######## match_detect_reg ########
File: src/rtl/match_detect_reg.sv
// Registered compare of a running value against a loadable target, with level,
// rising-edge pulse, sticky flag and saturating hit counter outputs.
module match_detect_reg #(
  parameter int WIDTH = 13,
  parameter int CNT_W = 8
) (
  input  logic             clk,
  input  logic             rst,
  input  logic             en,
  input  logic [1:0]       mode,
  input  logic             load_target,
  input  logic [WIDTH-1:0] target_in,
  input  logic [WIDTH-1:0] value,
  input  logic             clear,
  output logic [WIDTH-1:0] target_q,
  output logic             match,
  output logic             match_pulse,
  output logic             sticky,
  output logic [CNT_W-1:0] hit_count
);

  typedef enum logic [1:0] {
    MODE_EQ = 2'b00,
    MODE_NE = 2'b01,
    MODE_GE = 2'b10,
    MODE_LT = 2'b11
  } mode_e;

  logic [WIDTH-1:0] r_target;
  logic             r_match;
  logic             r_pulse;
  logic             r_sticky;
  logic [CNT_W-1:0] r_count;

  logic             w_cmp;
  logic             w_rise;
  logic             w_cnt_max;

  // The compare sees the target as it stood before any load in this cycle.
  always_comb begin
    w_cmp = 1'b0;
    case (mode_e'(mode))
      MODE_EQ: w_cmp = (value == r_target);
      MODE_NE: w_cmp = (value != r_target);
      MODE_GE: w_cmp = (value >= r_target);
      MODE_LT: w_cmp = (value <  r_target);
      default: w_cmp = 1'b0;
    endcase
  end

  assign w_rise    = w_cmp & ~r_match;
  assign w_cnt_max = &r_count;

  always_ff @(posedge clk or posedge rst) begin
    if (rst) begin
      r_target <= '0;
    end else if (load_target) begin
      r_target <= target_in;
    end
  end

  // clear beats en; with en low the level holds and no events are produced.
  always_ff @(posedge clk or posedge rst) begin
    if (rst) begin
      r_match  <= 1'b0;
      r_pulse  <= 1'b0;
      r_sticky <= 1'b0;
      r_count  <= '0;
    end else if (clear) begin
      r_match  <= 1'b0;
      r_pulse  <= 1'b0;
      r_sticky <= 1'b0;
      r_count  <= '0;
    end else if (en) begin
      r_match <= w_cmp;
      r_pulse <= w_rise;
      if (w_rise) begin
        r_sticky <= 1'b1;
        if (!w_cnt_max) begin
          r_count <= r_count + 1'b1;
        end
      end
    end else begin
      r_pulse <= 1'b0;
    end
  end

  assign target_q    = r_target;
  assign match       = r_match;
  assign match_pulse = r_pulse;
  assign sticky      = r_sticky;
  assign hit_count   = r_count;

endmodule

File: config.mk
export PLATFORM = sky130hd
export DESIGN_NAME = match_detect_reg
export DESIGN_NICKNAME = d
export VERILOG_FILES = /design/src/rtl/match_detect_reg.sv
export SDC_FILE = /design/constraint.sdc
export NUM_CORES = 1
export LEC_CHECK = 0
export ABC_CLOCK_PERIOD_IN_PS = 2410
export CAP_MARGIN = 20
export CORE_ASPECT_RATIO = 0.8
export CORE_MARGIN = 4
export CORE_UTILIZATION = 35
export CTS_CLUSTER_SIZE = 12
export DETAILED_ROUTE_END_ITERATION = 10
export GPL_TIMING_DRIVEN = 0
export PLACE_DENSITY = 0.73
export SYNTH_ARGS = -nofsm -noshare
export SYNTH_HDL_FRONTEND = slang
export SYNTH_SLANG_ARGS = --single-unit
File: constraint.sdc
create_clock -name clk -period 2.41 [get_ports clk]
set_input_delay 0.482 -clock clk [delete_from_list [all_inputs] [get_ports clk]]
set_output_delay 0.482 -clock clk [all_outputs]
set_load 0.02 [all_outputs]
######## reg_addr_demux ########
**src/rtl/mini_cpu_pkg.sv**
```systemverilog
// Shared definitions for the mini CPU datapath: register-address width,
// holding-slot state encoding and the delivered-token counter width.
package mini_cpu_pkg;

    localparam int unsigned REG_ADDR_W  = 5;
    localparam int unsigned STATS_CNT_W = 8;

    typedef enum logic {
        SLOT_EMPTY = 1'b0,
        SLOT_FULL  = 1'b1
    } slot_state_t;

    // Increment that sticks at all-ones instead of wrapping.
    function automatic logic [STATS_CNT_W-1:0] sat_inc(input logic [STATS_CNT_W-1:0] v);
        return (v == '1) ? v : v + 1'b1;
    endfunction

endpackage

```
**src/rtl/reg_addr_slot.sv**
```systemverilog
// One-entry valid/ready holding register. A load while FULL is only issued
// by the parent when the slot is draining in the same cycle, so the new
// token replaces the departing one and valid stays high.
module reg_addr_slot
    import mini_cpu_pkg::*;
#(
    parameter int unsigned WIDTH = REG_ADDR_W
) (
    input  logic             clk,
    input  logic             reset,
    input  logic             load,
    input  logic [WIDTH-1:0] load_data,
    input  logic             out_ready,
    output logic             out_valid,
    output logic [WIDTH-1:0] out_data,
    output logic             drain
);

    slot_state_t      state_q;
    slot_state_t      state_d;
    logic [WIDTH-1:0] data_q;

    // Slot state register.
    always_ff @(posedge clk) begin
        if (reset) begin
            state_q <= SLOT_EMPTY;
        end else begin
            state_q <= state_d;
        end
    end

    // Next-state and drain decode.
    always_comb begin
        state_d = state_q;
        drain   = 1'b0;
        case (state_q)
            SLOT_EMPTY: begin
                if (load) begin
                    state_d = SLOT_FULL;
                end
            end
            SLOT_FULL: begin
                drain = out_ready;
                if (out_ready && !load) begin
                    state_d = SLOT_EMPTY;
                end
            end
            default: state_d = SLOT_EMPTY;
        endcase
    end

    // Token storage; holds the last value while empty.
    always_ff @(posedge clk) begin
        if (reset) begin
            data_q <= '0;
        end else if (load) begin
            data_q <= load_data;
        end
    end

    assign out_valid = (state_q == SLOT_FULL);
    assign out_data  = data_q;

endmodule

```
**src/rtl/reg_addr_demux.sv**
```systemverilog
// Registered 1-to-2 demultiplexer for register-address tokens. in_sel steers
// each accepted token into one of two one-entry holding slots.
// Optional feature: define REG_ADDR_DEMUX_STATS_EN to add saturating
// per-channel delivered-token counters (out0_count, out1_count).
module reg_addr_demux
    import mini_cpu_pkg::*;
#(
    parameter int unsigned WIDTH = REG_ADDR_W
) (
    input  logic                   clk,
    input  logic                   reset,
    input  logic [WIDTH-1:0]       in_data,
    input  logic                   in_sel,
    input  logic                   in_valid,
    output logic                   in_ready,
    output logic [WIDTH-1:0]       out0_data,
    output logic                   out0_valid,
    input  logic                   out0_ready,
    output logic [WIDTH-1:0]       out1_data,
    output logic                   out1_valid,
    input  logic                   out1_ready
`ifdef REG_ADDR_DEMUX_STATS_EN
    ,
    output logic [STATS_CNT_W-1:0] out0_count,
    output logic [STATS_CNT_W-1:0] out1_count
`endif
);

    logic accept;
    logic load0;
    logic load1;
    logic drain0;
    logic drain1;
    logic room0;
    logic room1;

    // Selected slot has room if empty or emptying this cycle; in_valid not involved.
    always_comb begin
        room0    = !out0_valid || out0_ready;
        room1    = !out1_valid || out1_ready;
        in_ready = in_sel ? room1 : room0;
        accept   = in_valid && in_ready;
        load0    = accept && !in_sel;
        load1    = accept && in_sel;
    end

    reg_addr_slot #(.WIDTH(WIDTH)) u_slot0 (
        .clk       (clk),
        .reset     (reset),
        .load      (load0),
        .load_data (in_data),
        .out_ready (out0_ready),
        .out_valid (out0_valid),
        .out_data  (out0_data),
        .drain     (drain0)
    );

    reg_addr_slot #(.WIDTH(WIDTH)) u_slot1 (
        .clk       (clk),
        .reset     (reset),
        .load      (load1),
        .load_data (in_data),
        .out_ready (out1_ready),
        .out_valid (out1_valid),
        .out_data  (out1_data),
        .drain     (drain1)
    );

`ifdef REG_ADDR_DEMUX_STATS_EN
    // Saturating count of tokens delivered on each channel.
    always_ff @(posedge clk) begin
        if (reset) begin
            out0_count <= '0;
            out1_count <= '0;
        end else begin
            if (drain0) out0_count <= sat_inc(out0_count);
            if (drain1) out1_count <= sat_inc(out1_count);
        end
    end
`endif

endmodule
```
**config.mk**
```make
export PLATFORM = sky130hd
export DESIGN_NAME = reg_addr_demux
export DESIGN_NICKNAME = d
export VERILOG_FILES = /design/src/rtl/mini_cpu_pkg.sv /design/src/rtl/reg_addr_slot.sv /design/src/rtl/reg_addr_demux.sv
export SDC_FILE = /design/constraint.sdc
export NUM_CORES = 1
export LEC_CHECK = 0
export CORE_MARGIN = 5
export CORE_UTILIZATION = 33
export CTS_CLUSTER_DIAMETER = 60
export DETAILED_ROUTE_END_ITERATION = 10
export MAX_ROUTING_LAYER = met4
export PLACE_DENSITY_LB_ADDON = 0.2
export REMOVE_ABC_BUFFERS = 1
export SETUP_SLACK_MARGIN = 0.2
export SYNTH_ARGS = -nofsm -noshare
export SYNTH_HDL_FRONTEND = slang
export SYNTH_HIERARCHICAL = 1
export SYNTH_SLANG_ARGS = --single-unit
```
**constraint.sdc**
```tcl
create_clock -name clk -period 1.2 [get_ports clk]
set_clock_uncertainty 0.15 [all_clocks]
set_input_delay 0.24 -clock clk [delete_from_list [all_inputs] [get_ports clk]]
set_output_delay 0.24 -clock clk [all_outputs]
set_load 0.02 [all_outputs]
```
######## viterbi_frame_ctrl_flat ########
$ cat config.mk
export PLATFORM = sky130hd
export DESIGN_NAME = viterbi_frame_ctrl_flat
export DESIGN_NICKNAME = d
export VERILOG_FILES = /design/src/rtl/viterbi_pkg.sv /design/src/rtl/viterbi_frame_ctrl_if.sv /design/src/rtl/vit_out_stage.sv /design/src/rtl/viterbi_frame_ctrl.sv /design/src/flat_wrapper.sv
export SDC_FILE = /design/constraint.sdc
export NUM_CORES = 1
export LEC_CHECK = 0
export ABC_AREA = 0
export ABC_CLOCK_PERIOD_IN_PS = 3000
export CAP_MARGIN = 20
export CORE_MARGIN = 10
export CORE_UTILIZATION = 50
export DETAILED_ROUTE_END_ITERATION = 12
export GPL_ROUTABILITY_DRIVEN = 0
export GPL_TIMING_DRIVEN = 0
export MAX_ROUTING_LAYER = met4
export PLACE_DENSITY = 0.71
export SYNTH_ARGS = -nofsm -noshare
export SYNTH_HDL_FRONTEND = slang
export SYNTH_SLANG_ARGS = --single-unit
$ cat constraint.sdc
create_clock -name clk -period 3 [get_ports clk]
set_input_delay 0.45 -clock clk [delete_from_list [all_inputs] [get_ports clk]]
set_output_delay 0.45 -clock clk [all_outputs]
set_load 0.1 [all_outputs]
$ cat src/rtl/viterbi_pkg.sv
// Shared types and defaults for the Viterbi frame sequencer.
package viterbi_pkg;

    // Frame sequencer states
    typedef enum logic [1:0] {
        IDLE  = 2'd0,
        CLEAR = 2'd1,
        RUN   = 2'd2,
        FLUSH = 2'd3
    } state_t;

    localparam int CODE_K        = 3;
    localparam int DEF_TAIL_LEN  = CODE_K - 1;
    localparam int DEF_TB_DEPTH  = 10;
    localparam int DEF_FRAME_LEN = 64;
    localparam int DEF_CNT_W     = 16;

endpackage

$ cat src/rtl/viterbi_frame_ctrl_if.sv
// Control, symbol source, core and bit sink signals of the frame sequencer.
interface viterbi_frame_ctrl_if;
    logic       start;
    logic       busy;
    logic       s_valid;
    logic [1:0] s_sym;
    logic       s_ready;
    logic       dec_clr;
    logic       dec_en;
    logic [1:0] dec_sym;
    logic       dec_bit;
    logic       m_valid;
    logic       m_bit;
    logic       m_last;
    logic       m_ready;
    logic       frame_done;

    // master: the sequencer itself
    modport master (
        input  start, s_valid, s_sym, dec_bit, m_ready,
        output busy, s_ready, dec_clr, dec_en, dec_sym, m_valid, m_bit, m_last, frame_done
    );

    // slave: symbol source, decode core and bit sink around it
    modport slave (
        output start, s_valid, s_sym, dec_bit, m_ready,
        input  busy, s_ready, dec_clr, dec_en, dec_sym, m_valid, m_bit, m_last, frame_done
    );
endinterface

$ cat src/rtl/vit_out_stage.sv
// Output stage: registered m_valid/m_last, stall, and decode of which steps
// yield an info bit (step k carries symbol j = k-(TB_DEPTH-1)).
module vit_out_stage
    import viterbi_pkg::*;
#(
    parameter int FRAME_LEN = DEF_FRAME_LEN,
    parameter int TAIL_LEN  = DEF_TAIL_LEN,
    parameter int TB_DEPTH  = DEF_TB_DEPTH,
    parameter int CNT_W     = DEF_CNT_W
) (
    input  logic             clk,
    input  logic             rst,
    input  logic             step_i,
    input  logic [CNT_W-1:0] step_cnt_i,   // count before this step
    input  logic             m_ready_i,
    output logic             m_valid_o,
    output logic             m_last_o,
    output logic             stall_o
);
    // step_cnt_i+1 is the step number k; productive when 1 <= k-(TB_DEPTH-1) <= FRAME_LEN-TAIL_LEN
    localparam logic [CNT_W-1:0] FIRST_CNT = CNT_W'(TB_DEPTH - 1);
    localparam logic [CNT_W-1:0] LAST_CNT  = CNT_W'(FRAME_LEN - TAIL_LEN + TB_DEPTH - 2);

    logic m_valid_q, m_valid_d;
    logic m_last_q, m_last_d;
    logic prod;

    assign stall_o   = m_valid_q & ~m_ready_i;
    assign prod      = step_i && (step_cnt_i >= FIRST_CNT) && (step_cnt_i <= LAST_CNT);
    assign m_valid_o = m_valid_q;
    assign m_last_o  = m_last_q;

    // New bit replaces the old one on a productive step; otherwise drop it once taken
    always_comb begin
        m_valid_d = m_valid_q;
        m_last_d  = m_last_q;
        if (prod) begin
            m_valid_d = 1'b1;
            m_last_d  = (step_cnt_i == LAST_CNT);
        end else if (m_ready_i) begin
            m_valid_d = 1'b0;
            m_last_d  = 1'b0;
        end
    end

    // Output flags register
    always_ff @(posedge clk or posedge rst) begin
        if (rst) begin
            m_valid_q <= 1'b0;
            m_last_q  <= 1'b0;
        end else begin
            m_valid_q <= m_valid_d;
            m_last_q  <= m_last_d;
        end
    end
endmodule

$ cat src/rtl/viterbi_frame_ctrl.sv
// Frame sequencer for the rate-1/2 K=3 Viterbi core: clear, run, flush, emit bits.
module viterbi_frame_ctrl
    import viterbi_pkg::*;
#(
    parameter int FRAME_LEN = DEF_FRAME_LEN,
    parameter int TAIL_LEN  = DEF_TAIL_LEN,
    parameter int TB_DEPTH  = DEF_TB_DEPTH,
    parameter int CNT_W     = DEF_CNT_W
) (
    input  logic                 clk,
    input  logic                 rst,
    viterbi_frame_ctrl_if.master bus
);
    localparam logic [CNT_W-1:0] LAST_SYM_CNT = CNT_W'(FRAME_LEN - 1);
    localparam logic [CNT_W-1:0] MAX_STEPS    = CNT_W'(FRAME_LEN + TB_DEPTH - 1);

    state_t           state_q, state_d;
    logic [CNT_W-1:0] step_cnt_q, step_cnt_d;
    logic             step, stall, frame_end;
    logic             m_valid, m_last;
    logic             busy, s_ready, dec_clr, frame_done;
    logic [1:0]       dec_sym;

    vit_out_stage #(
        .FRAME_LEN (FRAME_LEN),
        .TAIL_LEN  (TAIL_LEN),
        .TB_DEPTH  (TB_DEPTH),
        .CNT_W     (CNT_W)
    ) u_out (
        .clk        (clk),
        .rst        (rst),
        .step_i     (step),
        .step_cnt_i (step_cnt_q),
        .m_ready_i  (bus.m_ready),
        .m_valid_o  (m_valid),
        .m_last_o   (m_last),
        .stall_o    (stall)
    );

    assign frame_end = (state_q == FLUSH) & m_valid & bus.m_ready & m_last;

    // State and step counter registers
    always_ff @(posedge clk or posedge rst) begin
        if (rst) begin
            state_q    <= IDLE;
            step_cnt_q <= '0;
        end else begin
            state_q    <= state_d;
            step_cnt_q <= step_cnt_d;
        end
    end

    // Next state: frame ends on acceptance of the last info bit, not on step count
    always_comb begin
        state_d = state_q;
        case (state_q)
            IDLE:    if (bus.start) state_d = CLEAR;
            CLEAR:   state_d = RUN;
            RUN:     if (step && step_cnt_q == LAST_SYM_CNT) state_d = FLUSH;
            FLUSH:   if (frame_end) state_d = IDLE;
            default: state_d = IDLE;
        endcase
    end

    // Step counter restarts from zero for every frame
    always_comb begin
        step_cnt_d = step_cnt_q;
        if (state_q == IDLE || state_q == CLEAR) step_cnt_d = '0;
        else if (step)                           step_cnt_d = step_cnt_q + 1'b1;
    end

    // Outputs: core only steps when the held output bit is not blocked
    always_comb begin
        busy       = 1'b0;
        s_ready    = 1'b0;
        dec_clr    = 1'b0;
        step       = 1'b0;
        dec_sym    = 2'b00;
        frame_done = 1'b0;
        case (state_q)
            CLEAR: begin
                busy    = 1'b1;
                dec_clr = 1'b1;
            end
            RUN: begin
                busy    = 1'b1;
                s_ready = ~stall;
                step    = bus.s_valid & ~stall;
                dec_sym = bus.s_sym;
            end
            FLUSH: begin
                busy       = 1'b1;
                step       = ~stall & (step_cnt_q < MAX_STEPS);
                frame_done = frame_end;
            end
            default: ;
        endcase
    end

    assign bus.busy       = busy;
    assign bus.s_ready    = s_ready;
    assign bus.dec_clr    = dec_clr;
    assign bus.dec_en     = step;
    assign bus.dec_sym    = dec_sym;
    assign bus.m_valid    = m_valid;
    assign bus.m_bit      = bus.dec_bit;
    assign bus.m_last     = m_last;
    assign bus.frame_done = frame_done;
endmodule

$ cat src/flat_wrapper.sv
// flat-port wrapper written by rule: the top's interface ports become plain ports
module viterbi_frame_ctrl_flat import viterbi_pkg::*;
#(
    parameter int FRAME_LEN = DEF_FRAME_LEN,
    parameter int TAIL_LEN  = DEF_TAIL_LEN,
    parameter int TB_DEPTH  = DEF_TB_DEPTH,
    parameter int CNT_W     = DEF_CNT_W
)
  (clk, rst, bus_start, bus_s_valid, bus_s_sym, bus_dec_bit, bus_m_ready, bus_busy, bus_s_ready, bus_dec_clr, bus_dec_en, bus_dec_sym, bus_m_valid, bus_m_bit, bus_m_last, bus_frame_done);
  viterbi_frame_ctrl_if bus_i ();
  input  logic clk;
  input  logic rst;
  input wire logic [$bits(bus_i.start)-1:0] bus_start;
  input wire logic [$bits(bus_i.s_valid)-1:0] bus_s_valid;
  input wire logic [$bits(bus_i.s_sym)-1:0] bus_s_sym;
  input wire logic [$bits(bus_i.dec_bit)-1:0] bus_dec_bit;
  input wire logic [$bits(bus_i.m_ready)-1:0] bus_m_ready;
  output wire logic [$bits(bus_i.busy)-1:0] bus_busy;
  output wire logic [$bits(bus_i.s_ready)-1:0] bus_s_ready;
  output wire logic [$bits(bus_i.dec_clr)-1:0] bus_dec_clr;
  output wire logic [$bits(bus_i.dec_en)-1:0] bus_dec_en;
  output wire logic [$bits(bus_i.dec_sym)-1:0] bus_dec_sym;
  output wire logic [$bits(bus_i.m_valid)-1:0] bus_m_valid;
  output wire logic [$bits(bus_i.m_bit)-1:0] bus_m_bit;
  output wire logic [$bits(bus_i.m_last)-1:0] bus_m_last;
  output wire logic [$bits(bus_i.frame_done)-1:0] bus_frame_done;
  assign bus_i.start = bus_start;
  assign bus_i.s_valid = bus_s_valid;
  assign bus_i.s_sym = bus_s_sym;
  assign bus_i.dec_bit = bus_dec_bit;
  assign bus_i.m_ready = bus_m_ready;
  assign bus_busy = bus_i.busy;
  assign bus_s_ready = bus_i.s_ready;
  assign bus_dec_clr = bus_i.dec_clr;
  assign bus_dec_en = bus_i.dec_en;
  assign bus_dec_sym = bus_i.dec_sym;
  assign bus_m_valid = bus_i.m_valid;
  assign bus_m_bit = bus_i.m_bit;
  assign bus_m_last = bus_i.m_last;
  assign bus_frame_done = bus_i.frame_done;
  viterbi_frame_ctrl #(.FRAME_LEN(FRAME_LEN), .TAIL_LEN(TAIL_LEN), .TB_DEPTH(TB_DEPTH), .CNT_W(CNT_W)) u_core (.clk(clk), .rst(rst), .bus(bus_i));
endmodule
reg_addr_demux, signal wires on met2:
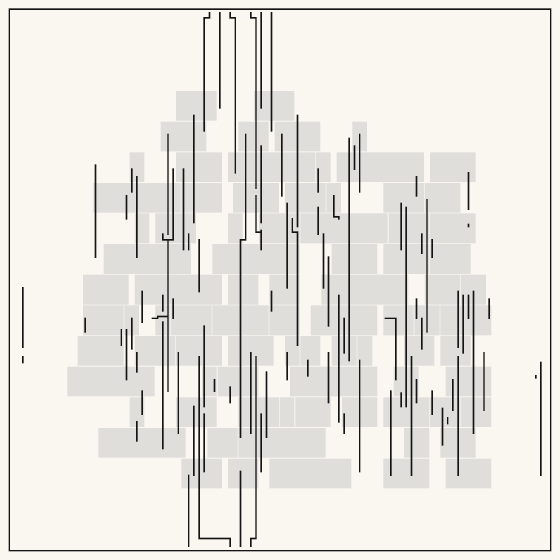
share of all routed wire = 48%
longest straight run = 19.7 um
wire length on this layer = 565 um
main direction = vertical
nets with wire on the layer = 80
DR vias: 430
detailed-route wire length: 1186 um
met2 Usage GRT: 0.1900

==> results.txt, reg_addr_demux <==
The implementation run finished. The run finished, with violations left. The final reports fail on setup timing. The first TritonRoute pass finished after 2 iterations. The capture point of the critical path was reported as in_ready. Number of buffers inserted by port buffering landed at 23. The power report attributes to the combinational group a share of 0.218. Entering global routing, the biggest net connects 13 pins. Average cell area after synthesis landed at 10.12 um^2. The detailed router used layers up to and including met3. Per the layout area report, the register area comes to 255.2 um^2. Count of non-CTS buffers in the layout landed at 34.

Post-route DRC violation count landed at 0. Post-synthesis instance total landed at 47. Area of the mapped netlist landed at 475.5 um^2.

Recorded from the global router log, the overflow total was 0. Number of antenna-violating nets in the routed design landed at 0. STA classifies the critical path endpoint as an output pin. Clock sink count landed at 12.

In this run the tools logged warnings totalling 27. Met1 wire length landed at 523 um. Per report_power, the Combinational row totals 0.000211 W.

After the flow finishes, the layout carries non-filler instances totaling 98. In the post-route analysis, the smallest setup slack over all paths is -0.2193 ns. Area of all placed cells without fillers landed at 888.4 um^2. Traced cell by cell, the critical path runs through nor3b_1, a31oi_1, buf_4.

Floorplan die height landed at 47.96 um. Share of cells above drive strength 1 landed at 0.5301. Power dissipated by switching net loads landed at 0.0002407 W. For met3 alone, demand over resource in global routing was 0.03383. STA classifies the critical path startpoint as a register.

Counting cells, the worst reg-to-reg path comes to 5. Final count of negative-setup-slack endpoints landed at 13. In this run the worst setup path begins at u_slot0/out_valid. The library cell used most frequently in the layout, excluding fill and tap cells, is buf_6. The worst setup path is of the reg2out kind.
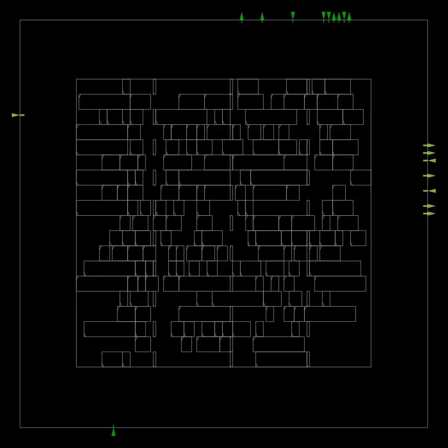
viterbi_frame_ctrl_flat: cell placement
sequential cell count of the final layout: 20
count of non-filler cells in the finished layout: 211

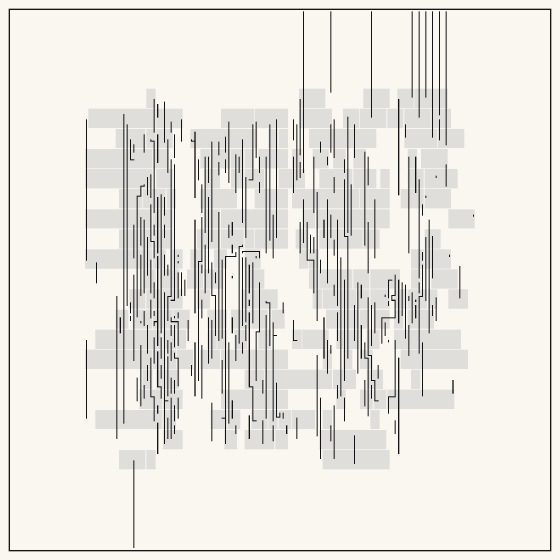
viterbi_frame_ctrl_flat: signal wires on met2
share of all routed wire = 47%
nets with wire on the layer = 155
wire length on this layer = 1620 um
longest straight run = 41.8 um
met2 Usage GRT: 0.2139
DR vias: 1287

==> results.txt, viterbi_frame_ctrl_flat <==
The implementation run finished. The post-route utilization of the core is recorded as 0.6037. Setup violations remaining at the end of the flow were counted as 0. According to the dpl log, the detail-placed design has an HPWL of 2557 um. Number of top-level design ports landed at 18. The flow inserted 31 tap cells.

TritonCTS built the clock tree. Per the OpenROAD floorplan log, the height of the die is 73.18 um. Via count of the first global-routing pass landed at 1264. The synthesis stats list as the most numerous cell dfrtp_1. Register share after synthesis landed at 0.3540.

Compared with the post-synthesis result, the final layout area differs by 16.73%. The timing report shows that the slowest cell on the worst path is or4b_1. The worst-case reg-to-reg setup slack stands at 0.58 ns. The post-placement cell area is 1613 um^2. The run finished with clean final reports.

The register with the most flip-flops in the layout has 16 of them. On the worst path, the slowest cell contributes a delay of 0.60 ns. Post-synthesis instance total landed at 161. The STA report counts the stages on the worst setup path as 5. Share of final layout cell area taken by non-clock buffers landed at 0.1281. Initial core utilization landed at 0.5172. Latest clock arrival within the worst-skew pair landed at 0.30 ns. Leaving out the clock tree, the finished layout contains a buffer count of 23. In the global route stage, overall resource usage came out at 0.1328. Number of nets in the finished design landed at 198. In the final run the clock tree shows a worst skew of 0.0007089 ns. Looking at the setup timing report, the critical path kind is reg2out. Setup repair after global routing left no endpoint under its margin. Area of all placed cells without fillers landed at 1650 um^2. In this run the worst path has a maximum fanout of 7.

The critical path in the final layout is reported with a setup slack of 0.1024 ns. Sum of met2 wire segment lengths after detailed routing landed at 1617 um. The number of antenna violations at the first check in global routing came to 0. Via density per instance landed at 6.100. Number of max-cap violations landed at 0. Of the total synthesized cell area, the portion taken by full adders, half adders and majority gates is 0.07965. The largest share of the power goes to registers. Signal routing reaches up to met4.

Traced cell by cell, the critical path runs through or4b_1, or3b_4, a41oi_4, inv_2, buf_4. The net count after synthesis is 178. The path class of the tightest hold or removal check is in2async.
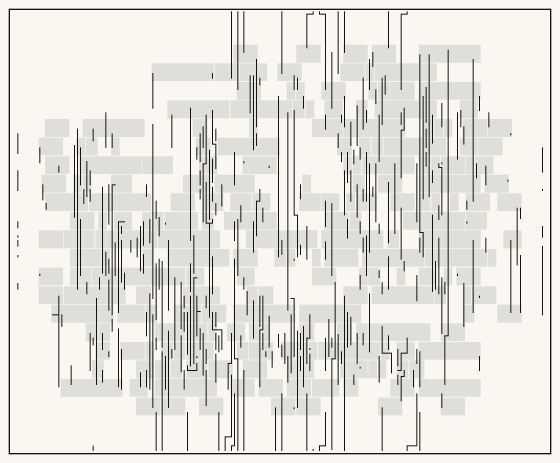
match_detect_reg: signal wires on met2
main direction = vertical
nets with wire on the layer = 227
longest straight run = 41.8 um
wire length on this layer = 1720 um

==> results.txt, match_detect_reg <==
The implementation run finished. The run finished with clean final reports. Pin count of the biggest net entering global routing landed at 25. Post-layout utilization of the core landed at 0.6071.

Via count of the first global-routing pass landed at 1245. Number of buffers added by the clock tree synthesis step landed at 3. After synthesis the cells add up to 1415 um^2. Looking at the clock tree report, the root buffer type is clkbuf_8. Share of cells above drive strength 1 landed at 0.1855. For this configuration, the core starts out at a cell density of 0.3672. The area fraction of the largest cell type after synthesis is 0.4244. The final timing report lists a hold violation count of 0. Number of buffers inserted for hold repair after clock tree synthesis landed at 0. The largest share of the power goes to registers.

Total power landed at 0.001056 W. Clock sink count landed at 24. Slew at the pin closest to its max-slew limit landed at 0.9284 ns.

The design has 24 sequential cells. The first global-routing pass estimated 6182 um of wire. In the power breakdown, the internal column shows 0.0007341 W. Global-route congestion overflow total landed at 0. According to the cell report, the number of logic gates is 108.

For this floorplan the total number of well-tap instances is 55. For the worst min-delay path, the startpoint reported by OpenROAD is sticky. When the netlist entered floorplanning its net count stood at 200.

The switching portion of total power comes to 0.3049. For this block, wires on met1 add up to 1803 um. TritonCTS built the clock tree. Sum of met2 wire segment lengths after detailed routing landed at 1720 um. Summed over all nets, wire length on met3 after detailed routing comes to 289 um.

Minimum hold slack landed at 0.5008 ns. The power report attributes to the clock group a share of 0.225. The total area inside the core boundary comes to 3854 um^2. Total negative setup slack landed at 0 ns. Post-placement cell area landed at 2044 um^2. Number of antenna cells inserted landed at 0. The report lists the power per cell area as 451.4 nW/um^2. Total of flip-flops plus latches after synthesis landed at 24. Total number of vias landed at 1363. Number of cell instances after yosys synthesis landed at 153.

STA lists the startpoint of the worst register-to-register path as target_q[10]. Number of nets in the finished design landed at 270. Sequential logic power landed at 0.000447 W. After layout, the inverter instance count without clock inverters stands at 17. In the hold timing report, the worst path depth is 2.

The final timing summary puts the cycle share of the worst path at 0.9675. STA on the placed design reports a worst setup slack of -0.4174 ns. Count of non-CTS buffers in the layout landed at 69.

Reg-to-reg setup timing slack landed at 0.08 ns. The last timing report of the flow puts the setup violation total at 0. According to the timing report, the data required time at the worst endpoint equals 2.59 ns.

==> gallery <==
Metal 3.
picture 1
Scale bar: 20 um.
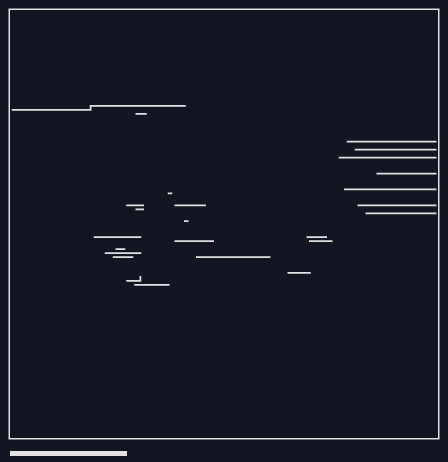
picture 2
Scale bar: 20 um.
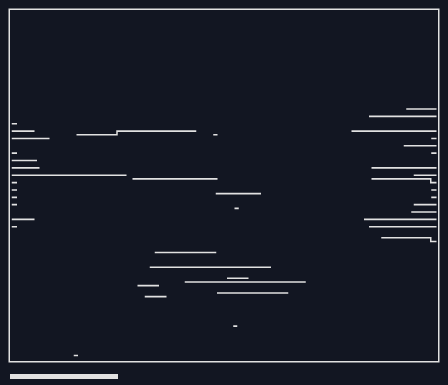
picture 3
Scale bar: 10 um.
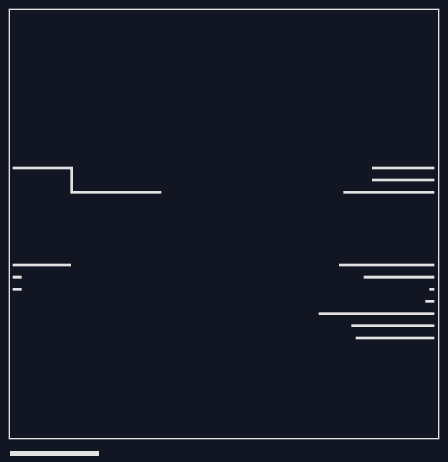
For match_detect_reg, see picture 2.
For reg_addr_demux, see picture 3.
For viterbi_frame_ctrl_flat, see picture 1.
The one with the smallest die is picture 3.

Key to picture 3:
main direction = horizontal
nets with wire on the layer = 14
share of all routed wire = 8.3%
longest straight run = 12.7 um
wire length on this layer = 98.9 um


######## encode_n_pipe_flat ########
encode_n_pipe_flat, signal wires on met2:
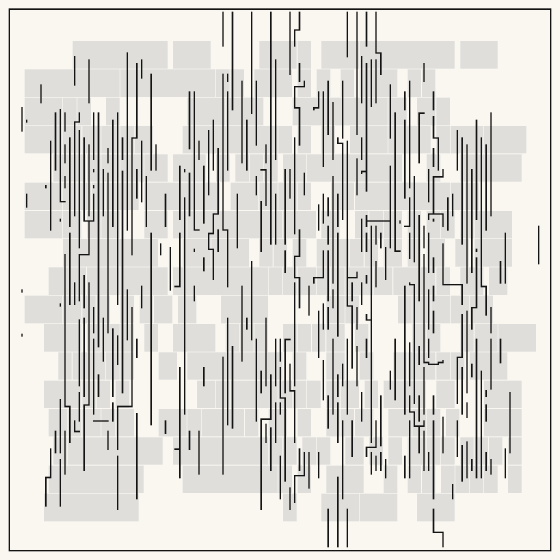

## config.mk

```make
export PLATFORM = sky130hd
export DESIGN_NAME = encode_n_pipe_flat
export DESIGN_NICKNAME = d
export VERILOG_FILES = /design/src/rtl/encode_n_pipe_pkg.sv /design/src/rtl/encode_n_pipe_if.sv /design/src/rtl/encode_n_pipe_prio_enc_lsb.sv /design/src/rtl/encode_n_pipe.sv /design/src/flat_wrapper.sv
export SDC_FILE = /design/constraint.sdc
export NUM_CORES = 1
export LEC_CHECK = 0
export ABC_AREA = 1
export CAP_MARGIN = 10
export CORE_UTILIZATION = 54
export DETAILED_ROUTE_END_ITERATION = 6
export GPL_TIMING_DRIVEN = 0
export PLACE_DENSITY = 0.84
export SYNTH_ARGS = -nofsm -noshare
export SYNTH_HDL_FRONTEND = slang
export SYNTH_SLANG_ARGS = --single-unit
export TNS_END_PERCENT = 50
```

## constraint.sdc

```tcl
create_clock -name clk -period 3.45 [get_ports clk]
set_input_delay 0.345 -clock clk [delete_from_list [all_inputs] [get_ports clk]]
set_output_delay 0.345 -clock clk [all_outputs]
set_load 0.03 [all_outputs]
```

## src/rtl/encode_n_pipe_pkg.sv

```systemverilog
// Shared definitions for the registered N-to-log2(N) encoder.
// Mode encodings are fixed by the downstream select/arbitration logic.
package encode_pkg;

   typedef enum logic [1:0] {
      MODE_ONEHOT = 2'b00,
      MODE_LSB    = 2'b01,
      MODE_RR     = 2'b10,
      MODE_MSB    = 2'b11
   } mode_e;

endpackage

```

## src/rtl/encode_n_pipe_if.sv

```systemverilog
// Request/result bundle for encode_n_pipe: captured request on one side,
// registered encoded result plus error status on the other.
interface encode_n_pipe_if #(
   parameter int N         = 8,
   parameter int W         = $clog2(N),
   parameter int ERR_CNT_W = 8
);
   logic                 ena;
   logic [N-1:0]         in;
   logic [1:0]           mode;
   logic                 out_ready;
   logic                 err_clr;
   logic                 out_valid;
   logic [W-1:0]         sel;
   logic                 err;
   logic                 multi;
   logic [ERR_CNT_W-1:0] err_cnt;

   modport master (
      output ena, in, mode, out_ready, err_clr,
      input  out_valid, sel, err, multi, err_cnt
   );

   modport slave (
      input  ena, in, mode, out_ready, err_clr,
      output out_valid, sel, err, multi, err_cnt
   );
endinterface

```

## src/rtl/encode_n_pipe_prio_enc_lsb.sv

```systemverilog
// Combinational lowest-set-bit priority encoder; found=0 means vec is zero
// and idx is then 0.
module prio_enc_lsb #(
   parameter int N = 8,
   parameter int W = $clog2(N)
) (
   input  logic [N-1:0] vec,
   output logic [W-1:0] idx,
   output logic         found
);

   always_comb begin
      idx   = '0;
      found = |vec;
      // Scan downward so the lowest set bit is the last one written.
      for (int i = N - 1; i >= 0; i--) begin
         if (vec[i]) begin
            idx = W'(i);
         end
      end
   end

endmodule

```

## src/rtl/encode_n_pipe.sv

```systemverilog
// Registered N-to-log2(N) encoder: one-hot / LSB / MSB / round-robin modes
// behind a valid/ready output register, with a saturating error counter.
module encode_n_pipe
   import encode_pkg::*;
#(
   parameter int N         = 8,
   parameter int W         = $clog2(N),
   parameter int ERR_CNT_W = 8
) (
   input  logic            clk,
   input  logic            rst_n,
   encode_n_pipe_if.slave  bus
);

   function automatic logic [ERR_CNT_W-1:0] sat_inc(input logic [ERR_CNT_W-1:0] c);
      return (&c) ? c : c + ERR_CNT_W'(1);
   endfunction

   // Wrap explicitly at N-1 so non-power-of-two N never points past the top line.
   function automatic logic [W-1:0] next_ptr(input logic [W-1:0] s);
      return (s == W'(N - 1)) ? '0 : s + W'(1);
   endfunction

   logic [N-1:0]         in_rev;
   logic [N-1:0]         in_mask;
   logic [W-1:0]         idx_lsb, idx_rev, idx_mask;
   logic                 fnd_lsb, fnd_rev, fnd_mask;
   logic [W-1:0]         rr_ptr;

   logic                 multi_p0;
   logic                 err_p0;
   logic [W-1:0]         sel_p0;
   logic                 acc_p0;

   logic                 vld_p1;
   logic [W-1:0]         sel_p1;
   logic                 err_p1;
   logic                 multi_p1;
   logic [ERR_CNT_W-1:0] err_cnt;

   // ---- stage p0: combinational encode of the presented request ----
   always_comb begin
      in_rev  = '0;
      in_mask = '0;
      for (int i = 0; i < N; i++) begin
         in_rev[i]  = bus.in[N - 1 - i];
         in_mask[i] = bus.in[i] && (i >= int'(rr_ptr));
      end
   end

   prio_enc_lsb #(.N(N), .W(W)) u_enc_lsb (
      .vec   (bus.in),
      .idx   (idx_lsb),
      .found (fnd_lsb)
   );

   prio_enc_lsb #(.N(N), .W(W)) u_enc_rev (
      .vec   (in_rev),
      .idx   (idx_rev),
      .found (fnd_rev)
   );

   prio_enc_lsb #(.N(N), .W(W)) u_enc_mask (
      .vec   (in_mask),
      .idx   (idx_mask),
      .found (fnd_mask)
   );

   // Clearing the lowest set bit leaves something only if two or more were set.
   assign multi_p0 = |(bus.in & (bus.in - N'(1)));

   always_comb begin
      sel_p0 = '0;
      err_p0 = 1'b1;
      case (mode_e'(bus.mode))
         MODE_ONEHOT: begin
            if (fnd_lsb && !multi_p0) begin
               sel_p0 = idx_lsb;
               err_p0 = 1'b0;
            end
         end
         MODE_LSB: begin
            if (fnd_lsb) begin
               sel_p0 = idx_lsb;
               err_p0 = 1'b0;
            end
         end
         MODE_MSB: begin
            if (fnd_rev) begin
               sel_p0 = W'(N - 1) - idx_rev;
               err_p0 = 1'b0;
            end
         end
         MODE_RR: begin
            // Nothing at or above rr_ptr: wrap around to the unmasked lowest bit.
            if (fnd_mask) begin
               sel_p0 = idx_mask;
               err_p0 = 1'b0;
            end else if (fnd_lsb) begin
               sel_p0 = idx_lsb;
               err_p0 = 1'b0;
            end
         end
         default: begin
            sel_p0 = '0;
            err_p0 = 1'b1;
         end
      endcase
   end

   assign acc_p0 = bus.ena && (!vld_p1 || bus.out_ready);

   // ---- stage p1: output register and handshake ----
   always_ff @(posedge clk or negedge rst_n) begin
      if (!rst_n) begin
         vld_p1   <= 1'b0;
         sel_p1   <= '0;
         err_p1   <= 1'b0;
         multi_p1 <= 1'b0;
      end else if (acc_p0) begin
         vld_p1   <= 1'b1;
         sel_p1   <= sel_p0;
         err_p1   <= err_p0;
         multi_p1 <= multi_p0;
      end else if (bus.out_ready) begin
         vld_p1   <= 1'b0;
      end
   end

   always_ff @(posedge clk or negedge rst_n) begin
      if (!rst_n) begin
         rr_ptr <= '0;
      end else if (acc_p0 && (bus.mode == MODE_RR) && !err_p0) begin
         rr_ptr <= next_ptr(sel_p0);
      end
   end

   always_ff @(posedge clk or negedge rst_n) begin
      if (!rst_n) begin
         err_cnt <= '0;
      end else if (bus.err_clr) begin
         err_cnt <= '0;
      end else if (acc_p0 && err_p0) begin
         err_cnt <= sat_inc(err_cnt);
      end
   end

   assign bus.out_valid = vld_p1;
   assign bus.sel       = sel_p1;
   assign bus.err       = err_p1;
   assign bus.multi     = multi_p1;
   assign bus.err_cnt   = err_cnt;

endmodule

```

## src/flat_wrapper.sv

```systemverilog
// flat-port wrapper written by rule: the top's interface ports become plain ports
module encode_n_pipe_flat import encode_pkg::*;
#(
   parameter int N         = 8,
   parameter int W         = $clog2(N),
   parameter int ERR_CNT_W = 8
)
  (clk, rst_n, bus_ena, bus_in, bus_mode, bus_out_ready, bus_err_clr, bus_out_valid, bus_sel, bus_err, bus_multi, bus_err_cnt);
  encode_n_pipe_if #(.N(N), .W(W), .ERR_CNT_W(ERR_CNT_W)) bus_i ();
  input  logic clk;
  input  logic rst_n;
  input wire logic [$bits(bus_i.ena)-1:0] bus_ena;
  input wire logic [$bits(bus_i.in)-1:0] bus_in;
  input wire logic [$bits(bus_i.mode)-1:0] bus_mode;
  input wire logic [$bits(bus_i.out_ready)-1:0] bus_out_ready;
  input wire logic [$bits(bus_i.err_clr)-1:0] bus_err_clr;
  output wire logic [$bits(bus_i.out_valid)-1:0] bus_out_valid;
  output wire logic [$bits(bus_i.sel)-1:0] bus_sel;
  output wire logic [$bits(bus_i.err)-1:0] bus_err;
  output wire logic [$bits(bus_i.multi)-1:0] bus_multi;
  output wire logic [$bits(bus_i.err_cnt)-1:0] bus_err_cnt;
  assign bus_i.ena = bus_ena;
  assign bus_i.in = bus_in;
  assign bus_i.mode = bus_mode;
  assign bus_i.out_ready = bus_out_ready;
  assign bus_i.err_clr = bus_err_clr;
  assign bus_out_valid = bus_i.out_valid;
  assign bus_sel = bus_i.sel;
  assign bus_err = bus_i.err;
  assign bus_multi = bus_i.multi;
  assign bus_err_cnt = bus_i.err_cnt;
  encode_n_pipe #(.N(N), .W(W), .ERR_CNT_W(ERR_CNT_W)) u_core (.clk(clk), .rst_n(rst_n), .bus(bus_i));
endmodule
```

######## uart_tx_mmio ########
`src/rtl/uart_mmio_pkg.sv`:
```
// Shared definitions for the memory-mapped UART transmitter: register map, STATUS layout, TX FSM states.
// Latency: not applicable (type and constant definitions only).
// Backpressure: not applicable.
package uart_mmio_pkg;

    // Word offsets within the register block, taken from aluout[3:2]
    localparam logic [1:0] REG_TXDATA  = 2'd0;
    localparam logic [1:0] REG_STATUS  = 2'd1;
    localparam logic [1:0] REG_BAUDDIV = 2'd2;

    // STATUS register bit positions
    localparam int ST_BUSY     = 0;
    localparam int ST_FULL     = 1;
    localparam int ST_EMPTY    = 2;
    localparam int ST_OVERFLOW = 3;
    localparam int ST_COUNT    = 4;   // 4-bit field, bits [7:4]

    // Serialiser states
    typedef enum logic [1:0] {
        S_IDLE  = 2'd0,
        S_START = 2'd1,
        S_DATA  = 2'd2,
        S_STOP  = 2'd3
    } tx_state_t;

    // The STATUS count field is only four bits wide, so deeper FIFOs saturate at 15
    function automatic logic [3:0] sat_count(input int unsigned n);
        if (n > 32'd15) begin
            return 4'hF;
        end
        return n[3:0];
    endfunction

endpackage

```
`src/rtl/uart_tx_mmio_fifo.sv`:
```
// Generic synchronous FIFO with occupancy count; push and pop may coincide even when full.
// Latency: a pushed word is visible at the head (pop_dat) one edge after the push.
// Backpressure: push is dropped when full unless a pop happens in the same cycle; pop when empty is ignored.
module sync_fifo #(
    parameter int WIDTH = 8,
    parameter int DEPTH = 8,
    localparam int AW = $clog2(DEPTH),
    localparam int CW = AW + 1
) (
    input  logic             clk,
    input  logic             reset,
    input  logic             push,
    input  logic [WIDTH-1:0] push_dat,
    input  logic             pop,
    output logic [WIDTH-1:0] pop_dat,
    output logic             full,
    output logic             empty,
    output logic [CW-1:0]    count
);

    logic [WIDTH-1:0] mem [DEPTH];
    logic [AW-1:0]    wr_ptr;
    logic [AW-1:0]    rd_ptr;
    logic             do_push;
    logic             do_pop;

    // A pop frees a slot in the same cycle, so a push into a full FIFO is legal alongside it
    assign do_pop  = pop && !empty;
    assign do_push = push && (!full || do_pop);

    assign full    = (count == CW'(DEPTH));
    assign empty   = (count == '0);
    assign pop_dat = mem[rd_ptr];

    // Pointers wrap naturally at DEPTH (power of two); count tracks occupancy
    always_ff @(posedge clk) begin
        if (reset) begin
            wr_ptr <= '0;
            rd_ptr <= '0;
            count  <= '0;
        end else begin
            if (do_push) begin
                wr_ptr <= wr_ptr + AW'(1);
            end
            if (do_pop) begin
                rd_ptr <= rd_ptr + AW'(1);
            end
            case ({do_push, do_pop})
                2'b10:   count <= count + CW'(1);
                2'b01:   count <= count - CW'(1);
                default: count <= count;
            endcase
        end
    end

    // Storage array; contents are don't-care until written, so no reset
    always_ff @(posedge clk) begin
        if (do_push) begin
            mem[wr_ptr] <= push_dat;
        end
    end

endmodule

```
`src/rtl/uart_tx_mmio.sv`:
```
// Memory-mapped 8N1 UART transmitter: address decode, registers, TX FIFO, baud counter and serialiser.
// Latency: register reads are combinational (zero cycles); a byte pushed into an idle block starts its start bit after the next edge.
// Backpressure: none toward the core; a TXDATA write to a full FIFO with no pop that cycle is dropped and sets sticky overflow.
module uart_tx_mmio
    import uart_mmio_pkg::*;
#(
    parameter logic [31:0] BASE_ADDR   = 32'hFFFF_FF00,
    parameter int          FIFO_DEPTH  = 8,
    parameter logic [15:0] DEFAULT_DIV = 16'd434
) (
    input  logic        clk,
    input  logic        reset,
    input  logic        memwrite,
    input  logic [31:0] aluout,
    input  logic [31:0] writedata,
    output logic [31:0] readdata,
    output logic        sel,
    output logic        txd,
    output logic        tx_idle
);

    localparam int CW = $clog2(FIFO_DEPTH) + 1;

    // Address decode and write strobes
    logic [1:0]    offset;
    logic          wr_en;
    logic          fifo_push;

    // FIFO interface
    logic          fifo_pop;
    logic [7:0]    fifo_dat;
    logic          fifo_full;
    logic          fifo_empty;
    logic [CW-1:0] fifo_count;

    // Register file
    logic          overflow;
    logic [15:0]   baud_div;

    // Serialiser state
    tx_state_t     state;
    logic [15:0]   baud_cnt;
    logic [2:0]    bit_idx;
    logic [7:0]    shreg;
    logic          bit_end;

    // Read data assembly
    logic [31:0]   status_word;

    // Upper data bits and byte-offset address bits have no meaning in this register block
    logic          unused_bits;
    assign unused_bits = ^{writedata[31:16], aluout[1:0]};

    assign sel       = (aluout[31:4] == BASE_ADDR[31:4]);
    assign offset    = aluout[3:2];
    assign wr_en     = memwrite && sel;
    assign fifo_push = wr_en && (offset == REG_TXDATA);

    // Last cycle of the current bit period; the counter is reloaded from baud_div at every bit start
    assign bit_end   = (baud_cnt == 16'd1);

    // Head is taken when idle, or at the end of a stop bit so the next start bit follows with no gap
    assign fifo_pop  = !fifo_empty && ((state == S_IDLE) || ((state == S_STOP) && bit_end));

    assign tx_idle   = fifo_empty && (state == S_IDLE);

    sync_fifo #(
        .WIDTH (8),
        .DEPTH (FIFO_DEPTH)
    ) u_fifo (
        .clk      (clk),
        .reset    (reset),
        .push     (fifo_push),
        .push_dat (writedata[7:0]),
        .pop      (fifo_pop),
        .pop_dat  (fifo_dat),
        .full     (fifo_full),
        .empty    (fifo_empty),
        .count    (fifo_count)
    );

    // Writable registers: sticky overflow (cleared by any STATUS write) and baud divisor (0 coerced to 1)
    always_ff @(posedge clk) begin
        if (reset) begin
            overflow <= 1'b0;
            baud_div <= DEFAULT_DIV;
        end else begin
            if (wr_en && (offset == REG_STATUS)) begin
                overflow <= 1'b0;
            end else if (fifo_push && fifo_full && !fifo_pop) begin
                overflow <= 1'b1;
            end
            if (wr_en && (offset == REG_BAUDDIV)) begin
                baud_div <= (writedata[15:0] == 16'd0) ? 16'd1 : writedata[15:0];
            end
        end
    end

    // STATUS word built from current state; count reflects the FIFO after the previous edge
    always_comb begin
        status_word                      = '0;
        status_word[ST_BUSY]             = (state != S_IDLE);
        status_word[ST_FULL]             = fifo_full;
        status_word[ST_EMPTY]            = fifo_empty;
        status_word[ST_OVERFLOW]         = overflow;
        status_word[ST_COUNT +: 4]       = sat_count(32'(fifo_count));
    end

    // Combinational read mux; zero whenever the block is not addressed
    always_comb begin
        readdata = '0;
        if (sel) begin
            case (offset)
                REG_STATUS:  readdata = status_word;
                REG_BAUDDIV: readdata = {16'd0, baud_div};
                default:     readdata = '0;
            endcase
        end
    end

    // Serialiser: start bit, eight data bits LSB first, stop bit; each bit lasts baud_div cycles
    always_ff @(posedge clk) begin
        if (reset) begin
            state    <= S_IDLE;
            txd      <= 1'b1;
            baud_cnt <= 16'd1;
            bit_idx  <= 3'd0;
            shreg    <= 8'd0;
        end else begin
            case (state)
                S_IDLE: begin
                    txd <= 1'b1;
                    if (!fifo_empty) begin
                        shreg    <= fifo_dat;
                        txd      <= 1'b0;
                        baud_cnt <= baud_div;
                        state    <= S_START;
                    end
                end
                S_START: begin
                    if (bit_end) begin
                        txd      <= shreg[0];
                        shreg    <= {1'b0, shreg[7:1]};
                        bit_idx  <= 3'd0;
                        baud_cnt <= baud_div;
                        state    <= S_DATA;
                    end else begin
                        baud_cnt <= baud_cnt - 16'd1;
                    end
                end
                S_DATA: begin
                    if (bit_end) begin
                        baud_cnt <= baud_div;
                        if (bit_idx == 3'd7) begin
                            txd   <= 1'b1;
                            state <= S_STOP;
                        end else begin
                            txd     <= shreg[0];
                            shreg   <= {1'b0, shreg[7:1]};
                            bit_idx <= bit_idx + 3'd1;
                        end
                    end else begin
                        baud_cnt <= baud_cnt - 16'd1;
                    end
                end
                S_STOP: begin
                    if (bit_end) begin
                        if (!fifo_empty) begin
                            shreg    <= fifo_dat;
                            txd      <= 1'b0;
                            baud_cnt <= baud_div;
                            state    <= S_START;
                        end else begin
                            state <= S_IDLE;
                        end
                    end else begin
                        baud_cnt <= baud_cnt - 16'd1;
                    end
                end
                default: begin
                    state <= S_IDLE;
                    txd   <= 1'b1;
                end
            endcase
        end
    end

endmodule

```
`config.mk`:
```
export PLATFORM = sky130hd
export DESIGN_NAME = uart_tx_mmio
export DESIGN_NICKNAME = d
export VERILOG_FILES = /design/src/rtl/uart_mmio_pkg.sv /design/src/rtl/uart_tx_mmio_fifo.sv /design/src/rtl/uart_tx_mmio.sv
export SDC_FILE = /design/constraint.sdc
export NUM_CORES = 1
export LEC_CHECK = 0
export ABC_CLOCK_PERIOD_IN_PS = 6900
export CAP_MARGIN = 20
export CORE_MARGIN = 3
export CORE_UTILIZATION = 59
export DETAILED_ROUTE_END_ITERATION = 10
export DONT_BUFFER_PORTS = 1
export PLACE_DENSITY = 0.83
export SLEW_MARGIN = 20
export SYNTH_ARGS = -nofsm -noshare
export SYNTH_HDL_FRONTEND = slang
export SYNTH_SLANG_ARGS = --single-unit
```
`constraint.sdc`:
```
create_clock -name clk -period 6.9 [get_ports clk]
set_input_delay 1.035 -clock clk [delete_from_list [all_inputs] [get_ports clk]]
set_output_delay 1.035 -clock clk [all_outputs]
set_load 0.05 [all_outputs]
```
######## reset_sequencer ########
## src/rtl/reset_seq_pkg.sv

```systemverilog
// Shared types and constants for the reset sequencer.
// Contents: FSM state enum, lock-loss counter width, a small max helper.
// No ports; imported by reset_sequencer.
package reset_seq_pkg;

  typedef enum logic [2:0] {
    HOLD,
    FILTER,
    RELEASE,
    RUN,
    SWRST
  } state_e;

  localparam int LOSS_CNT_W = 8;

  function automatic int max3(input int a, input int b, input int c);
    int m;
    m = (a > b) ? a : b;
    return (m > c) ? m : c;
  endfunction

endpackage

```

## src/rtl/reset_sequencer_sync_2ff.sv

```systemverilog
// Generic two-flop synchroniser for a single asynchronous level signal.
// Ports: clk, rst (sync active-high, loads RST_VAL), d (async in), q (synchronised out).
// Latency: a change on d appears on q after the second sampling edge.
module sync_2ff #(
  parameter logic RST_VAL = 1'b0
) (
  input  logic clk,
  input  logic rst,
  input  logic d,
  output logic q
);

  logic meta;

  always_ff @(posedge clk) begin
    if (rst) begin
      meta <= RST_VAL;
      q    <= RST_VAL;
    end else begin
      meta <= d;
      q    <= meta;
    end
  end

endmodule

```

## src/rtl/reset_sequencer.sv

```systemverilog
// Reset controller: qualifies PLL lock and board reset, then releases NUM_DOMAINS
// reset domains in staggered order; supports software reset and counts lock losses.
// Ports: clk, rst (sync active-high), pll_locked_i / ext_rst_n_i (async), sw_rst_req_i,
// rst_n_o (per-domain active-low), all_released_o, lock_loss_cnt_o (saturating).
module reset_sequencer
  import reset_seq_pkg::*;
#(
  parameter int NUM_DOMAINS   = 4,
  parameter int LOCK_FILTER   = 16,
  parameter int STAGGER       = 8,
  parameter int SW_RST_CYCLES = 32
) (
  input  logic                   clk,
  input  logic                   rst,
  input  logic                   pll_locked_i,
  input  logic                   ext_rst_n_i,
  input  logic                   sw_rst_req_i,
  output logic [NUM_DOMAINS-1:0] rst_n_o,
  output logic                   all_released_o,
  output logic [LOSS_CNT_W-1:0]  lock_loss_cnt_o
);

  localparam int CNT_MAX = max3(LOCK_FILTER, (NUM_DOMAINS - 1) * STAGGER + 1, SW_RST_CYCLES);
  localparam int CNT_W   = $clog2(CNT_MAX) + 1;

  localparam logic [CNT_W-1:0] CNT_ONE   = CNT_W'(1);
  localparam logic [CNT_W-1:0] FILT_LAST = CNT_W'(LOCK_FILTER - 1);
  localparam logic [CNT_W-1:0] STAG_LAST = CNT_W'(STAGGER);
  localparam logic [CNT_W-1:0] SW_LAST   = CNT_W'(SW_RST_CYCLES);

  logic sync_locked;
  logic sync_ext_n;
  logic good;

  sync_2ff #(.RST_VAL(1'b0)) u_sync_lock (
    .clk (clk),
    .rst (rst),
    .d   (pll_locked_i),
    .q   (sync_locked)
  );

  sync_2ff #(.RST_VAL(1'b0)) u_sync_ext (
    .clk (clk),
    .rst (rst),
    .d   (ext_rst_n_i),
    .q   (sync_ext_n)
  );

  assign good = sync_locked & sync_ext_n;

  state_e                  state_q, state_d;
  logic [CNT_W-1:0]        cnt_q, cnt_d;
  logic [NUM_DOMAINS-1:0]  thermo_q, thermo_d;
  logic [LOSS_CNT_W-1:0]   loss_q, loss_d;
  logic [NUM_DOMAINS-1:0]  thermo_shift;
  logic                    start_release;

  // Next thermometer value: one more domain released.
  assign thermo_shift = (thermo_q << 1) | NUM_DOMAINS'(1);

  // State register
  always_ff @(posedge clk) begin
    if (rst) begin
      state_q  <= HOLD;
      cnt_q    <= '0;
      thermo_q <= '0;
      loss_q   <= '0;
    end else begin
      state_q  <= state_d;
      cnt_q    <= cnt_d;
      thermo_q <= thermo_d;
      loss_q   <= loss_d;
    end
  end

  // Next-state logic. The shared counter holds: good cycles seen (FILTER),
  // cycles since the last domain release (RELEASE), cycles in reset (SWRST).
  always_comb begin
    state_d       = state_q;
    cnt_d         = cnt_q;
    thermo_d      = thermo_q;
    loss_d        = loss_q;
    start_release = 1'b0;

    if (!good) begin
      // Loss of qualification dominates everything, including a software request.
      state_d  = HOLD;
      cnt_d    = '0;
      thermo_d = '0;
      if ((state_q == RELEASE || state_q == RUN) && !sync_locked && loss_q != '1) begin
        loss_d = loss_q + 1'b1;
      end
    end else begin
      case (state_q)
        HOLD: begin
          // The first good cycle already counts towards the filter.
          if (LOCK_FILTER == 1) begin
            start_release = 1'b1;
          end else begin
            state_d = FILTER;
            cnt_d   = CNT_ONE;
          end
        end
        FILTER: begin
          if (cnt_q == FILT_LAST) begin
            start_release = 1'b1;
          end else begin
            cnt_d = cnt_q + 1'b1;
          end
        end
        RELEASE: begin
          if (cnt_q == STAG_LAST) begin
            thermo_d = thermo_shift;
            cnt_d    = CNT_ONE;
            if (&thermo_shift) begin
              state_d = RUN;
            end
          end else begin
            cnt_d = cnt_q + 1'b1;
          end
        end
        RUN: begin
          if (sw_rst_req_i) begin
            state_d  = SWRST;
            cnt_d    = CNT_ONE;
            thermo_d = '0;
          end
        end
        SWRST: begin
          if (cnt_q == SW_LAST) begin
            state_d = FILTER;
            cnt_d   = '0;
          end else begin
            cnt_d = cnt_q + 1'b1;
          end
        end
        default: begin
          state_d  = HOLD;
          cnt_d    = '0;
          thermo_d = '0;
        end
      endcase

      if (start_release) begin
        thermo_d = NUM_DOMAINS'(1);
        cnt_d    = CNT_ONE;
        state_d  = (NUM_DOMAINS == 1) ? RUN : RELEASE;
      end
    end
  end

  // Outputs
  always_comb begin
    rst_n_o         = thermo_q;
    all_released_o  = (state_q == RUN);
    lock_loss_cnt_o = loss_q;
  end

endmodule

```

## config.mk

```make
export PLATFORM = sky130hd
export DESIGN_NAME = reset_sequencer
export DESIGN_NICKNAME = d
export VERILOG_FILES = /design/src/rtl/reset_seq_pkg.sv /design/src/rtl/reset_sequencer_sync_2ff.sv /design/src/rtl/reset_sequencer.sv
export SDC_FILE = /design/constraint.sdc
export NUM_CORES = 1
export LEC_CHECK = 0
export ABC_AREA = 0
export CELL_PAD_IN_SITES_DETAIL_PLACEMENT = 0
export CELL_PAD_IN_SITES_GLOBAL_PLACEMENT = 2
export CORE_ASPECT_RATIO = 0.6
export CORE_MARGIN = 5
export CORE_UTILIZATION = 34
export DETAILED_ROUTE_END_ITERATION = 10
export PLACE_DENSITY = 0.85
export REMOVE_ABC_BUFFERS = 1
export SETUP_SLACK_MARGIN = 0.4
export SYNTH_ARGS = -nofsm -noshare
export SYNTH_HDL_FRONTEND = slang
export SYNTH_SLANG_ARGS = --single-unit
```

## constraint.sdc

```tcl
create_clock -name clk -period 3.8 [get_ports clk]
set_input_delay 0.76 -clock clk [delete_from_list [all_inputs] [get_ports clk]]
set_output_delay 0.76 -clock clk [all_outputs]
set_load 0.01 [all_outputs]
```

######## raycast_arbiter ########
--- config.mk ---
export PLATFORM = sky130hd
export DESIGN_NAME = raycast_arbiter
export DESIGN_NICKNAME = d
export VERILOG_FILES = /design/src/rtl/raycast_arbiter_pkg.sv /design/src/rtl/raycast_arbiter_tag_fifo.sv /design/src/rtl/raycast_arbiter.sv
export SDC_FILE = /design/constraint.sdc
export NUM_CORES = 1
export LEC_CHECK = 0
export CAP_MARGIN = 20
export CORE_AREA = 4 4 198 200
export CTS_BUF_LIST = sky130_fd_sc_hd__clkbuf_2
export DETAILED_ROUTE_END_ITERATION = 10
export DIE_AREA = 0 0 202 204
export PLACE_DENSITY = 0.56
export SYNTH_ARGS = -nofsm -noshare
export SYNTH_HDL_FRONTEND = slang
export SYNTH_SLANG_ARGS = --single-unit
export TNS_END_PERCENT = 30
--- constraint.sdc ---
create_clock -name clk -period 6.8 [get_ports clk]
set_input_delay 1.36 -clock clk [delete_from_list [all_inputs] [get_ports clk]]
set_output_delay 1.36 -clock clk [all_outputs]
set_load 0.03 [all_outputs]
--- src/rtl/raycast_arbiter_pkg.sv ---
`default_nettype none
// raycast_arbiter_pkg: geometry types and request/result bundles shared by the raycast arbiter.
// Rev 1.0
package raycast_arbiter_pkg;

  typedef logic [15:0] float16;

  typedef struct packed {
    float16 x;
    float16 y;
    float16 z;
  } vec3;

  typedef logic [7:0] Shape;

  localparam int VEC3_W  = $bits(vec3);
  localparam int SHAPE_W = $bits(Shape);

  typedef struct packed {
    vec3 src;
    vec3 dir;
  } RaycastReq;

  typedef struct packed {
    logic hit;
    vec3  intersection;
    vec3  normal;
    Shape hit_shape;
  } RaycastResp;

endpackage
`default_nettype wire

--- src/rtl/raycast_arbiter_tag_fifo.sv ---
`default_nettype none
// tag_fifo: synchronous FIFO of requester ids, one entry per ray in flight inside the raycaster.
// Rev 1.0
module tag_fifo #(
  parameter int DEPTH = 4,
  parameter int W     = 1
) (
  input  logic         clk,
  input  logic         rst,
  input  logic         clear,
  input  logic         push,
  input  logic [W-1:0] din,
  input  logic         pop,
  output logic [W-1:0] dout,
  output logic         empty,
  output logic         full
);

  localparam int AW = $clog2(DEPTH);

  logic [AW:0]  wr_ptr;
  logic [AW:0]  rd_ptr;
  logic [W-1:0] mem [DEPTH];

  // Extra pointer bit distinguishes full from empty when the indices match.
  assign empty = (wr_ptr == rd_ptr);
  assign full  = (wr_ptr[AW] != rd_ptr[AW]) && (wr_ptr[AW-1:0] == rd_ptr[AW-1:0]);
  assign dout  = mem[rd_ptr[AW-1:0]];

  always_ff @(posedge clk) begin
    if (rst || clear) begin
      wr_ptr <= '0;
      rd_ptr <= '0;
    end else begin
      if (push && !full) wr_ptr <= wr_ptr + 1'b1;
      if (pop && !empty) rd_ptr <= rd_ptr + 1'b1;
    end
  end

  always_ff @(posedge clk) begin
    if (push && !full && !clear) mem[wr_ptr[AW-1:0]] <= din;
  end

endmodule
`default_nettype wire

--- src/rtl/raycast_arbiter.sv ---
`default_nettype none
// raycast_arbiter: round-robin sharing of one raycaster among NUM_REQ requesters, in-order result routing, flush.
// Rev 1.0; define RAYCAST_ARB_STATS_EN to add grant_count / drop_count_total statistics outputs.
module raycast_arbiter
  import raycast_arbiter_pkg::*;
#(
  parameter int NUM_REQ         = 2,
  parameter int MAX_OUTSTANDING = 4
) (
  input  logic                          clk,
  input  logic                          rst,
  input  logic                          flush,
  input  logic [NUM_REQ-1:0]            req_valid,
  output logic [NUM_REQ-1:0]            req_ready,
  input  logic [NUM_REQ*VEC3_W-1:0]     req_src,
  input  logic [NUM_REQ*VEC3_W-1:0]     req_dir,
  output logic [NUM_REQ-1:0]            resp_valid,
  output logic                          resp_hit,
  output logic [VEC3_W-1:0]             resp_intersection,
  output logic [VEC3_W-1:0]             resp_normal,
  output logic [SHAPE_W-1:0]            resp_shape,
  output logic                          rc_valid_in,
  output logic [VEC3_W-1:0]             rc_src,
  output logic [VEC3_W-1:0]             rc_dir,
  input  logic                          rc_valid_out,
  input  logic                          rc_hit,
  input  logic [VEC3_W-1:0]             rc_intersection,
  input  logic [VEC3_W-1:0]             rc_normal,
  input  logic [SHAPE_W-1:0]            rc_hit_shape,
`ifdef RAYCAST_ARB_STATS_EN
  output logic [NUM_REQ*32-1:0]         grant_count,
  output logic [31:0]                   drop_count_total,
`endif
  output logic [$clog2(MAX_OUTSTANDING):0] inflight
);

  localparam int IDX_W = $clog2(NUM_REQ);
  localparam int CNT_W = $clog2(MAX_OUTSTANDING) + 1;

  typedef logic [IDX_W-1:0] ReqId;

  ReqId             rr_ptr;
  ReqId             grant_idx;
  ReqId             issue_tag;
  ReqId             fifo_head;
  logic             grant_any;
  logic             credit_ok;
  logic             fifo_empty;
  logic             fifo_full;
  logic             pop_live;
  logic             drop_hit;
  logic [CNT_W:0]   occupancy;
  logic [CNT_W-1:0] drop_cnt;
  logic [CNT_W-1:0] drop_sum;

  // A granted request not yet issued already owns a credit.
  assign occupancy = (CNT_W+1)'(inflight) + (CNT_W+1)'(drop_cnt) + (CNT_W+1)'(rc_valid_in);
  assign credit_ok = !rst && !flush && (occupancy < (CNT_W+1)'(MAX_OUTSTANDING));

  always_comb begin : p_grant
    int   idx;
    ReqId sel;
    grant_any = 1'b0;
    grant_idx = '0;
    idx       = 0;
    sel       = '0;
    for (int k = 0; k < NUM_REQ; k++) begin
      idx = int'(rr_ptr) + k;
      if (idx >= NUM_REQ) idx = idx - NUM_REQ;
      sel = ReqId'(idx);
      if (credit_ok && !grant_any && req_valid[sel]) begin
        grant_any = 1'b1;
        grant_idx = sel;
      end
    end
  end

  assign req_ready = grant_any ? (NUM_REQ'(1) << grant_idx) : '0;

  // Results owed to flushed requests are swallowed before any live tag is popped.
  assign pop_live = rc_valid_out && (drop_cnt == '0) && !fifo_empty;
  assign drop_hit = rc_valid_out && (drop_cnt != '0);
  assign drop_sum = drop_cnt - CNT_W'(drop_hit) + inflight + CNT_W'(rc_valid_in) - CNT_W'(pop_live);

  always_ff @(posedge clk) begin
    if (rst) begin
      rr_ptr            <= '0;
      rc_valid_in       <= 1'b0;
      issue_tag         <= '0;
      rc_src            <= '0;
      rc_dir            <= '0;
      inflight          <= '0;
      drop_cnt          <= '0;
      resp_valid        <= '0;
      resp_hit          <= 1'b0;
      resp_intersection <= '0;
      resp_normal       <= '0;
      resp_shape        <= '0;
    end else begin
      rc_valid_in <= grant_any;
      if (grant_any) begin
        issue_tag <= grant_idx;
        rc_src    <= req_src[grant_idx*VEC3_W +: VEC3_W];
        rc_dir    <= req_dir[grant_idx*VEC3_W +: VEC3_W];
        rr_ptr    <= (grant_idx == ReqId'(NUM_REQ-1)) ? '0 : ReqId'(grant_idx + 1'b1);
      end
      resp_valid <= pop_live ? (NUM_REQ'(1) << fifo_head) : '0;
      if (pop_live) begin
        resp_hit          <= rc_hit;
        resp_intersection <= rc_intersection;
        resp_normal       <= rc_normal;
        resp_shape        <= rc_hit_shape;
      end
      if (flush) begin
        drop_cnt <= drop_sum;
        inflight <= '0;
      end else begin
        drop_cnt <= drop_cnt - CNT_W'(drop_hit);
        inflight <= inflight + CNT_W'(rc_valid_in) - CNT_W'(pop_live);
      end
    end
  end

  tag_fifo #(
    .DEPTH (MAX_OUTSTANDING),
    .W     (IDX_W)
  ) u_tag_fifo (
    .clk   (clk),
    .rst   (rst),
    .clear (flush),
    .push  (rc_valid_in),
    .din   (issue_tag),
    .pop   (pop_live),
    .dout  (fifo_head),
    .empty (fifo_empty),
    .full  (fifo_full)
  );

`ifdef RAYCAST_ARB_STATS_EN
  logic [31:0] grant_cnt_q [NUM_REQ];
  logic [31:0] drop_total_q;

  always_ff @(posedge clk) begin
    if (rst) begin
      for (int i = 0; i < NUM_REQ; i++) grant_cnt_q[i] <= '0;
      drop_total_q <= '0;
    end else begin
      for (int i = 0; i < NUM_REQ; i++) begin
        if (req_ready[i] && grant_cnt_q[i] != '1) grant_cnt_q[i] <= grant_cnt_q[i] + 32'd1;
      end
      if (drop_hit && drop_total_q != '1) drop_total_q <= drop_total_q + 32'd1;
    end
  end

  for (genvar g = 0; g < NUM_REQ; g++) begin : g_grant_count
    assign grant_count[g*32 +: 32] = grant_cnt_q[g];
  end
  assign drop_count_total = drop_total_q;
`endif

`ifndef SYNTHESIS
  a_no_orphan_result: assert property (@(posedge clk) disable iff (rst)
    !(rc_valid_out && drop_cnt == '0 && fifo_empty));
  a_no_fifo_overflow: assert property (@(posedge clk) disable iff (rst)
    !(rc_valid_in && fifo_full && !flush));
`endif

endmodule
`default_nettype wire

reset_sequencer, signal wires on met2:
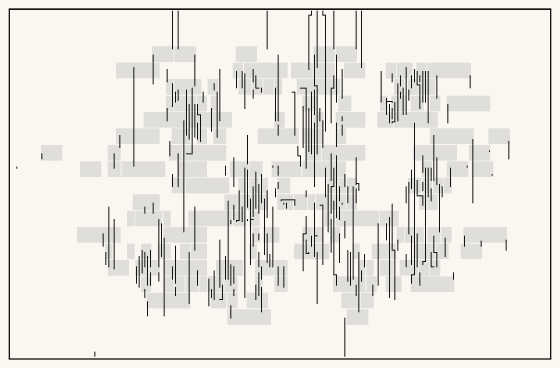
main direction = vertical
share of all routed wire = 39%
longest straight run = 25.1 um
met2 Usage GRT: 0.1459
detailed-route wire length: 2804 um

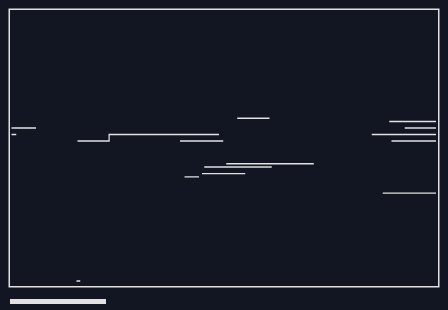
reset_sequencer: metal 3
Scale bar: 20 um.
longest straight run = 22.8 um
nets with wire on the layer = 13
main direction = horizontal
fraction of met3 tracks used by global routing: 0.03125
DR vias: 1117

==> results.txt, reset_sequencer <==
The implementation run finished. By startpoint and endpoint, the worst setup path is classified as reg2out. Area of all placed cells without fillers landed at 1526 um^2. Summing every instance area after synthesis gives 1285 um^2.

Count of TritonRoute iterations in the first routing pass landed at 4. Per the post-CTS timing run, clock transition at the registers of the reported paths is 0.09 ns. Per the layout report, the design carries 387 filler cells. According to the floorplan report, the die width is 89.37 um. The most common logic cell in the final layout is dfxtp_1.

In this run the VDD rail shows a maximum IR drop of 132.8 uV. The run finished with clean final reports. Per Yosys stat, the portion of area used by sequential elements is 0.3895. Data arrival time of the critical path landed at 1.81 ns. Detailed placement reports a standard cell area of 1480 um^2. Ranked by instance count, the synthesized netlist is headed by dfxtp_1 (25), a21oi_1 (16), o21ai_0 (14).

The final hold violation count recorded for this run is 0. Clock sink count landed at 25. For reference, the final report shows the max-slew violation count at 0. In this run the full chip footprint comes out at 5149 um^2. Per the synthesis report, the XOR/XNOR share of the synthesized area is 0.01363.

For the worst reg-to-reg path, the startpoint reported by OpenROAD is cnt_q[0]. By instance count after routing, the leading logic cell types are dfxtp_1 (25), clkdlybuf4s50_1 (17), a21oi_1 (16), o21ai_0 (14), nand2_1 (12). Initial core utilization landed at 0.3512.

Maximum fanout along the worst path landed at 13. The script logs the mean routed wire length per placed instance as 13.16 um. In this run the number of H-tree levels came out at 1. 18 I/O pins were placed. The first global-routing pass estimated 4595 um of wire. Hold timing on the final database bottoms out at a slack of 0.4423 ns. After the flow finishes, the layout carries non-filler instances totaling 213. The synthesis report names the predominant flop master as dfxtp_1. Chip area from the yosys synthesis statistics landed at 1285 um^2. The final timing report derives a shortest allowable period of 2.569 ns. Dividing total power by cell area gives a power density of 281.9 nW/um^2. Combinational gate area landed at 728.2 um^2. Number of placement rows landed at 17.

Area share of the largest cell type after synthesis landed at 0.3895. The startpoint identified for the worst hold timing path is u_sync_ext.meta. The most frequently used library cell after synthesis is dfxtp_1. Post-route DRC violation count landed at 0.

Reg-to-reg setup timing slack landed at 1.57 ns. The transition time recorded at the tightest slew-check pin is 0.7219 ns. Register area landed at 500.5 um^2.
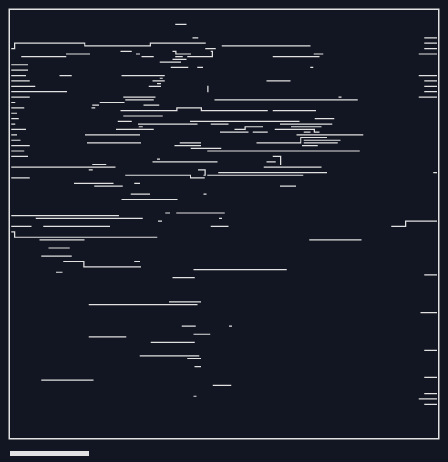
uart_tx_mmio: metal 3
Scale bar: 20 um.
longest straight run = 38.2 um
nets with wire on the layer = 109
main direction = horizontal
wire length on this layer = 1180 um
share of all routed wire = 8.3%
fraction of met3 tracks used by global routing: 0.07164
detailed-route wire length: 14210 um

==> results.txt, uart_tx_mmio <==
The implementation run finished. Clock sink count landed at 124. In the log, the iteration count for the first detailed-route pass is 5. Post-placement cell area landed at 6150 um^2. The layout stage reports a final design area of 6731 um^2. The highest layer touched by signal routing is met4. The net count of the finished layout is 615. The detailed router finished its first iteration with 395 violations. For this run, the final setup violation count is recorded as 0. STA lists the endpoint of the worst register-to-register path as u_fifo.mem[6][0]. The layout summary lists the proportion of cells stronger than drive strength 1 as 0.1410.

Overall fraction of global-route tracks in use landed at 0.2542. Register area landed at 3124 um^2. Number of antenna-violating nets in the routed design landed at 0. Latest clock arrival within the worst-skew pair landed at 0.53 ns. Final cycle utilization of the critical path landed at 0.7090.

Register share after synthesis landed at 0.5088. For this run, the detailed router reports a per-instance via density of 6.592. Derived from the worst setup path, the maximum achievable clock frequency is 204.4 MHz.

For this run, asynchronously set or reset flops after synthesis account for 0. Minimum hold slack landed at 0.4694 ns. TritonCTS built the clock tree.

The tree is rooted in a clkbuf_8. Post-layout utilization of the core landed at 0.6762. In the final layout, the registers with the most flip-flops are u_fifo.mem: 64 flops, baud_cnt: 16 flops, baud_div: 16 flops. According to the hold report, the worst path is of the reg2reg type. The largest share of the power goes to clock. In this run the number of cells on the critical path is 5. On the critical path the data arrives at 3.86 ns.

STA classifies the critical path endpoint as an output pin. The run finished with clean final reports. Grouping stages by cell kind, the critical path spends the most delay in simple AND/OR/NAND/NOR gates. Number of buffers added by the clock tree synthesis step landed at 17. Met1 usage in global routing landed at 0.3275. The area growth from synthesis to layout is 9.662%.

The final timing report gives a worst setup slack of 2.008 ns. Among all stages on the critical path, the maximum delay recorded is 0.84 ns. Required time reported for the critical path endpoint landed at 5.86 ns. Area share of xor/xnor cells in the synthesized design landed at 0.01855. Across all stage logs, warnings added up to 51. The clock arrives with 0.01056 ns of skew. In this run the deepest clock path goes through 2 buffers. The die is 108 um tall. In the final timing run, aggregate negative setup slack is 0 ns.
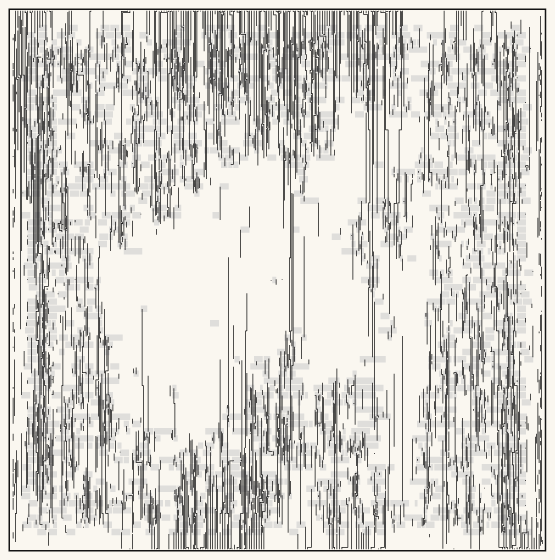
raycast_arbiter: signal wires on met2
main direction = vertical
longest straight run = 95.9 um

==> results.txt, raycast_arbiter <==
The implementation run finished. According to the floorplan report, the die height is 204 um. Dividing the final minimum period by the clock period gives 0.7645. The synthesized instance count is 1119. Area share of xor/xnor cells in the synthesized design landed at 0.01004. In the log, the iteration count for the first detailed-route pass is 5. Warnings raised by the tools during the run amount to 30. Met1 wire length landed at 16220 um.

CTS added clock buffers totalling 66. Of the cells placed in the final design, the portion with a size suffix greater than 1 is 0.07338. Per the post-synthesis report, the nets total 1438. From synthesis to final layout, the design area changed by 62.91%. The longest incremental delay of any stage on the critical path is reported as 0.69 ns. Synthesis warning total landed at 0. The biggest slice of the area belongs to non-clock buffers. The cell-mix breakdown from Yosys lists the adder-cell area share as 0.02321. Maximum fanout along the worst path landed at 10. Summed over all nets, the switching power comes to 0.001122 W. The report gives the cell count of the worst hold path as 2. Deepest level of the CTS H-tree landed at 3.

The run finished with clean final reports. The commonest register cell is dfxtp_1. On the critical path the largest part of the delay comes from buffers and inverters. Number of logic gates landed at 780.

Fraction of standard cell area in multi-input logic landed at 0.2957. Clock slew at the register clock pins of the worst setup and hold paths landed at 0.07 ns. The capture point of the worst register-to-register path is recorded as rc_src[4]. Per the post-synthesis stats, the area per cell is 8.576 um^2.

Per the detailed placement report, the placed cell area equals 15080 um^2. Slew at the pin closest to its max-slew limit landed at 1.168 ns. In the post-synthesis netlist, the cell with the most instances is dfxtp_1.

Die span in x landed at 202 um. Tap cell count landed at 511. Routability congestion estimate landed at 0.8016. Count of pins over their slew limit landed at 0. The worst setup path is of the in2out kind. Power spread over the standard cell area amounts to 214.8 nW/um^2. The clock arrives with 0.05913 ns of skew.

Per report_power, the top consumer among the power groups is registers. Once placement completed, the tool counted placed cells totaling 2054. The floorplan has 71 rows. The synthesized design contains 4 enable-type register cells.

The switching portion of total power comes to 0.3340. The fraction of final cell area spent on non-clock buffers in this run is 0.3348. Reg-to-reg setup timing slack landed at 3.40 ns.

For reference, the top cells by count after synthesis are dfxtp_1 (220), nand2_1 (214), a21oi_1 (208).
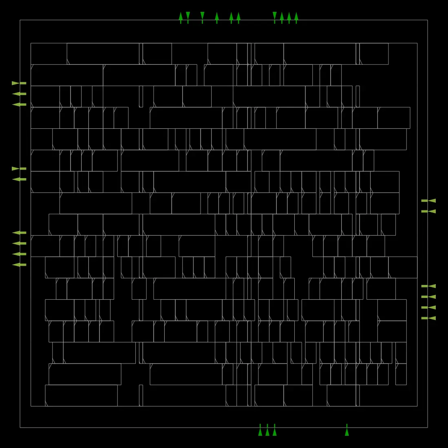
encode_n_pipe_flat: cell placement
core outline area: 2276 um^2
final standard cell utilization of the core: 0.7416
tapcell count: 28

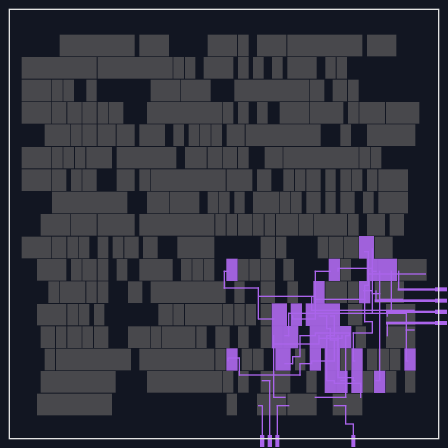
encode_n_pipe_flat: I/O nets highlighted
purple -> bus_in  # bits 8, direction input, end cells 25, wire 278 um

Notes on 'signal wires on met2' of encode_n_pipe_flat above:
main direction = vertical
wire length on this layer = 1560 um
share of all routed wire = 51%
longest straight run = 22.4 um
met2 Usage GRT: 0.4594
detailed-route wire length: 3069 um

==> results.txt, encode_n_pipe_flat <==
The implementation run finished. The detailed router used layers up to and including met4. Setup repair after global routing left no endpoint under its margin. The commonest cells after synthesis are nand2_1 (76), nor2_1 (20), inv_1 (19).

In the final layout, the clock buffer count is 3. In the post-synthesis netlist, the biggest area contributors are dfrtp_1 (32%), nand2_1 (21%), nand3_1 (6.7%). Clock network power landed at 0.000106 W. The horizontal die dimension reported for this design is 51.91 um.

Delay of the slowest critical-path stage landed at 0.49 ns. The kind of cell with the highest combined delay along the critical path is simple AND/OR/NAND/NOR gates. After filler insertion, the fill cell instance count of the layout stands at 183. Combinational gate area landed at 833.3 um^2.

Number of cell instances after yosys synthesis landed at 204. Number of max-cap violations landed at 0. Routability-driven placement finished with a final weighted congestion of 0.8994. Among all flip-flop cells after synthesis, the most frequent one is dfrtp_1. Number of antenna cells inserted landed at 0.

Post-cts repair resize count landed at 0. The tool warning count for the run is 26. After detailed placement, the design holds a cell count of 260. The flow ran to the end, and the final reports show no timing, DRC or antenna violations. Across the routed clock network, the largest skew measured is 0.01362 ns. The initial utilization of the core area, before any placement, comes to 0.5910.

The top cell types in the final layout, fill and taps aside, are nand2_1 (76), clkdlybuf4s50_1 (28), nor2_1 (20), inv_1 (19), nand3_1 (18). STA classifies the critical path startpoint as a primary input.


## Gallery

I/O nets highlighted.
panel A
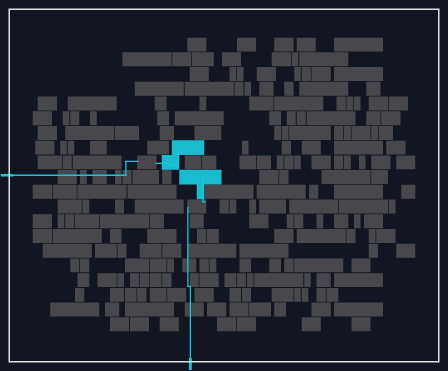
panel B
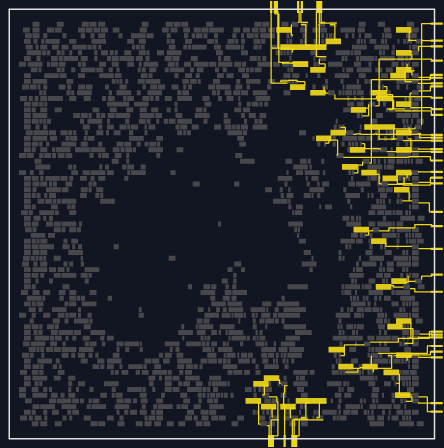
panel C
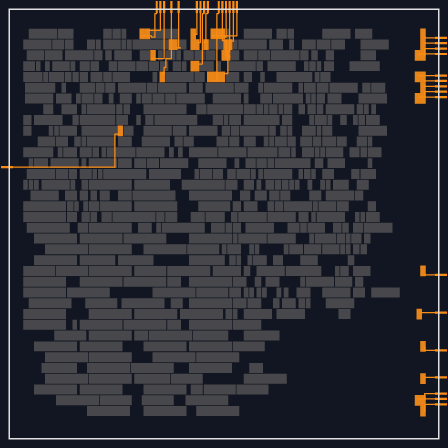
panel D
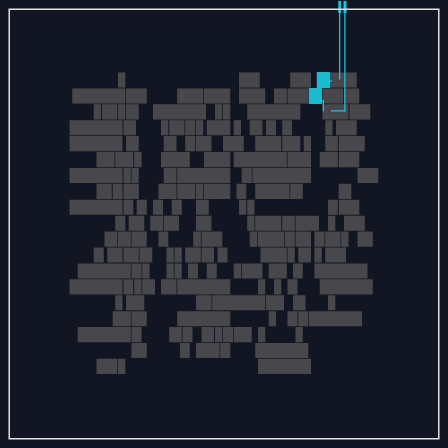
panel E
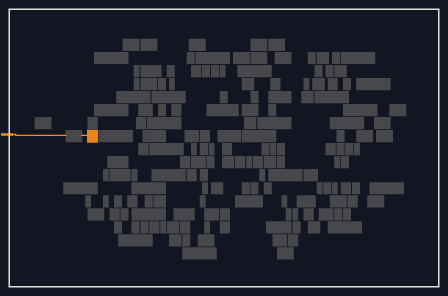
panel F
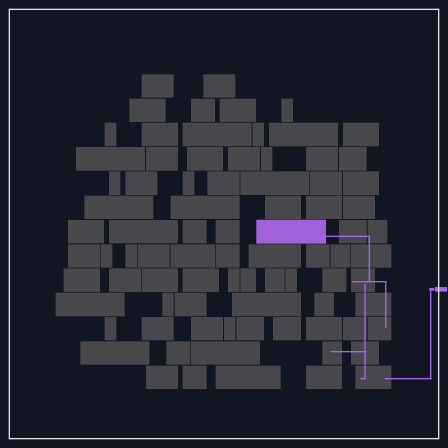
For reg_addr_demux, see panel F.
For raycast_arbiter, see panel B.
For uart_tx_mmio, see panel C.
For match_detect_reg, see panel A.
For reset_sequencer, see panel E.
For viterbi_frame_ctrl_flat, see panel D.
Of these, fewest cells: panel F
Of these, most cells: panel B

Key to panel A:
cyan -> mode  # bits 2, direction input, end cells 4, wire 66.7 um


## Gallery

Placement by cell class.
Fill, decap, tap and diode cells in gray.
shot_01.png
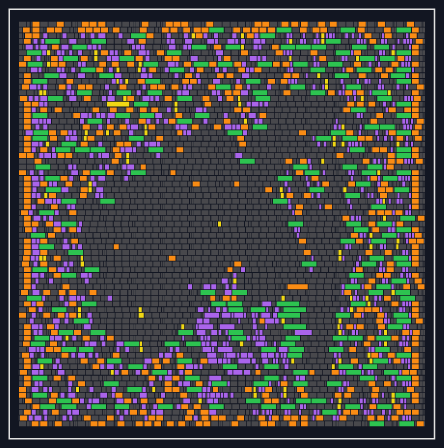
shot_02.png
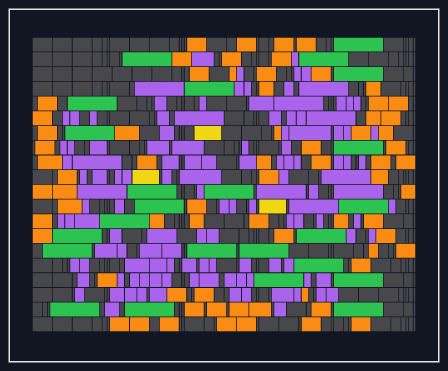
shot_03.png
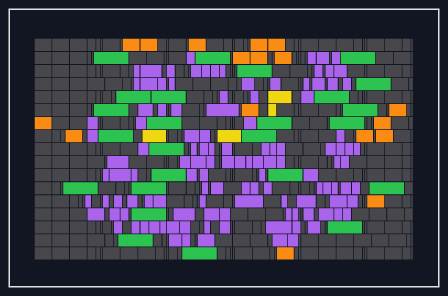
shot_04.png
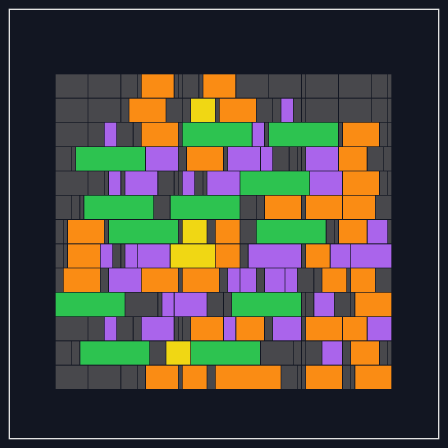
shot_05.png
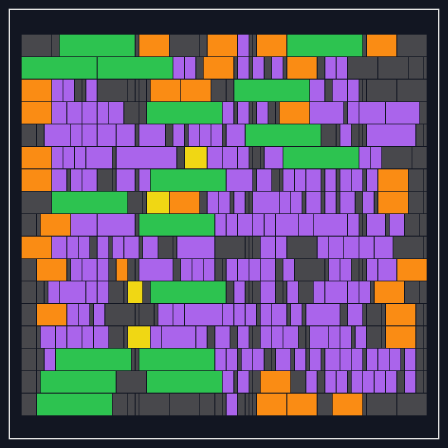
shot_06.png
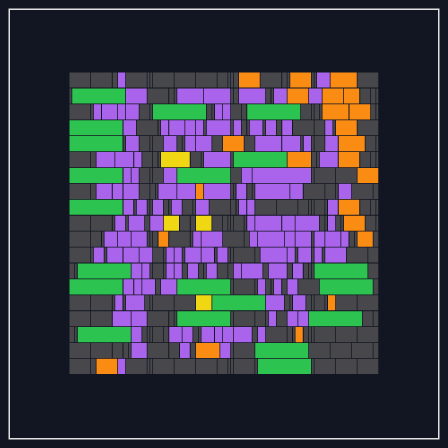
The one with the fewest sequential cells is shot_04.png.
The one with the most cells is shot_01.png.
shot_04.png comes from reg_addr_demux.
shot_02.png comes from match_detect_reg.
shot_03.png comes from reset_sequencer.
shot_01.png comes from raycast_arbiter.
shot_06.png comes from viterbi_frame_ctrl_flat.
shot_05.png comes from encode_n_pipe_flat.

Power and IR drop assume default switching activity.
